# ---- uart_tx_fifo ----
`config.mk`:
```
export PLATFORM = sky130hd
export DESIGN_NAME = uart_tx_fifo
export DESIGN_NICKNAME = d
export VERILOG_FILES = /design/src/rtl/uart_tx_fifo.sv
export SDC_FILE = /design/constraint.sdc
export NUM_CORES = 1
export LEC_CHECK = 0
export CAP_MARGIN = 0
export CORE_ASPECT_RATIO = 0.75
export CORE_MARGIN = 5
export CORE_UTILIZATION = 27
export CTS_CLUSTER_SIZE = 12
export DETAILED_ROUTE_END_ITERATION = 16
export SLEW_MARGIN = 20
export SYNTH_ARGS = -nofsm -noshare
export SYNTH_HDL_FRONTEND = slang
export SYNTH_SLANG_ARGS = --single-unit
```
`constraint.sdc`:
```
create_clock -name clk -period 8.8 [get_ports clk]
set_clock_uncertainty 0.15 [all_clocks]
set_input_delay 1.76 -clock clk [delete_from_list [all_inputs] [get_ports clk]]
set_output_delay 1.76 -clock clk [all_outputs]
set_load 0.02 [all_outputs]
```
`src/rtl/uart_tx_fifo.sv`:
```
// uart_tx_fifo: byte FIFO feeding an 8N1 asynchronous serial transmitter.
// Bytes written on i_serial/i_serial_v are queued and shifted out LSB first,
// with back-to-back frames whenever the queue still holds data at stop end.
module uart_tx_fifo #(
    parameter int unsigned CLKS_PER_BIT = 217,
    parameter int unsigned FIFO_DEPTH   = 16
) (
    input  logic                          clk,
    input  logic                          rst,
    input  logic [7:0]                    i_serial,
    input  logic                          i_serial_v,
    output logic                          o_tx,
    output logic                          o_busy,
    output logic                          o_full,
    output logic                          o_empty,
    output logic [$clog2(FIFO_DEPTH):0]   o_count,
    output logic                          o_overflow
);

    localparam int unsigned AW = $clog2(FIFO_DEPTH);
    localparam int unsigned BW = $clog2(CLKS_PER_BIT);

    localparam logic [BW-1:0] BAUD_LAST = BW'(CLKS_PER_BIT - 1);
    localparam logic [AW:0]   DEPTH_CNT = (AW + 1)'(FIFO_DEPTH);

    typedef enum logic [1:0] {
        IDLE,
        START,
        DATA,
        STOP
    } state_e;

    // Transmitter state
    state_e          state_q,   state_d;
    logic            tx_q,      tx_d;
    logic            busy_q,    busy_d;
    logic [7:0]      shift_q,   shift_d;
    logic [2:0]      bit_idx_q, bit_idx_d;
    logic [BW-1:0]   baud_q,    baud_d;

    // FIFO bookkeeping
    logic [AW-1:0]   wr_ptr_q,  wr_ptr_d;
    logic [AW-1:0]   rd_ptr_q,  rd_ptr_d;
    logic [AW:0]     count_q,   count_d;
    logic            full_q,    full_d;
    logic            empty_q,   empty_d;
    logic            ovf_q,     ovf_d;

    logic [7:0]      mem [FIFO_DEPTH];

    logic            pop;
    logic            wr_accept;
    logic            baud_tick;
    logic [2:0]      bit_next;

    // A write is taken only when the queue was not full before this edge,
    // so a pop on the same edge can never make room for it.
    assign wr_accept = i_serial_v && !full_q;
    assign baud_tick = (baud_q == BAUD_LAST);
    assign bit_next  = bit_idx_q + 3'd1;

    // Transmitter next-state: framing, bit sequencing and FIFO pop requests
    always_comb begin
        state_d   = state_q;
        tx_d      = tx_q;
        busy_d    = busy_q;
        shift_d   = shift_q;
        bit_idx_d = bit_idx_q;
        baud_d    = baud_q;
        pop       = 1'b0;

        unique case (state_q)
            IDLE: begin
                tx_d      = 1'b1;
                busy_d    = 1'b0;
                baud_d    = '0;
                bit_idx_d = '0;
                if (!empty_q) begin
                    pop     = 1'b1;
                    shift_d = mem[rd_ptr_q];
                    state_d = START;
                    tx_d    = 1'b0;
                    busy_d  = 1'b1;
                end
            end

            START: begin
                baud_d = baud_tick ? '0 : baud_q + BW'(1);
                if (baud_tick) begin
                    state_d   = DATA;
                    bit_idx_d = '0;
                    tx_d      = shift_q[0];
                end
            end

            DATA: begin
                baud_d = baud_tick ? '0 : baud_q + BW'(1);
                if (baud_tick) begin
                    if (bit_idx_q == 3'd7) begin
                        state_d = STOP;
                        tx_d    = 1'b1;
                    end else begin
                        bit_idx_d = bit_next;
                        tx_d      = shift_q[bit_next];
                    end
                end
            end

            STOP: begin
                baud_d = baud_tick ? '0 : baud_q + BW'(1);
                if (baud_tick) begin
                    // Chain straight into the next start bit when data waits,
                    // so consecutive frames carry no idle gap.
                    if (!empty_q) begin
                        pop       = 1'b1;
                        shift_d   = mem[rd_ptr_q];
                        state_d   = START;
                        tx_d      = 1'b0;
                        bit_idx_d = '0;
                    end else begin
                        state_d = IDLE;
                        tx_d    = 1'b1;
                        busy_d  = 1'b0;
                    end
                end
            end

            default: begin
                state_d = IDLE;
                tx_d    = 1'b1;
                busy_d  = 1'b0;
                baud_d  = '0;
            end
        endcase
    end

    // FIFO next-state: pointers, occupancy, flags and sticky overflow
    always_comb begin
        wr_ptr_d = wr_ptr_q;
        rd_ptr_d = rd_ptr_q;
        count_d  = count_q;
        ovf_d    = ovf_q;

        if (wr_accept) begin
            wr_ptr_d = wr_ptr_q + AW'(1);
        end
        if (pop) begin
            rd_ptr_d = rd_ptr_q + AW'(1);
        end

        unique case ({wr_accept, pop})
            2'b10:   count_d = count_q + (AW + 1)'(1);
            2'b01:   count_d = count_q - (AW + 1)'(1);
            default: count_d = count_q;
        endcase

        if (i_serial_v && full_q) begin
            ovf_d = 1'b1;
        end

        full_d  = (count_d == DEPTH_CNT);
        empty_d = (count_d == '0);
    end

    // All control state and registered outputs; reset aborts any frame
    always_ff @(posedge clk or negedge rst) begin
        if (!rst) begin
            state_q   <= IDLE;
            tx_q      <= 1'b1;
            busy_q    <= 1'b0;
            shift_q   <= '0;
            bit_idx_q <= '0;
            baud_q    <= '0;
            wr_ptr_q  <= '0;
            rd_ptr_q  <= '0;
            count_q   <= '0;
            full_q    <= 1'b0;
            empty_q   <= 1'b1;
            ovf_q     <= 1'b0;
        end else begin
            state_q   <= state_d;
            tx_q      <= tx_d;
            busy_q    <= busy_d;
            shift_q   <= shift_d;
            bit_idx_q <= bit_idx_d;
            baud_q    <= baud_d;
            wr_ptr_q  <= wr_ptr_d;
            rd_ptr_q  <= rd_ptr_d;
            count_q   <= count_d;
            full_q    <= full_d;
            empty_q   <= empty_d;
            ovf_q     <= ovf_d;
        end
    end

    // Byte storage; contents need no reset since occupancy governs validity
    always_ff @(posedge clk) begin
        if (wr_accept) begin
            mem[wr_ptr_q] <= i_serial;
        end
    end

    assign o_tx       = tx_q;
    assign o_busy     = busy_q;
    assign o_full     = full_q;
    assign o_empty    = empty_q;
    assign o_count    = count_q;
    assign o_overflow = ovf_q;

endmodule

```
# ---- rf_wb_arbiter ----
--- src/rtl/rf_wb_arbiter.sv ---
// Writeback arbiter for the 16x16 register file: round-robin grant between the
// ALU pipe (A) and the long-latency unit (B), registered write port, bypass flags.
module rf_wb_arbiter #(
    parameter int DATA_W = 16,
    parameter int ADDR_W = 4
) (
    input  logic              clk,
    input  logic              rst,
    input  logic              a_valid,
    input  logic [ADDR_W-1:0] a_addr,
    input  logic [DATA_W-1:0] a_data,
    output logic              a_ready,
    input  logic              b_valid,
    input  logic [ADDR_W-1:0] b_addr,
    input  logic [DATA_W-1:0] b_data,
    output logic              b_ready,
    input  logic              hlt,
    output logic [ADDR_W-1:0] dst_addr,
    output logic [DATA_W-1:0] dst,
    output logic              we,
    input  logic [ADDR_W-1:0] rd0_addr,
    input  logic [ADDR_W-1:0] rd1_addr,
    output logic              byp0,
    output logic              byp1,
    output logic [DATA_W-1:0] byp_data,
    output logic [15:0]       conflict_cnt,
    output logic              pri_dbg
);

    // Handshake: a write moves when x_valid && x_ready in the same cycle; the
    // requester holds valid/addr/data stable until it sees ready. Ready depends
    // only on valid, hlt, rst and the priority pointer, never on addr/data.

    typedef enum logic {
        PRI_A = 1'b0,
        PRI_B = 1'b1
    } pri_t;

    pri_t pri_q;
    pri_t pri_d;
    logic denied;

    always_comb begin
        a_ready = 1'b0;
        b_ready = 1'b0;
        pri_d   = pri_q;
        if (!rst && !hlt) begin
            if (a_valid && (!b_valid || pri_q == PRI_A)) begin
                a_ready = 1'b1;
            end else if (b_valid) begin
                b_ready = 1'b1;
            end
        end
        // The winner yields priority to the other side for the next contest.
        if (a_ready) begin
            pri_d = PRI_B;
        end else if (b_ready) begin
            pri_d = PRI_A;
        end
    end

    assign denied = (a_valid && !a_ready) || (b_valid && !b_ready);

    always_ff @(posedge clk) begin
        if (rst) begin
            pri_q <= PRI_A;
        end else begin
            pri_q <= pri_d;
        end
    end

    // Register-0 writes are consumed here but never raise we.
    always_ff @(posedge clk) begin
        if (rst) begin
            we       <= 1'b0;
            dst_addr <= '0;
            dst      <= '0;
        end else if (a_ready) begin
            we       <= (a_addr != '0);
            dst_addr <= a_addr;
            dst      <= a_data;
        end else if (b_ready) begin
            we       <= (b_addr != '0);
            dst_addr <= b_addr;
            dst      <= b_data;
        end else begin
            we       <= 1'b0;
        end
    end

    always_ff @(posedge clk) begin
        if (rst) begin
            conflict_cnt <= '0;
        end else if (denied && conflict_cnt != 16'hFFFF) begin
            conflict_cnt <= conflict_cnt + 16'd1;
        end
    end

    assign byp0     = we && (dst_addr == rd0_addr);
    assign byp1     = we && (dst_addr == rd1_addr);
    assign byp_data = dst;
    assign pri_dbg  = (pri_q == PRI_B);

endmodule
--- config.mk ---
export PLATFORM = sky130hd
export DESIGN_NAME = rf_wb_arbiter
export DESIGN_NICKNAME = d
export VERILOG_FILES = /design/src/rtl/rf_wb_arbiter.sv
export SDC_FILE = /design/constraint.sdc
export NUM_CORES = 1
export LEC_CHECK = 0
export ABC_AREA = 1
export CORE_ASPECT_RATIO = 1.25
export CORE_UTILIZATION = 41
export DETAILED_ROUTE_END_ITERATION = 12
export GPL_ROUTABILITY_DRIVEN = 1
export PLACE_DENSITY = 0.83
export SYNTH_ARGS = -nofsm -noshare
export SYNTH_HDL_FRONTEND = slang
export SYNTH_SLANG_ARGS = --single-unit
--- constraint.sdc ---
create_clock -name clk -period 1.8 [get_ports clk]
set_input_delay 0.45 -clock clk [delete_from_list [all_inputs] [get_ports clk]]
set_output_delay 0.45 -clock clk [all_outputs]
set_load 0.005 [all_outputs]
# ---- prefix_adder_pipe ----
==> src/rtl/prefix_adder_pkg.sv <==
// Shared types and helpers for the pipelined Kogge-Stone adder.
// Carry codes: 00 kill, 10 propagate, 11 generate.
package prefix_adder_pkg;

    typedef logic [1:0] kpg_t;

    localparam kpg_t KPG_KILL = 2'b00;
    localparam kpg_t KPG_PROP = 2'b10;
    localparam kpg_t KPG_GEN  = 2'b11;

    function automatic int clog2(input int n);
        int r;
        r = 0;
        for (int i = 0; i < 31; i++) begin
            if ((1 << i) < n) r = i + 1;
        end
        return r;
    endfunction

    function automatic int num_stages(input int width, input int lps);
        return (clog2(width) + lps - 1) / lps;
    endfunction

    function automatic kpg_t kpg_encode(input logic ai, input logic bi);
        kpg_t c;
        unique case (1'b1)
            (ai & bi): c = KPG_GEN;
            (ai ^ bi): c = KPG_PROP;
            default:   c = KPG_KILL;
        endcase
        return c;
    endfunction

endpackage

==> src/rtl/prefix_adder_pipe_cell.sv <==
// One Kogge-Stone combine: a propagating position inherits the
// code of the position 2^k below it; kill/generate stay put.
module prefix_kpg_cell
    import prefix_adder_pkg::*;
(
    input  kpg_t cur,
    input  kpg_t prev,
    output kpg_t res
);

    assign res = (cur == KPG_PROP) ? prev : cur;

endmodule

==> src/rtl/prefix_adder_pipe.sv <==
// Pipelined Kogge-Stone adder/subtractor with valid/ready at both ends.
// Define PREFIX_ADDER_FLAGS_EN to add registered ovf/zero outputs.
module prefix_adder_pipe
    import prefix_adder_pkg::*;
#(
    parameter int WIDTH            = 32,
    parameter int LEVELS_PER_STAGE = 2
) (
    input  logic             clk,
    input  logic             rst,
    input  logic             in_valid,
    output logic             in_ready,
    input  logic [WIDTH-1:0] a,
    input  logic [WIDTH-1:0] b,
    input  logic             cin,
    input  logic             op_sub,
    output logic             out_valid,
    input  logic             out_ready,
    output logic [WIDTH-1:0] sum,
    output logic             cout
`ifdef PREFIX_ADDER_FLAGS_EN
    ,
    output logic             ovf,
    output logic             zero
`endif
);

    localparam int L  = clog2(WIDTH);
    localparam int NS = num_stages(WIDTH, LEVELS_PER_STAGE);
    localparam int N  = WIDTH + 1;

    logic en;

    assign en       = !out_valid || out_ready;
    assign in_ready = en;

    logic [WIDTH-1:0] b_eff;
    logic [WIDTH-1:0] hs_d;
    logic             c0;
    kpg_t [N-1:0]     kpg_d;

    // Position 0 is the carry-in; bit 0 absorbs it up front so the
    // L levels only have to span WIDTH positions.
    always_comb begin
        b_eff    = op_sub ? ~b : b;
        c0       = op_sub ? ~cin : cin;
        hs_d     = a ^ b_eff;
        kpg_d[0] = c0 ? KPG_GEN : KPG_KILL;
        for (int i = 0; i < WIDTH; i++) begin
            kpg_d[i+1] = kpg_encode(a[i], b_eff[i]);
        end
        if (kpg_d[1] == KPG_PROP) kpg_d[1] = kpg_d[0];
    end

    logic             v_q       [NS];
    kpg_t [N-1:0]     kpg_q     [NS];
    logic [WIDTH-1:0] hs_q      [NS];
    kpg_t [N-1:0]     stage_res [NS];

    for (genvar k = 0; k < L; k++) begin : g_lvl
        localparam int ST = k / LEVELS_PER_STAGE;
        localparam int D  = 1 << k;

        kpg_t [N-1:0] lin;
        kpg_t [N-1:0] lout;

        if (k % LEVELS_PER_STAGE == 0) begin : g_head
            assign lin = kpg_q[ST];
        end else begin : g_chain
            assign lin = g_lvl[k-1].lout;
        end

        for (genvar i = 0; i < N; i++) begin : g_bit
            if (i >= D) begin : g_cell
                prefix_kpg_cell u_cell (
                    .cur  (lin[i]),
                    .prev (lin[i-D]),
                    .res  (lout[i])
                );
            end else begin : g_pass
                assign lout[i] = lin[i];
            end
        end

        if ((k % LEVELS_PER_STAGE == LEVELS_PER_STAGE - 1) || (k == L - 1)) begin : g_tap
            assign stage_res[ST] = lout;
        end
    end

    logic [N-1:0]     carry;
    logic [WIDTH-1:0] sum_d;

    always_comb begin
        carry = '0;
        for (int j = 0; j < N; j++) begin
            carry[j] = (stage_res[NS-1][j] == KPG_GEN);
        end
        sum_d = hs_q[NS-1] ^ carry[WIDTH-1:0];
    end

`ifdef PREFIX_ADDER_FLAGS_EN
    logic a_msb_q [NS];
    logic b_msb_q [NS];
`endif

    always_ff @(posedge clk or posedge rst) begin
        if (rst) begin
            out_valid <= 1'b0;
            sum       <= '0;
            cout      <= 1'b0;
            for (int s = 0; s < NS; s++) begin
                v_q[s]   <= 1'b0;
                kpg_q[s] <= '0;
                hs_q[s]  <= '0;
`ifdef PREFIX_ADDER_FLAGS_EN
                a_msb_q[s] <= 1'b0;
                b_msb_q[s] <= 1'b0;
`endif
            end
`ifdef PREFIX_ADDER_FLAGS_EN
            ovf  <= 1'b0;
            zero <= 1'b0;
`endif
        end else if (en) begin
            v_q[0]   <= in_valid;
            kpg_q[0] <= kpg_d;
            hs_q[0]  <= hs_d;
            for (int s = 1; s < NS; s++) begin
                v_q[s]   <= v_q[s-1];
                kpg_q[s] <= stage_res[s-1];
                hs_q[s]  <= hs_q[s-1];
            end
            out_valid <= v_q[NS-1];
            sum       <= sum_d;
            cout      <= carry[WIDTH];
`ifdef PREFIX_ADDER_FLAGS_EN
            a_msb_q[0] <= a[WIDTH-1];
            b_msb_q[0] <= b_eff[WIDTH-1];
            for (int s = 1; s < NS; s++) begin
                a_msb_q[s] <= a_msb_q[s-1];
                b_msb_q[s] <= b_msb_q[s-1];
            end
            ovf  <= (a_msb_q[NS-1] == b_msb_q[NS-1]) &&
                    (sum_d[WIDTH-1] != a_msb_q[NS-1]);
            zero <= (sum_d == '0);
`endif
        end
    end

endmodule

==> config.mk <==
export PLATFORM = sky130hd
export DESIGN_NAME = prefix_adder_pipe
export DESIGN_NICKNAME = d
export VERILOG_FILES = /design/src/rtl/prefix_adder_pkg.sv /design/src/rtl/prefix_adder_pipe_cell.sv /design/src/rtl/prefix_adder_pipe.sv
export SDC_FILE = /design/constraint.sdc
export NUM_CORES = 1
export LEC_CHECK = 0
export CAP_MARGIN = 40
export CORE_ASPECT_RATIO = 0.9
export CORE_MARGIN = 3
export CORE_UTILIZATION = 40
export CTS_CLUSTER_SIZE = 25
export DETAILED_ROUTE_END_ITERATION = 10
export PLACE_DENSITY_LB_ADDON = 0.3
export SLEW_MARGIN = 25
export SYNTH_ARGS = -nofsm -noshare
export SYNTH_HDL_FRONTEND = slang
export SYNTH_SLANG_ARGS = --single-unit
==> constraint.sdc <==
create_clock -name clk -period 13.05 [get_ports clk]
set_input_delay 2.61 -clock clk [delete_from_list [all_inputs] [get_ports clk]]
set_output_delay 2.61 -clock clk [all_outputs]
set_load 0.1 [all_outputs]
**rf_wb_arbiter: wiring by layer**

Only two layers are drawn.
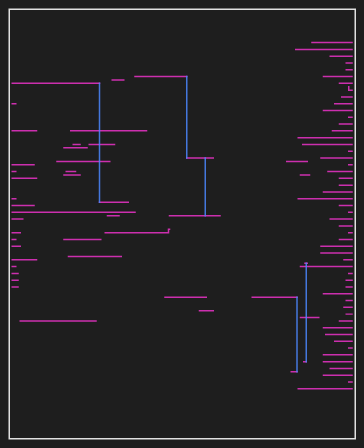
color	layer	wire length
blue	metal 4	86.4 µm
magenta	metal 3	443 µm

==> impl_metrics.env, rf_wb_arbiter <==
# source this file to load flow results
export IMPL_netlist_area_um2=2300
export IMPL_synthArstFlopShare_pct=0
export IMPL_worstSetupEndpoint="conflict_cnt[5]"
export IMPL_maxPowerGroup="sequential cells"
export IMPL_antenna_found_initial=0
export IMPL_vdd_drop_max_v=0.000324
export IMPL_hold_class="register to register"
export IMPL_holdCritStartpoint="pri_dbg$_SDFFE_PP0P_"
export IMPL_yosys_warnings=0
export IMPL_path_clk_slew_ns=0.07
export IMPL_pg_seq_mw=0.905
export IMPL_wl_met1_mm=2.70
export IMPL_critPathTopFamily="buffers and inverters"
export IMPL_core_um2=5410
export IMPL_critPathBufInv=1
export IMPL_pwr_density_cell_nw_per_um2=546
export IMPL_grtUsageMet3_pct=4.82
export IMPL_dominant_cells="buffers"
export IMPL_drt_iter0_drc=108
export IMPL_outcome="finished, final reports clean"
export IMPL_min_to="pri_dbg$_SDFFE_PP0P_"
export IMPL_warning_count=27
export IMPL_dr_pass1_iters=4
export IMPL_rr_startpoint="conflict_cnt[1]$_SDFFE_PP0P_"
[rf_wb_arbiter: metrics by stage]
step           area, µm²  util (%)  worst slack, ns  std cells  hold slack, ns
6_report            3540      65.5           0.0663        531           0.512
5_1_grt             3540      65.5          0.00270        531           0.553
3_3_place_gp        3460      64.0           -0.492        523           0.479
4_1_cts             3530      65.4          -0.0435        531           0.517
3_5_place_dp        3460      64.0           -0.548        523           0.496
2_1_floorplan       2300         -            0.313        356           0.473
[rf_wb_arbiter: flip-flops by register name, summed over array words and instances (netlist names)]
name          cells
conflict_cnt     16
dst_addr          4
pri_dbg           1
we                1
byp_data         16
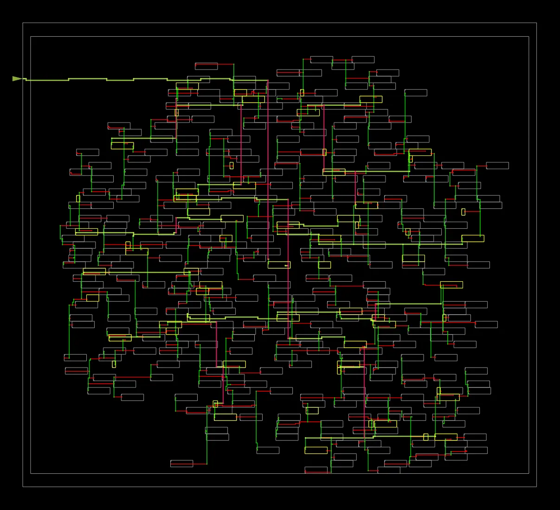
**Above:** prefix_adder_pipe (the clock network).
Clock Buffer Count: 58
CTS Buf Count: 36

==> impl_metrics.env, prefix_adder_pipe <==
# source this file to load flow results
export IMPL_outcome="finished, final reports clean"
export IMPL_antenna_found_initial=0
export IMPL_largest_area_cell="dfrtp_1"
export IMPL_place_ws_ns=5.02
export IMPL_whs_ns=0.465
export IMPL_hold_depth=2
export IMPL_cp_depth=6
export IMPL_routed_top_layer="met4"
export IMPL_sh_seq_area_pct=44.8
export IMPL_final_area_um2=18300
export IMPL_dp_cells=2153
export IMPL_synth_distinct_cells=31
export IMPL_die_h_um=191
export IMPL_crit_start="out_ready"
export IMPL_fillers=3384
export IMPL_cp_slowest_cell="clkdlybuf4s50_1"
export IMPL_avgSynthCellArea_um2=9.43
export IMPL_tns_ns=0
export IMPL_nonClockInverterCount=82
export IMPL_ys_top_cells_by_area="dfrtp_1 54%, nand2_1 12%, ha_1 5.4%"
export IMPL_maxCapViolations=0
export IMPL_cpPeakStageDelay_ns=0.62
export IMPL_grtUsageMet3_pct=3.64
export IMPL_wl_met1_mm=17.6
export IMPL_ys_area_um2=15100
export IMPL_syn2layout_area_growth_pct=21.0
export IMPL_finalHoldViolations=0
export IMPL_netlist_area_um2=15100
export IMPL_synthesis_nets=1741
export IMPL_holdCritStartpoint="v_q[1]$_DFFE_PP0P_"
export IMPL_wirelength_mm=36.2
export IMPL_busiest_layer="met2"
export IMPL_fmax_ghz=0.137
export IMPL_rows=66
export IMPL_start_kind="primary input"
==> prefix_adder_pipe: power by group <==
group          leakage [nW]  internal, mW  switching (mW)  total (mW)
Combinational          4.20         0.737            1.17        1.90
Sequential             3.88          1.45           0.381        1.83
Clock                 0.566         0.580           0.399       0.980
Total                  8.65          2.76            1.95        4.71
==> prefix_adder_pipe: cell families after synthesis <==
| logic type | share of synthesized area (%) |
|---|---|
| AOI/OAI and AO/OA | 18.0 |
| xor gates and xnor gates | 2.89 |
| adders and majority gates | 5.37 |
| buffers and inverters | 4.92 |
| DFF | 54.2 |
| and+or+nand+nor | 14.6 |
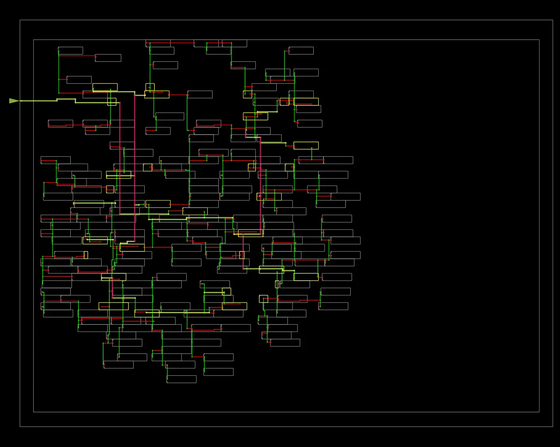
**Above:** uart_tx_fifo (the clock network).
CTS Buf Count: 17
clock latency (worst-skew pair): 0.42 ns

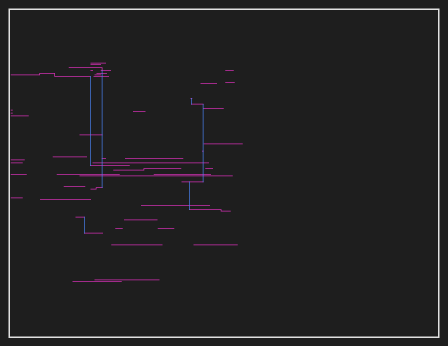
**Above:** uart_tx_fifo (wiring by layer).
Only two layers are drawn.
color	layer	wire length
blue	metal 4	155 µm
magenta	metal 3	696 µm

==> impl_metrics.env, uart_tx_fifo <==
# source this file to load flow results
export IMPL_finalHoldViolations=0
export IMPL_grt_ovfl_total=0
export IMPL_largest_register="mem"
export IMPL_synth_flop_count=167
export IMPL_critPathTopFamily="simple AND/OR/NAND/NOR gates"
export IMPL_dr_wl_met2_mm=6.26
export IMPL_maxPowerGroup="sequential cells"
export IMPL_worst_setup_path_type="primary input to register"
export IMPL_nonClockInverterCount=11
export IMPL_place_ws_ns=3.83
export IMPL_outcome="finished, final reports clean"
export IMPL_lay_top_count="edfxtp_1"
export IMPL_nMultiInputCombCells=197
export IMPL_synth_edff_count=128
export IMPL_critPathBufInv=1
export IMPL_ys_cells=391
export IMPL_final_area_um2=8280
export IMPL_fillers=2516
export IMPL_slew_headroom_pct=42.3
export IMPL_register_area_um2=4830
export IMPL_top_regs="mem: 128 flops, baud_q: 8 flops, shift_q: 8 flops"
export IMPL_cpPeakStageDelay_ns=0.55
export IMPL_cp_data_arrival_time_ns=4.72
export IMPL_antenna_found_initial=0
export IMPL_gp_congestion=0.800
export IMPL_seqPwrFrac_pct=50.9
export IMPL_whs_ns=0.315
export IMPL_worst_slack_ns=4.26
export IMPL_fin_nets=442
export IMPL_drive_above_1_share_pct=18.0
==> uart_tx_fifo: final timing paths <==
kind                                         from                      end  slack, ns
max                                    i_serial_v         o_full$_DFF_PN0_       4.26
min                        o_overflow$_DFFE_PN0P_   o_overflow$_DFFE_PN0P_       0.31
min reg2reg                o_overflow$_DFFE_PN0P_   o_overflow$_DFFE_PN0P_       0.31
max in group asynchronous                     rst  rd_ptr_q[0]$_DFFE_PN0P_       6.56
max reg2reg                   baud_q[0]$_DFF_PN0_         o_full$_DFF_PN0_       5.50
min in group asynchronous                     rst      baud_q[6]$_DFF_PN0_       1.30

# ---- mem_handle_server_flat ----
File: src/rtl/mem_handle_server_pkg.sv
// Shared types for the per-handle memory responder: sizes, handle struct, server states.
// Latency: n/a (types and a pure helper function only).
// Backpressure: n/a.
package mem_pkg;

  localparam int ADDR_SIZE = 23;
  localparam int DATA_SIZE = 32;

  // One worker-side handle. The server reads only the initiator-driven
  // fields; avail/done are regenerated by the server on its own outputs.
  typedef struct packed {
    logic [ADDR_SIZE-1:0] region_begin;
    logic [ADDR_SIZE-1:0] region_end;
    logic [ADDR_SIZE-1:0] ptr;
    logic                 w_en;
    logic                 r_en;
    logic                 write_through;
    logic                 read_through;
    logic [DATA_SIZE-1:0] data;
    logic                 avail;
    logic                 done;
  } mem_handle_t;

  typedef enum logic [2:0] {
    IDLE,
    FLUSH,
    RD_REQ,
    RD_WAIT,
    WR_REQ,
    RESP
  } mem_srv_state_t;

  // Half-open region [rb, re); an empty or inverted region admits nothing.
  function automatic logic in_region(input logic [ADDR_SIZE-1:0] ptr,
                                     input logic [ADDR_SIZE-1:0] rb,
                                     input logic [ADDR_SIZE-1:0] re);
    return (ptr >= rb) && (ptr < re);
  endfunction

endpackage

File: src/rtl/mem_handle_server_if.sv
// Bundle of the handle-side and memory-side signals of one mem_handle_server.
// Latency: n/a (wires only).
// Backpressure: avail gates new handle requests; mem_req is held until mem_gnt.
// slave  : the server (consumes h and the memory responses, drives the rest)
// master : the environment (initiator plus memory arbiter)
interface mem_handle_server_if;

  mem_pkg::mem_handle_t                h;
  logic                                avail;
  logic                                done;
  logic                                err;
  logic [mem_pkg::DATA_SIZE-1:0]       rdata;
  logic                                mem_req;
  logic                                mem_we;
  logic [mem_pkg::ADDR_SIZE-1:0]       mem_addr;
  logic [mem_pkg::DATA_SIZE-1:0]       mem_wdata;
  logic                                mem_gnt;
  logic                                mem_rvalid;
  logic [mem_pkg::DATA_SIZE-1:0]       mem_rdata;

  modport slave (
    input  h, mem_gnt, mem_rvalid, mem_rdata,
    output avail, done, err, rdata, mem_req, mem_we, mem_addr, mem_wdata
  );

  modport master (
    output h, mem_gnt, mem_rvalid, mem_rdata,
    input  avail, done, err, rdata, mem_req, mem_we, mem_addr, mem_wdata
  );

endinterface

File: src/rtl/mem_handle_server_buf.sv
// One-word write-back buffer entry with hit compare and dirty tracking.
// Latency: hit is combinational; fill/update/clean take effect on the next edge.
// Backpressure: none; the owner sequences all writes.
// Ports: cmp_addr/hit compare; fill_* loads a new entry (clean or dirty);
//        upd_* overwrites data of the current entry and marks it clean;
//        clean_en clears dirty after a flush is accepted.
module mem_word_buf
  import mem_pkg::*;
(
  input  logic                 clk,
  input  logic                 rst_l,
  input  logic [ADDR_SIZE-1:0] cmp_addr,
  output logic                 hit,
  output logic                 bdirty,
  output logic [ADDR_SIZE-1:0] baddr,
  output logic [DATA_SIZE-1:0] bdata,
  input  logic                 fill_en,
  input  logic                 fill_dirty,
  input  logic [ADDR_SIZE-1:0] fill_addr,
  input  logic [DATA_SIZE-1:0] fill_data,
  input  logic                 upd_en,
  input  logic [DATA_SIZE-1:0] upd_data,
  input  logic                 clean_en
);

  logic bvalid;

  assign hit = bvalid && (baddr == cmp_addr);

  // fill wins over clean: a write-back write completing in the same cycle as
  // the flush grant must leave the new entry dirty.
  always_ff @(posedge clk or negedge rst_l) begin
    if (!rst_l) begin
      bvalid <= 1'b0;
      bdirty <= 1'b0;
      baddr  <= '0;
      bdata  <= '0;
    end else if (fill_en) begin
      bvalid <= 1'b1;
      bdirty <= fill_dirty;
      baddr  <= fill_addr;
      bdata  <= fill_data;
    end else if (upd_en) begin
      bdata  <= upd_data;
      bdirty <= 1'b0;
    end else if (clean_en) begin
      bdirty <= 1'b0;
    end
  end

endmodule

File: src/rtl/mem_handle_server.sv
// Per-handle memory responder: region check, one-word write-back buffer, memory port.
// Latency: hit/reject/buffered write done at N+1; memory accesses add grant/rvalid waits.
// Backpressure: avail low while busy; mem_req/we/addr/wdata held stable until mem_gnt.
// Ports: clk, rst_l (async, active-low); bus (slave modport) carries the handle
//        request h, avail/done/err/rdata and the mem_* request/response port.
module mem_handle_server
  import mem_pkg::*;
(
  input  logic                clk,
  input  logic                rst_l,
  mem_handle_server_if.slave  bus
);

  mem_srv_state_t       state_q, state_n;
  logic                 ready_q;
  logic [ADDR_SIZE-1:0] ptr_q;
  logic [DATA_SIZE-1:0] data_q;
  logic                 we_q, wt_q, rt_q, err_q;
  logic [DATA_SIZE-1:0] rdata_q;
  logic                 mem_req_q, mem_we_q;
  logic [ADDR_SIZE-1:0] mem_addr_q;
  logic [DATA_SIZE-1:0] mem_wdata_q;

  logic                 avail, accept, reject;
  logic [ADDR_SIZE-1:0] cur_ptr;
  logic [DATA_SIZE-1:0] cur_data;

  logic                 hit, bdirty;
  logic [ADDR_SIZE-1:0] baddr;
  logic [DATA_SIZE-1:0] bdata;
  logic                 fill_en, fill_dirty, upd_en, clean_en;
  logic [ADDR_SIZE-1:0] fill_addr;
  logic [DATA_SIZE-1:0] fill_data;
  logic                 rd_buf, rd_mem;

  logic unused_h;
  assign unused_h = bus.h.avail ^ bus.h.done;

  // ready_q keeps avail low for the first edge after reset release.
  assign avail   = ready_q && (state_q == IDLE);
  assign accept  = avail && (bus.h.r_en || bus.h.w_en);
  assign reject  = (bus.h.r_en && bus.h.w_en) ||
                   !in_region(bus.h.ptr, bus.h.region_begin, bus.h.region_end);

  // In IDLE decisions are made on the live request; afterwards on the latched copy.
  assign cur_ptr  = (state_q == IDLE) ? bus.h.ptr  : ptr_q;
  assign cur_data = (state_q == IDLE) ? bus.h.data : data_q;

  mem_word_buf u_buf (
    .clk        (clk),
    .rst_l      (rst_l),
    .cmp_addr   (cur_ptr),
    .hit        (hit),
    .bdirty     (bdirty),
    .baddr      (baddr),
    .bdata      (bdata),
    .fill_en    (fill_en),
    .fill_dirty (fill_dirty),
    .fill_addr  (fill_addr),
    .fill_data  (fill_data),
    .upd_en     (upd_en),
    .upd_data   (data_q),
    .clean_en   (clean_en)
  );

  always_comb begin
    state_n    = state_q;
    fill_en    = 1'b0;
    fill_dirty = 1'b0;
    fill_addr  = cur_ptr;
    fill_data  = cur_data;
    upd_en     = 1'b0;
    clean_en   = 1'b0;
    rd_buf     = 1'b0;
    rd_mem     = 1'b0;
    case (state_q)
      IDLE: begin
        if (accept) begin
          if (reject) begin
            state_n = RESP;
          end else if (bus.h.r_en) begin
            if (!bus.h.read_through) begin
              if (hit) begin
                state_n = RESP;
                rd_buf  = 1'b1;
              end else begin
                state_n = bdirty ? FLUSH : RD_REQ;
              end
            end else begin
              // A dirty hit must reach memory before a read that bypasses the buffer.
              state_n = (hit && bdirty) ? FLUSH : RD_REQ;
            end
          end else if (!bus.h.write_through) begin
            if (bdirty && !hit) begin
              state_n = FLUSH;
            end else begin
              fill_en    = 1'b1;
              fill_dirty = 1'b1;
              state_n    = RESP;
            end
          end else begin
            state_n = WR_REQ;
          end
        end
      end
      FLUSH: begin
        if (bus.mem_gnt) begin
          clean_en = 1'b1;
          if (we_q) begin
            // Only write-back writes flush on the write path; complete into the buffer.
            fill_en    = 1'b1;
            fill_dirty = 1'b1;
            state_n    = RESP;
          end else begin
            state_n = RD_REQ;
          end
        end
      end
      RD_REQ: begin
        if (bus.mem_gnt) state_n = RD_WAIT;
      end
      RD_WAIT: begin
        if (bus.mem_rvalid) begin
          rd_mem  = 1'b1;
          state_n = RESP;
          if (!rt_q) begin
            fill_en   = 1'b1;
            fill_data = bus.mem_rdata;
          end
        end
      end
      WR_REQ: begin
        if (bus.mem_gnt) begin
          state_n = RESP;
          upd_en  = hit;
        end
      end
      RESP: begin
        state_n = IDLE;
      end
      default: begin
        state_n = IDLE;
      end
    endcase
  end

  always_ff @(posedge clk or negedge rst_l) begin
    if (!rst_l) begin
      state_q     <= IDLE;
      ready_q     <= 1'b0;
      ptr_q       <= '0;
      data_q      <= '0;
      we_q        <= 1'b0;
      wt_q        <= 1'b0;
      rt_q        <= 1'b0;
      err_q       <= 1'b0;
      rdata_q     <= '0;
      mem_req_q   <= 1'b0;
      mem_we_q    <= 1'b0;
      mem_addr_q  <= '0;
      mem_wdata_q <= '0;
    end else begin
      state_q <= state_n;
      ready_q <= 1'b1;
      if (accept) begin
        ptr_q  <= bus.h.ptr;
        data_q <= bus.h.data;
        we_q   <= bus.h.w_en;
        wt_q   <= bus.h.write_through;
        rt_q   <= bus.h.read_through;
        err_q  <= reject;
      end
      if (rd_buf) begin
        rdata_q <= bdata;
      end else if (rd_mem) begin
        rdata_q <= bus.mem_rdata;
      end
      // Memory port registers load only on entry to a request state, so the
      // request stays frozen until the grant moves the FSM on.
      if (state_n != state_q) begin
        case (state_n)
          FLUSH: begin
            mem_req_q   <= 1'b1;
            mem_we_q    <= 1'b1;
            mem_addr_q  <= baddr;
            mem_wdata_q <= bdata;
          end
          RD_REQ: begin
            mem_req_q   <= 1'b1;
            mem_we_q    <= 1'b0;
            mem_addr_q  <= cur_ptr;
          end
          WR_REQ: begin
            mem_req_q   <= 1'b1;
            mem_we_q    <= 1'b1;
            mem_addr_q  <= cur_ptr;
            mem_wdata_q <= cur_data;
          end
          default: begin
            mem_req_q   <= 1'b0;
          end
        endcase
      end
    end
  end

  assign bus.avail     = avail;
  assign bus.done      = (state_q == RESP);
  assign bus.err       = (state_q == RESP) && err_q;
  assign bus.rdata     = rdata_q;
  assign bus.mem_req   = mem_req_q;
  assign bus.mem_we    = mem_we_q;
  assign bus.mem_addr  = mem_addr_q;
  assign bus.mem_wdata = mem_wdata_q;

endmodule

File: src/flat_wrapper.sv
// flat-port wrapper written by rule: the top's interface ports become plain ports
module mem_handle_server_flat import mem_pkg::*;
  (clk, rst_l, bus_h, bus_mem_gnt, bus_mem_rvalid, bus_mem_rdata, bus_avail, bus_done, bus_err, bus_rdata, bus_mem_req, bus_mem_we, bus_mem_addr, bus_mem_wdata);
  mem_handle_server_if bus_i ();
  input  logic clk;
  input  logic rst_l;
  input wire logic [$bits(bus_i.h)-1:0] bus_h;
  input wire logic [$bits(bus_i.mem_gnt)-1:0] bus_mem_gnt;
  input wire logic [$bits(bus_i.mem_rvalid)-1:0] bus_mem_rvalid;
  input wire logic [$bits(bus_i.mem_rdata)-1:0] bus_mem_rdata;
  output wire logic [$bits(bus_i.avail)-1:0] bus_avail;
  output wire logic [$bits(bus_i.done)-1:0] bus_done;
  output wire logic [$bits(bus_i.err)-1:0] bus_err;
  output wire logic [$bits(bus_i.rdata)-1:0] bus_rdata;
  output wire logic [$bits(bus_i.mem_req)-1:0] bus_mem_req;
  output wire logic [$bits(bus_i.mem_we)-1:0] bus_mem_we;
  output wire logic [$bits(bus_i.mem_addr)-1:0] bus_mem_addr;
  output wire logic [$bits(bus_i.mem_wdata)-1:0] bus_mem_wdata;
  assign bus_i.h = bus_h;
  assign bus_i.mem_gnt = bus_mem_gnt;
  assign bus_i.mem_rvalid = bus_mem_rvalid;
  assign bus_i.mem_rdata = bus_mem_rdata;
  assign bus_avail = bus_i.avail;
  assign bus_done = bus_i.done;
  assign bus_err = bus_i.err;
  assign bus_rdata = bus_i.rdata;
  assign bus_mem_req = bus_i.mem_req;
  assign bus_mem_we = bus_i.mem_we;
  assign bus_mem_addr = bus_i.mem_addr;
  assign bus_mem_wdata = bus_i.mem_wdata;
  mem_handle_server u_core (.clk(clk), .rst_l(rst_l), .bus(bus_i));
endmodule
File: config.mk
export PLATFORM = sky130hd
export DESIGN_NAME = mem_handle_server_flat
export DESIGN_NICKNAME = d
export VERILOG_FILES = /design/src/rtl/mem_handle_server_pkg.sv /design/src/rtl/mem_handle_server_if.sv /design/src/rtl/mem_handle_server_buf.sv /design/src/rtl/mem_handle_server.sv /design/src/flat_wrapper.sv
export SDC_FILE = /design/constraint.sdc
export NUM_CORES = 1
export LEC_CHECK = 0
export ABC_AREA = 1
export CAP_MARGIN = 10
export CORE_MARGIN = 3
export CORE_UTILIZATION = 35
export CTS_CLUSTER_SIZE = 12
export DETAILED_ROUTE_END_ITERATION = 7
export PLACE_DENSITY = 0.69
export SLEW_MARGIN = 20
export SYNTH_ARGS = -nofsm -noshare
export SYNTH_HDL_FRONTEND = slang
export SYNTH_SLANG_ARGS = --single-unit
File: constraint.sdc
create_clock -name clk -period 5.57 [get_ports clk]
set_input_delay 0.557 -clock clk [delete_from_list [all_inputs] [get_ports clk]]
set_output_delay 0.557 -clock clk [all_outputs]
set_load 0.01 [all_outputs]
# ---- lab3_check ----
$ cat src/rtl/lab3_pkg.sv
// Shared types and defaults for the lab 3 countdown response checker.
//   state_t     : checker FSM states
//   LAB3_WIDTH  : default observed vector width ({a..f})
//   LAB3_START  : default start / arming value
package lab3_pkg;

    typedef enum logic [1:0] {
        StIdle  = 2'd0,
        StArm   = 2'd1,
        StCheck = 2'd2,
        StDone  = 2'd3
    } state_t;

    localparam int unsigned LAB3_WIDTH = 6;
    localparam int unsigned LAB3_START = 63;

endpackage

$ cat src/rtl/lab3_satcnt.sv
// Generic saturating up-counter.
//   clk : clock
//   rst : synchronous active-high reset
//   clr : synchronous clear (wins over inc)
//   inc : increment by one, sticking at all-ones
//   cnt : current count
module lab3_satcnt #(
    parameter int unsigned ERR_W = 8
) (
    input  logic             clk,
    input  logic             rst,
    input  logic             clr,
    input  logic             inc,
    output logic [ERR_W-1:0] cnt
);

    always_ff @(posedge clk) begin
        if (rst || clr) begin
            cnt <= '0;
        end else if (inc && (cnt != '1)) begin
            cnt <= cnt + ERR_W'(1);
        end
    end

endmodule

$ cat src/rtl/lab3_check.sv
// Response checker for the lab 3 six-bit countdown pattern.
//   clk, rst            : clock, synchronous active-high reset
//   a..f                : observed vector {a,b,c,d,e,f}, a is the MSB
//   sample              : strobe, vector is stable this cycle
//   start               : arm request (honoured in IDLE and DONE)
//   busy, done, pass    : status; pass only valid while done
//   err_cnt             : saturating mismatch count
//   vec_cnt             : vectors consumed, including the arming vector
//   first_exp/first_got : expected/observed value at the first mismatch
module lab3_check
    import lab3_pkg::*;
#(
    parameter int unsigned WIDTH = LAB3_WIDTH,
    parameter int unsigned START = LAB3_START,
    parameter int unsigned COUNT = 64,
    parameter int unsigned ERR_W = 8
) (
    input  logic                         clk,
    input  logic                         rst,
    input  logic                         a,
    input  logic                         b,
    input  logic                         c,
    input  logic                         d,
    input  logic                         e,
    input  logic                         f,
    input  logic                         sample,
    input  logic                         start,
    output logic                         busy,
    output logic                         done,
    output logic                         pass,
    output logic [ERR_W-1:0]             err_cnt,
    output logic [$clog2(COUNT+1)-1:0]   vec_cnt,
    output logic [WIDTH-1:0]             first_exp,
    output logic [WIDTH-1:0]             first_got
);

    localparam int unsigned VEC_W = $clog2(COUNT + 1);
    localparam logic [VEC_W-1:0] VEC_LAST = VEC_W'(COUNT);
    localparam logic [WIDTH-1:0] START_V  = WIDTH'(START);
    localparam logic [WIDTH-1:0] ARMED_V  = WIDTH'(START - 1);

    state_t           state_q;
    logic [WIDTH-1:0] in_q;
    logic             sample_q;
    logic [WIDTH-1:0] exp_q;
    logic             mismatch;
    logic             err_inc;
    logic             err_clr;

    assign mismatch = (in_q != exp_q);
    assign err_inc  = (state_q == StCheck) && sample_q && mismatch;
    assign err_clr  = start && ((state_q == StIdle) || (state_q == StDone));

    lab3_satcnt #(
        .ERR_W (ERR_W)
    ) u_err_cnt (
        .clk (clk),
        .rst (rst),
        .clr (err_clr),
        .inc (err_inc),
        .cnt (err_cnt)
    );

    always_ff @(posedge clk) begin
        if (rst) begin
            state_q   <= StIdle;
            in_q      <= '0;
            sample_q  <= 1'b0;
            exp_q     <= '0;
            vec_cnt   <= '0;
            first_exp <= '0;
            first_got <= '0;
            busy      <= 1'b0;
            done      <= 1'b0;
            pass      <= 1'b0;
        end else begin
            in_q     <= WIDTH'({a, b, c, d, e, f});
            sample_q <= sample;
            unique case (state_q)
                StIdle, StDone: begin
                    if (start) begin
                        state_q   <= StArm;
                        exp_q     <= START_V;
                        vec_cnt   <= '0;
                        first_exp <= '0;
                        first_got <= '0;
                        busy      <= 1'b1;
                        done      <= 1'b0;
                        pass      <= 1'b0;
                    end
                end
                StArm: begin
                    // Anything other than the start value is pre-roll noise, not an error.
                    if (sample_q && (in_q == START_V)) begin
                        vec_cnt <= VEC_W'(1);
                        exp_q   <= ARMED_V;
                        if (COUNT == 1) begin
                            state_q <= StDone;
                            busy    <= 1'b0;
                            done    <= 1'b1;
                            pass    <= 1'b1;
                        end else begin
                            state_q <= StCheck;
                        end
                    end
                end
                StCheck: begin
                    if (sample_q) begin
                        // err_cnt is still zero exactly until the first mismatch lands.
                        if (mismatch && (err_cnt == '0)) begin
                            first_exp <= exp_q;
                            first_got <= in_q;
                        end
                        exp_q   <= exp_q - WIDTH'(1);
                        vec_cnt <= vec_cnt + VEC_W'(1);
                        if ((vec_cnt + VEC_W'(1)) == VEC_LAST) begin
                            state_q <= StDone;
                            busy    <= 1'b0;
                            done    <= 1'b1;
                            // Look ahead: err_cnt updates on this same edge.
                            pass    <= (err_cnt == '0) && !mismatch;
                        end
                    end
                end
                default: state_q <= StIdle;
            endcase
        end
    end

endmodule

$ cat config.mk
export PLATFORM = sky130hd
export DESIGN_NAME = lab3_check
export DESIGN_NICKNAME = d
export VERILOG_FILES = /design/src/rtl/lab3_pkg.sv /design/src/rtl/lab3_satcnt.sv /design/src/rtl/lab3_check.sv
export SDC_FILE = /design/constraint.sdc
export NUM_CORES = 1
export LEC_CHECK = 0
export ABC_AREA = 1
export CAP_MARGIN = 5
export CORE_ASPECT_RATIO = 0.75
export CORE_MARGIN = 2
export CORE_UTILIZATION = 57
export CTS_CLUSTER_DIAMETER = 80
export DETAILED_ROUTE_END_ITERATION = 8
export GPL_ROUTABILITY_DRIVEN = 0
export PLACE_DENSITY = 0.91
export SLEW_MARGIN = 5
export SYNTH_ARGS = -nofsm -noshare
export SYNTH_HDL_FRONTEND = slang
export SYNTH_HIERARCHICAL = 1
export SYNTH_SLANG_ARGS = --single-unit
$ cat constraint.sdc
create_clock -name clk -period 5.55 [get_ports clk]
set_clock_uncertainty 0.15 [all_clocks]
set_input_delay 1.665 -clock clk [delete_from_list [all_inputs] [get_ports clk]]
set_output_delay 1.665 -clock clk [all_outputs]
set_load 0.03 [all_outputs]
# ---- rst_seq_sync ----
$ cat src/rtl/rst_seq_pkg.sv
// Shared types and helpers for the reset synchroniser/sequencer.
package rst_seq_pkg;

  typedef enum logic [1:0] {
    RST  = 2'd0,
    HOLD = 2'd1,
    SEQ  = 2'd2,
    DONE = 2'd3
  } rst_state_e;

  // Larger of two values; used to size the shared hold/gap counter.
  function automatic int unsigned max(input int unsigned a, input int unsigned b);
    return (a > b) ? a : b;
  endfunction

endpackage

$ cat src/rtl/rst_sync_cell.sv
// Async-clear, sync-release reset synchroniser chain.
module rst_sync_cell
  import rst_seq_pkg::*;
#(
  parameter int unsigned STAGES = 2
) (
  input  logic clk,
  input  logic rst_async_n,
  output logic sync_n
);

  logic [STAGES-1:0] sync_q;
  logic [STAGES-1:0] sync_d;

  // Shift a constant one in from the LSB end.
  always_comb begin
    sync_d = {sync_q[STAGES-2:0], 1'b1};
  end

  // Chain flops: cleared at once by reset, released one stage per clock.
  always_ff @(posedge clk or negedge rst_async_n) begin
    if (!rst_async_n) begin
      sync_q <= '0;
    end else begin
      sync_q <= sync_d;
    end
  end

  assign sync_n = sync_q[STAGES-1];

endmodule

$ cat src/rtl/rst_seq_sync.sv
// Reset synchroniser and sequencer for one clock domain.
// Synchronised release, MIN_HOLD-cycle hold, then channels released in
// order 0..NUM_CH-1 spaced RELEASE_GAP cycles apart.
// Optional feature macro: RST_SEQ_SW_RESET_EN adds sw_rst_req_i, a
// clk-synchronous software reset that returns the sequencer to HOLD.
module rst_seq_sync
  import rst_seq_pkg::*;
#(
  parameter int unsigned NUM_CH      = 4,
  parameter int unsigned SYNC_STAGES = 2,
  parameter int unsigned MIN_HOLD    = 4,
  parameter int unsigned RELEASE_GAP = 2
) (
  input  logic              clk,
  input  logic              rst_async_n,
`ifdef RST_SEQ_SW_RESET_EN
  input  logic              sw_rst_req_i,
`endif
  output logic [NUM_CH-1:0] rst_n_o,
  output logic              rst_done_o
);

  localparam int unsigned CW = $clog2(max(MIN_HOLD, RELEASE_GAP) + 1);
  localparam int unsigned IW = (NUM_CH > 1) ? $clog2(NUM_CH) : 1;

  localparam logic [CW-1:0] HOLD_LAST = CW'(MIN_HOLD - 1);
  localparam logic [CW-1:0] GAP_LAST  = CW'(RELEASE_GAP - 1);
  localparam logic [IW-1:0] LAST_CH   = IW'(NUM_CH - 1);

  logic              sync_n;
  logic              sw_req;

  rst_state_e        state_q, state_d;
  logic [CW-1:0]     cnt_q, cnt_d;
  logic [IW-1:0]     ch_q, ch_d;
  logic [NUM_CH-1:0] rst_n_q, rst_n_d;
  logic              done_q, done_d;

  rst_sync_cell #(
    .STAGES (SYNC_STAGES)
  ) u_sync (
    .clk         (clk),
    .rst_async_n (rst_async_n),
    .sync_n      (sync_n)
  );

`ifdef RST_SEQ_SW_RESET_EN
  assign sw_req = sw_rst_req_i;
`else
  assign sw_req = 1'b0;
`endif

  // Next-state, counter, channel index and output decode.
  always_comb begin
    state_d = state_q;
    cnt_d   = cnt_q;
    ch_d    = ch_q;
    rst_n_d = rst_n_q;
    done_d  = done_q;

    unique case (state_q)
      RST: begin
        cnt_d   = '0;
        ch_d    = '0;
        rst_n_d = '0;
        done_d  = 1'b0;
        if (sync_n) begin
          state_d = HOLD;
        end
      end
      HOLD: begin
        if (cnt_q == HOLD_LAST) begin
          cnt_d   = '0;
          ch_d    = '0;
          rst_n_d = NUM_CH'(1);
          if (NUM_CH == 1) begin
            state_d = DONE;
            done_d  = 1'b1;
          end else begin
            state_d = SEQ;
          end
        end else begin
          cnt_d = cnt_q + 1'b1;
        end
      end
      SEQ: begin
        if (cnt_q == GAP_LAST) begin
          cnt_d = '0;
          ch_d  = ch_q + 1'b1;
          // Outputs stay thermometer-coded: shift one more released bit in.
          rst_n_d = NUM_CH'({rst_n_q, 1'b1});
          if (ch_d == LAST_CH) begin
            state_d = DONE;
            done_d  = 1'b1;
          end
        end else begin
          cnt_d = cnt_q + 1'b1;
        end
      end
      DONE: begin
        cnt_d = '0;
      end
      default: begin
        state_d = RST;
      end
    endcase

    // Software request overrides the sequence everywhere except RST.
    if (sw_req && (state_q != RST)) begin
      state_d = HOLD;
      cnt_d   = '0;
      ch_d    = '0;
      rst_n_d = '0;
      done_d  = 1'b0;
    end
  end

  // Sequencer state and registered outputs, cleared asynchronously.
  always_ff @(posedge clk or negedge rst_async_n) begin
    if (!rst_async_n) begin
      state_q <= RST;
      cnt_q   <= '0;
      ch_q    <= '0;
      rst_n_q <= '0;
      done_q  <= 1'b0;
    end else begin
      state_q <= state_d;
      cnt_q   <= cnt_d;
      ch_q    <= ch_d;
      rst_n_q <= rst_n_d;
      done_q  <= done_d;
    end
  end

  assign rst_n_o    = rst_n_q;
  assign rst_done_o = done_q;

endmodule

$ cat config.mk
export PLATFORM = sky130hd
export DESIGN_NAME = rst_seq_sync
export DESIGN_NICKNAME = d
export VERILOG_FILES = /design/src/rtl/rst_seq_pkg.sv /design/src/rtl/rst_sync_cell.sv /design/src/rtl/rst_seq_sync.sv
export SDC_FILE = /design/constraint.sdc
export NUM_CORES = 1
export LEC_CHECK = 0
export ABC_AREA = 1
export CAP_MARGIN = 20
export CELL_PAD_IN_SITES_DETAIL_PLACEMENT = 2
export CELL_PAD_IN_SITES_GLOBAL_PLACEMENT = 2
export CORE_UTILIZATION = 33
export CTS_CLUSTER_SIZE = 28
export DETAILED_ROUTE_END_ITERATION = 7
export HOLD_SLACK_MARGIN = 0.06
export PLACE_DENSITY_LB_ADDON = 0.2
export SYNTH_ARGS = -nofsm -noshare
export SYNTH_HDL_FRONTEND = slang
export SYNTH_SLANG_ARGS = --single-unit
$ cat constraint.sdc
create_clock -name clk -period 1.45 [get_ports clk]
set_input_delay 0.29 -clock clk [delete_from_list [all_inputs] [get_ports clk]]
set_output_delay 0.29 -clock clk [all_outputs]
set_load 0.03 [all_outputs]

==> screenshots <==
M2 wires.
Cells faint in the background.
picture 1
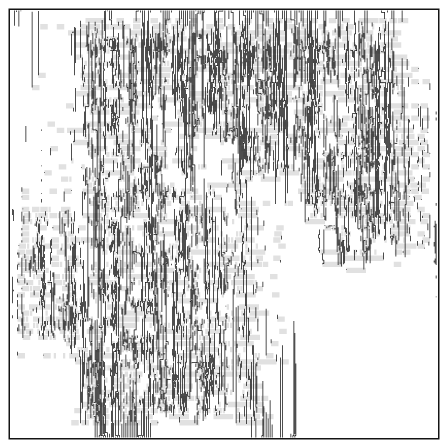
picture 2
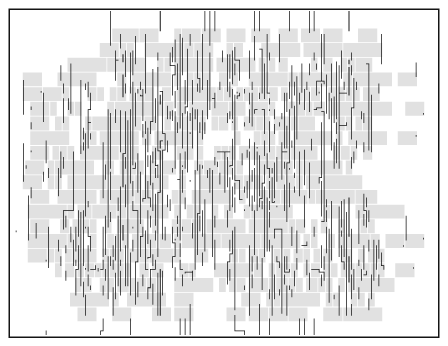
picture 3
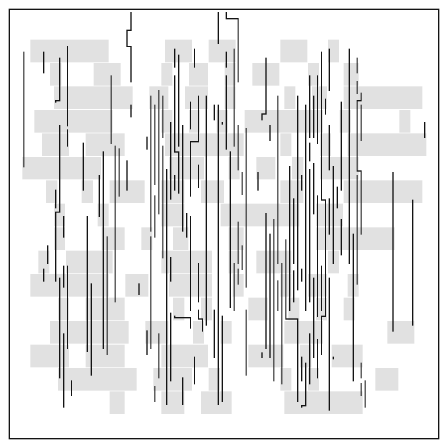
lab3_check: picture 2
mem_handle_server_flat: picture 1
rst_seq_sync: picture 3

**rst_seq_sync: cell sizes after repair**

The bar under the picture is 10 µm long.
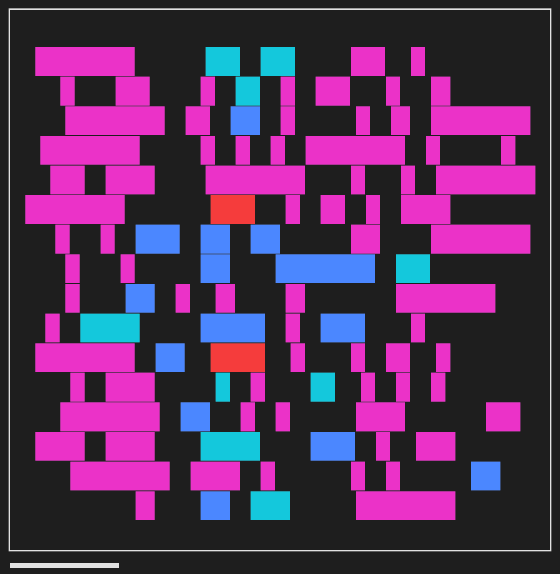
color	size	cells
magenta	_0 and _1 cells	75
red	_6 and larger	2
blue	_3 and _4 cells	14
cyan	_2 cells	9

==> impl_metrics.env, rst_seq_sync <==
# source this file to load flow results
export IMPL_vdd_drop_max_v=0.00112
export IMPL_detail_route_vias_per_cell=4.77
export IMPL_r2r_end="ch_q[0]$_DFFE_PN0P_"
export IMPL_grtUsageTotal_pct=16.5
export IMPL_antenna_found_initial=0
export IMPL_fmax_ghz=0.684
export IMPL_wire_per_inst_um=17.6
export IMPL_dp_hpwl_mm=1.25
export IMPL_grt_pass1_vias=627
export IMPL_ios=7
export IMPL_busiest_layer="met2"
export IMPL_yosys_mux_area_fraction_pct=0
export IMPL_synthesis_nets=95
export IMPL_dr_wl_met3_um=62
export IMPL_finalSetupViolations=3
export IMPL_skew_ns=0.00623
export IMPL_gp_congestion=0.728
export IMPL_synthMostInstantiatedCell="nand2_1"
export IMPL_violations="negative setup slack"
export IMPL_cp_max_fo=5
export IMPL_outcome="finished with violations"
export IMPL_slew_violations=0
export IMPL_worst_setup_path_type="register to register"
export IMPL_path_clk_slew_ns=0.10
export IMPL_lay_top_count="nand2_1"
export IMPL_register_area_um2=350
export IMPL_place_area_um2=846
export IMPL_hold_class="primary input to asynchronous set/reset pin"
export IMPL_dominant_cells="logic gates"
export IMPL_yosys_warnings=0
export IMPL_final_cell_count_no_fill=127
export IMPL_seq_cells=14
export IMPL_pg_comb_mw=1.29
export IMPL_worst_slack_ns=-0.0124
-- rst_seq_sync: what timing repair did --
action,CTS,global route
cloned,0,1
endpoints found under the setup margin,11,10
pin swaps,0,5
setup buffers,0,5
gates resized,6,13
-- rst_seq_sync: registers in the layout, indices dropped and copies added (netlist names) --
register	count
rst_n_o	4
cnt_q	3
ch_q	2
state_q	2
u_sync.sync_q	2
rst_done_o	1
-- rst_seq_sync: critical path, delay by kind of cell, from the launching register on --
family,cells,cell delay [ns]
simple gates,1,0.07
flops,1,0.37
buf+inv,2,0.19
fa+ha+maj,2,0.37
compound gates,2,0.37
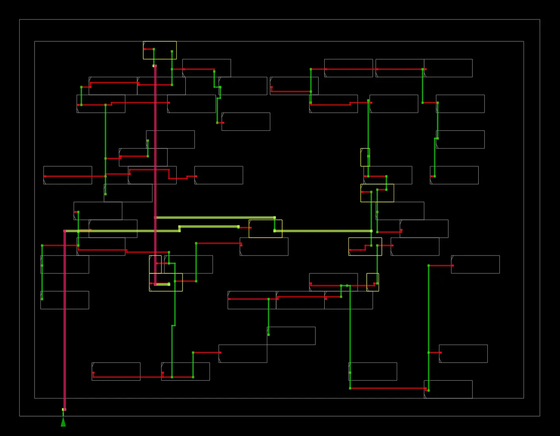
**Above:** lab3_check (the clock network).
Clock Buffer Count: 6
clock latency (worst-skew pair): 0.30 ns
Clk power: 0.196 mW
Sink Count: 45

==> impl_metrics.env, lab3_check <==
# source this file to load flow results
export IMPL_path_clk_slew_ns=0.08
export IMPL_synth_distinct_cells=36
export IMPL_rr_startpoint="state_q[0]$_SDFFE_PP0P_"
export IMPL_maxPowerGroup="combinational cells"
export IMPL_holdCritStartpoint="done$_SDFFE_PP0P_"
export IMPL_synthesis_nets=367
export IMPL_dp_hpwl_mm=3.49
export IMPL_core_um2=4050
export IMPL_yosys_warnings=6
export IMPL_register_area_um2=901
export IMPL_cp_slowest_cell="clkdlybuf4s50_1"
export IMPL_largest_area_cell="dfxtp_1"
export IMPL_synthMostInstantiatedCell="nand2_1"
export IMPL_finalSetupViolations=0
export IMPL_outcome="finished, final reports clean"
export IMPL_leakage_nw=1.24
export IMPL_fin_util_pct=70.3
export IMPL_synth_xor_xnor_area_share_pct=0.723
export IMPL_ys_seq_share_pct=37.2
export IMPL_n_antenna_cell=0
lab3_check: sequential cells by signal (all words and copies together), names as in the netlist:
name / flops
state_q: 2
u_err_cnt/cnt: 8
vec_cnt: 7
in_q: 6
busy: 1
first_got: 6
first_exp: 6
exp_q: 6
pass: 1
done: 1
sample_q: 1
lab3_check: per-layer routing:
layer | up-vias | routed length, µm | track usage, % | part of all wire [%]
li1 | 1196 | - | - | -
met1 | 1007 | 2440 | 30.4 | 49
met2 | 70 | 2190 | 33.1 | 44
met3 | 5 | 292 | 4.46 | 5.9
met4 | 0 | 60 | 9.61 | 1.2
met5 | - | 0 | 0 | 0
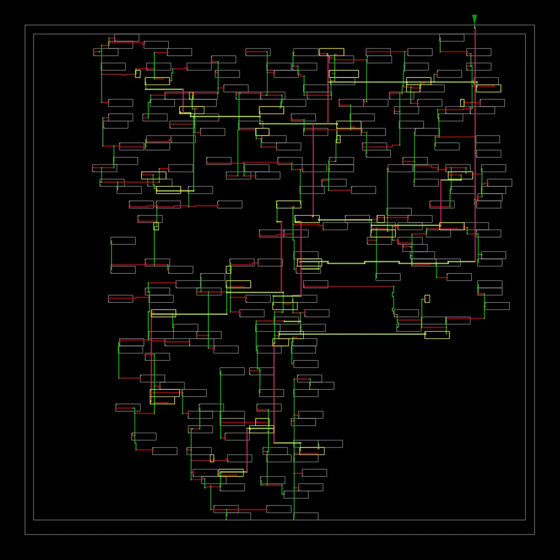
**Above:** mem_handle_server_flat (the clock network).
clock latency (worst-skew pair): 0.53 ns
clock skew: 0.0229 ns
Clock Buffer Count: 31
Clk power: 1.55 mW
CTS Buf Count: 24

==> impl_metrics.env, mem_handle_server_flat <==
# source this file to load flow results
export IMPL_dr_wl_met3_mm=2.66
export IMPL_nMultiInputCombCells=1179
export IMPL_drc=0
export IMPL_grtUsageMet3_pct=3.48
export IMPL_slew_violations=0
export IMPL_maxCapViolations=0
export IMPL_nNonClkBuffers=250
export IMPL_fmax_ghz=0.215
export IMPL_worst_slack_ns=0.921
export IMPL_maxPowerGroup="combinational cells"
export IMPL_rr_startpoint="u_core.state_q[2]$_DFF_PN0_"
export IMPL_vdd_drop_max_v=0.000392
export IMPL_netlist_instances=1637
export IMPL_outcome="finished, final reports clean"
export IMPL_dominant_cells="logic gates"
export IMPL_lay_top_cells="613 x nand2_1, 230 x clkdlybuf4s50_1, 208 x dfrtp_1, 168 x nand3_1, 166 x o21ai_0"
export IMPL_lay_top_count="nand2_1"
export IMPL_fin_nets=2007
export IMPL_cp_data_required_time_ns=6.03
export IMPL_dr_wl_met2_mm=16.7
export IMPL_warning_count=30
export IMPL_combPwrFrac_pct=52.5
export IMPL_die_area_um2=36500
export IMPL_pg_comb_mw=4.62
export IMPL_ys_cells=1637
export IMPL_path_clk_slew_ns=0.06
export IMPL_slew_headroom_pct=37.7
export IMPL_clockBufferDepth=3
export IMPL_finalSetupViolations=0
export IMPL_grt_setup_unrepaired="false"
export IMPL_crit_start="u_core.state_q[2]$_DFF_PN0_"
## mem_handle_server_flat: metrics by stage
| stage | cell area (µm²) | cells |
|---|---|---|
| floorplan | 12000 | 1637 |
| global placement | 14600 | 2241 |
| detailed placement | 14600 | 2241 |
| CTS | 15400 | 2280 |
| global route | 15400 | 2283 |
| finish | 15400 | 2283 |
## mem_handle_server_flat: kinds of logic (layout without fill, tap and decap cells)
logic type,after synthesis,after routing
buffers and inverters,250,445
AND-OR/OR-AND,243,243
adder cells (fa/ha/maj),45,45
other,1,4
AND/OR/NAND/NOR,890,890
flip-flops,208,208

# ---- alu_seq_nbit ----
**alu_seq_nbit: wiring by layer**

Only two layers are drawn.
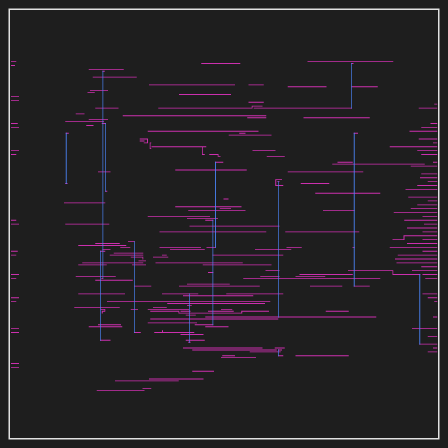
**src/rtl/alu_seq_nbit.sv**
```systemverilog
// Registered N-bit ALU with valid/ready handshake on both sides.
// Define ALU_MUL_EN to enable the multi-cycle shift-add MUL on opcode 111; otherwise 111 is a single-cycle XNOR.
module alu_seq_nbit #(
    parameter int WIDTH = 32
) (
    input  logic             clk,
    input  logic             rst,
    input  logic             in_valid,
    output logic             in_ready,
    input  logic [WIDTH-1:0] a,
    input  logic [WIDTH-1:0] b,
    input  logic             S0,
    input  logic             S1,
    input  logic             S2,
    input  logic             Ci,
    output logic             out_valid,
    input  logic             out_ready,
    output logic [WIDTH-1:0] F,
    output logic             Co,
    output logic             zero,
    output logic             ovf
);

    logic [2:0]       op_s;
    logic [WIDTH:0]   sum_s;
    logic [WIDTH:0]   diff_s;
    logic             add_ovf_s;
    logic             sub_ovf_s;
    logic [WIDTH-1:0] res_f_s;
    logic             res_co_s;
    logic             res_ovf_s;
    logic             accept_s;
    logic             is_mul_op_s;
    logic             mul_done_s;
    logic [WIDTH-1:0] mul_f_s;
    logic             mul_co_s;

    logic [WIDTH-1:0] f_r;
    logic             co_r;
    logic             zero_r;
    logic             ovf_r;
    logic             out_valid_r;

    assign op_s      = {S2, S1, S0};
    assign accept_s  = in_valid && in_ready;
    assign out_valid = out_valid_r;
    assign F         = f_r;
    assign Co        = co_r;
    assign zero      = zero_r;
    assign ovf       = ovf_r;

    // Single-cycle datapath; carries come from WIDTH+1 bit sums, SLT is sign(a-b) corrected by overflow
    always_comb begin
        sum_s     = {1'b0, a} + {1'b0, b} + {{WIDTH{1'b0}}, Ci};
        diff_s    = {1'b0, a} + {1'b0, ~b} + {{WIDTH{1'b0}}, 1'b1};
        add_ovf_s = (a[WIDTH-1] == b[WIDTH-1]) && (sum_s[WIDTH-1] != a[WIDTH-1]);
        sub_ovf_s = (a[WIDTH-1] != b[WIDTH-1]) && (diff_s[WIDTH-1] != a[WIDTH-1]);
        res_f_s   = {WIDTH{1'b0}};
        res_co_s  = 1'b0;
        res_ovf_s = 1'b0;
        case (op_s)
            3'b000: begin
                res_f_s   = sum_s[WIDTH-1:0];
                res_co_s  = sum_s[WIDTH];
                res_ovf_s = add_ovf_s;
            end
            3'b001: begin
                res_f_s   = diff_s[WIDTH-1:0];
                res_co_s  = diff_s[WIDTH];
                res_ovf_s = sub_ovf_s;
            end
            3'b010:  res_f_s = a & b;
            3'b011:  res_f_s = a | b;
            3'b100:  res_f_s = a ^ b;
            3'b101:  res_f_s = ~(a | b);
            3'b110:  res_f_s = {{(WIDTH-1){1'b0}}, diff_s[WIDTH-1] ^ sub_ovf_s};
`ifdef ALU_MUL_EN
            3'b111:  res_f_s = {WIDTH{1'b0}};
`else
            3'b111:  res_f_s = ~(a ^ b);
`endif
            default: res_f_s = {WIDTH{1'b0}};
        endcase
    end

`ifdef ALU_MUL_EN
    localparam int CNT_W = $clog2(WIDTH + 1);

    typedef enum logic [0:0] {
        ST_IDLE = 1'b0,
        ST_MUL  = 1'b1
    } state_t;

    state_t             state_r;
    state_t             state_nx_s;
    logic [CNT_W-1:0]   cnt_r;
    logic [2*WIDTH-1:0] mcand_r;
    logic [2*WIDTH-1:0] acc_r;
    logic [2*WIDTH-1:0] acc_nx_s;
    logic [WIDTH-1:0]   mplier_r;

    assign is_mul_op_s = (op_s == 3'b111);
    assign in_ready    = !rst && (state_r == ST_IDLE) && (!out_valid_r || out_ready);
    assign mul_f_s     = acc_nx_s[WIDTH-1:0];
    assign mul_co_s    = |acc_nx_s[2*WIDTH-1:WIDTH];

    // Next state and the partial-product step for the current multiplier bit
    always_comb begin
        state_nx_s = state_r;
        mul_done_s = 1'b0;
        if (mplier_r[0]) begin
            acc_nx_s = acc_r + mcand_r;
        end else begin
            acc_nx_s = acc_r;
        end
        case (state_r)
            ST_IDLE: begin
                if (accept_s && is_mul_op_s) begin
                    state_nx_s = ST_MUL;
                end else begin
                    state_nx_s = ST_IDLE;
                end
            end
            ST_MUL: begin
                if (cnt_r == CNT_W'(WIDTH - 1)) begin
                    mul_done_s = 1'b1;
                    state_nx_s = ST_IDLE;
                end else begin
                    state_nx_s = ST_MUL;
                end
            end
            default: state_nx_s = ST_IDLE;
        endcase
    end

    // State register
    always_ff @(posedge clk) begin
        if (rst) begin
            state_r <= ST_IDLE;
        end else begin
            state_r <= state_nx_s;
        end
    end

    // Multiplier operands, accumulator and bit counter
    always_ff @(posedge clk) begin
        if (rst) begin
            cnt_r    <= {CNT_W{1'b0}};
            mcand_r  <= {(2*WIDTH){1'b0}};
            mplier_r <= {WIDTH{1'b0}};
            acc_r    <= {(2*WIDTH){1'b0}};
        end else if (accept_s && is_mul_op_s) begin
            cnt_r    <= {CNT_W{1'b0}};
            mcand_r  <= {{WIDTH{1'b0}}, a};
            mplier_r <= b;
            acc_r    <= {(2*WIDTH){1'b0}};
        end else if (state_r == ST_MUL) begin
            cnt_r    <= cnt_r + {{(CNT_W-1){1'b0}}, 1'b1};
            mcand_r  <= {mcand_r[2*WIDTH-2:0], 1'b0};
            mplier_r <= {1'b0, mplier_r[WIDTH-1:1]};
            acc_r    <= acc_nx_s;
        end else begin
            cnt_r    <= cnt_r;
            mcand_r  <= mcand_r;
            mplier_r <= mplier_r;
            acc_r    <= acc_r;
        end
    end
`else
    assign is_mul_op_s = 1'b0;
    assign mul_done_s  = 1'b0;
    assign mul_f_s     = {WIDTH{1'b0}};
    assign mul_co_s    = 1'b0;
    assign in_ready    = !rst && (!out_valid_r || out_ready);
`endif

    // Output register: single-cycle results, MUL completion, and consume
    always_ff @(posedge clk) begin
        if (rst) begin
            out_valid_r <= 1'b0;
            f_r         <= {WIDTH{1'b0}};
            co_r        <= 1'b0;
            zero_r      <= 1'b0;
            ovf_r       <= 1'b0;
        end else if (accept_s && !is_mul_op_s) begin
            out_valid_r <= 1'b1;
            f_r         <= res_f_s;
            co_r        <= res_co_s;
            zero_r      <= (res_f_s == {WIDTH{1'b0}});
            ovf_r       <= res_ovf_s;
        end else if (accept_s) begin
            out_valid_r <= 1'b0;
        end else if (mul_done_s) begin
            out_valid_r <= 1'b1;
            f_r         <= mul_f_s;
            co_r        <= mul_co_s;
            zero_r      <= (mul_f_s == {WIDTH{1'b0}});
            ovf_r       <= 1'b0;
        end else if (out_valid_r && out_ready) begin
            out_valid_r <= 1'b0;
        end else begin
            out_valid_r <= out_valid_r;
        end
    end

endmodule
```
**config.mk**
```make
export PLATFORM = sky130hd
export DESIGN_NAME = alu_seq_nbit
export DESIGN_NICKNAME = d
export VERILOG_FILES = /design/src/rtl/alu_seq_nbit.sv
export SDC_FILE = /design/constraint.sdc
export NUM_CORES = 1
export LEC_CHECK = 0
export CAP_MARGIN = 20
export CORE_UTILIZATION = 33
export CTS_CLUSTER_SIZE = 14
export DETAILED_ROUTE_END_ITERATION = 8
export GPL_TIMING_DRIVEN = 0
export PLACE_DENSITY_LB_ADDON = 0.05
export SYNTH_ARGS = -nofsm -noshare
export SYNTH_HDL_FRONTEND = slang
export SYNTH_SLANG_ARGS = --single-unit
```
**constraint.sdc**
```tcl
create_clock -name clk -period 7.7 [get_ports clk]
set_clock_uncertainty 0.2 [all_clocks]
set_input_delay 1.54 -clock clk [delete_from_list [all_inputs] [get_ports clk]]
set_output_delay 1.54 -clock clk [all_outputs]
set_load 0.005 [all_outputs]
```
==> impl_metrics.env <==
# source this file to load flow results
export IMPL_outcome="finished, final reports clean"
export IMPL_tightestPinTransition_ns=1.11
export IMPL_nonClockInverterCount=98
export IMPL_syn2layout_area_growth_pct=21.5
export IMPL_aoi_share_pct=37.0
export IMPL_worst_setup_path_type="primary input to register"
export IMPL_netlist_instances=1058
export IMPL_nWellTaps=275
export IMPL_synth_edff_count=0
export IMPL_grt_pass1_vias=8002
export IMPL_dominant_cells="logic gates"
export IMPL_pwr_density_cell_nw_per_um2=119
export IMPL_finalSetupViolations=0
export IMPL_drc=0
export IMPL_htree_levels=2
export IMPL_cpPeakStageDelay_ns=0.55
export IMPL_path_common_cell="a21oi_1"
export IMPL_drt_iter0_drc=739
export IMPL_ff_type="dfxtp_1"
export IMPL_largest_area_cell="ha_1"
export IMPL_ys_area_um2=7270
export IMPL_rows=53
export IMPL_die_w_um=150
export IMPL_top_area_share_pct=16.5
export IMPL_cp_depth=24
export IMPL_antenna_found_initial=0
export IMPL_register_area_um2=721
export IMPL_warning_count=90
export IMPL_slew_headroom_pct=25.7
export IMPL_leakage_nw=3.64
export IMPL_start_kind="primary input"
export IMPL_clock_latency_late_pin_ns=0.28
export IMPL_hold_class="register to register"
export IMPL_grtUsageMet2_pct=46.1
export IMPL_synth_xor_xnor_area_share_pct=2.77
export IMPL_netlist_area_um2=7270
export IMPL_cp_slowest_cell="a32oi_2"
export IMPL_yosys_warnings=0
export IMPL_dr_wl_met2_mm=14.3
Notes on 'wiring by layer' of alu_seq_nbit above:
color	layer	wire length
blue	metal 4	405 µm
magenta	metal 3	2250 µm

[metrics by stage]
step                      cell area (µm²)  hold WS [ns]  power [mW]  utilization, %
after detailed placement             8670         0.248       0.839            40.7
final                                8830         0.257        1.06            41.5
after global routing                 8830         0.276        1.12            41.5
after floorplan                      7270         0.247       0.599               -
after CTS                            8820         0.260        1.05            41.4
after global placement               8670         0.244       0.841            40.7
[power breakdown]
part	total, mW	internal, mW	switching, mW
sequential	0.216	0.204	0.0112
clock	0.202	0.120	0.0822
combinational	0.637	0.243	0.394
total	1.06	0.568	0.487


==> notes/layouts.md <==
Pictures saved along the way, in no particular order.

Metal 1.
shot_01.png
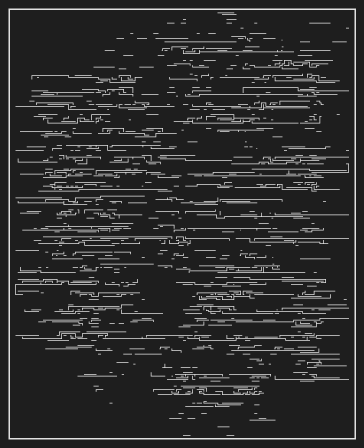
shot_02.png
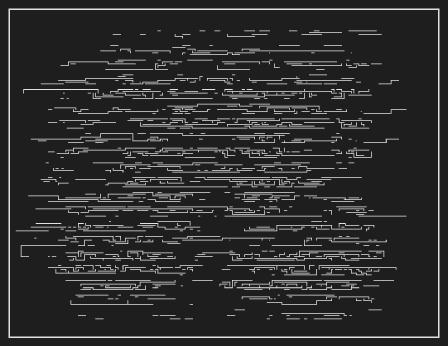
shot_03.png
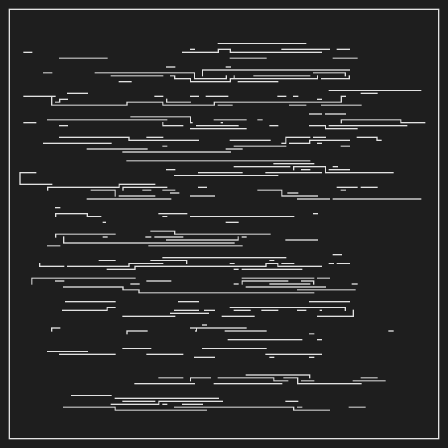
| from | picture |
|---|---|
| rf_wb_arbiter | shot_01.png |
| lab3_check | shot_02.png |
| rst_seq_sync | shot_03.png |


==> screenshots <==
Wiring by layer.
Only two layers are drawn.
Plate I
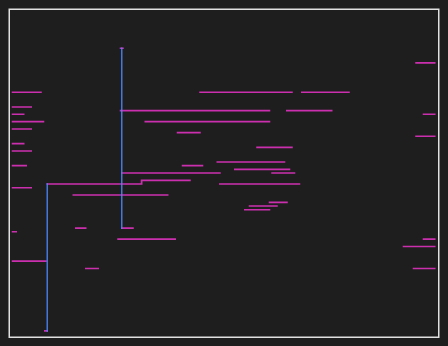
Plate II
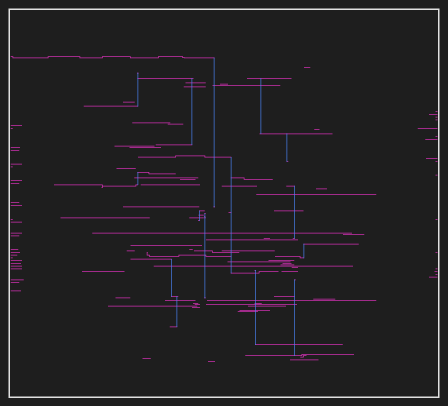
Plate III
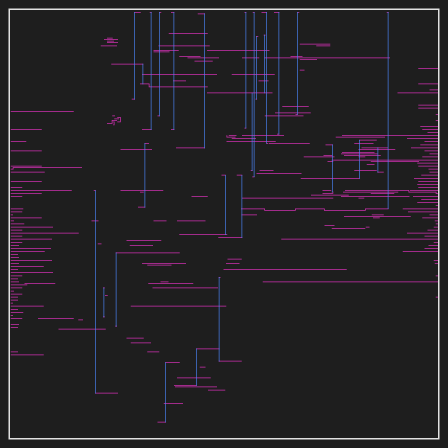
Plate IV
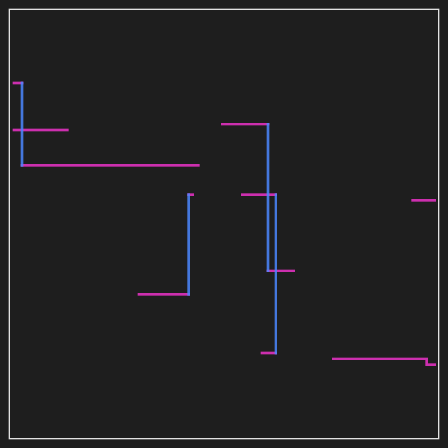
Plate IV: rst_seq_sync
Plate II: prefix_adder_pipe
Plate III: mem_handle_server_flat
Plate I: lab3_check
- least wire: Plate IV

Key to Plate III:
color	layer	wire length
magenta	metal 3	2660 µm
blue	metal 4	1070 µm

No activity file was given, so power comes from the tool's default toggle rates.
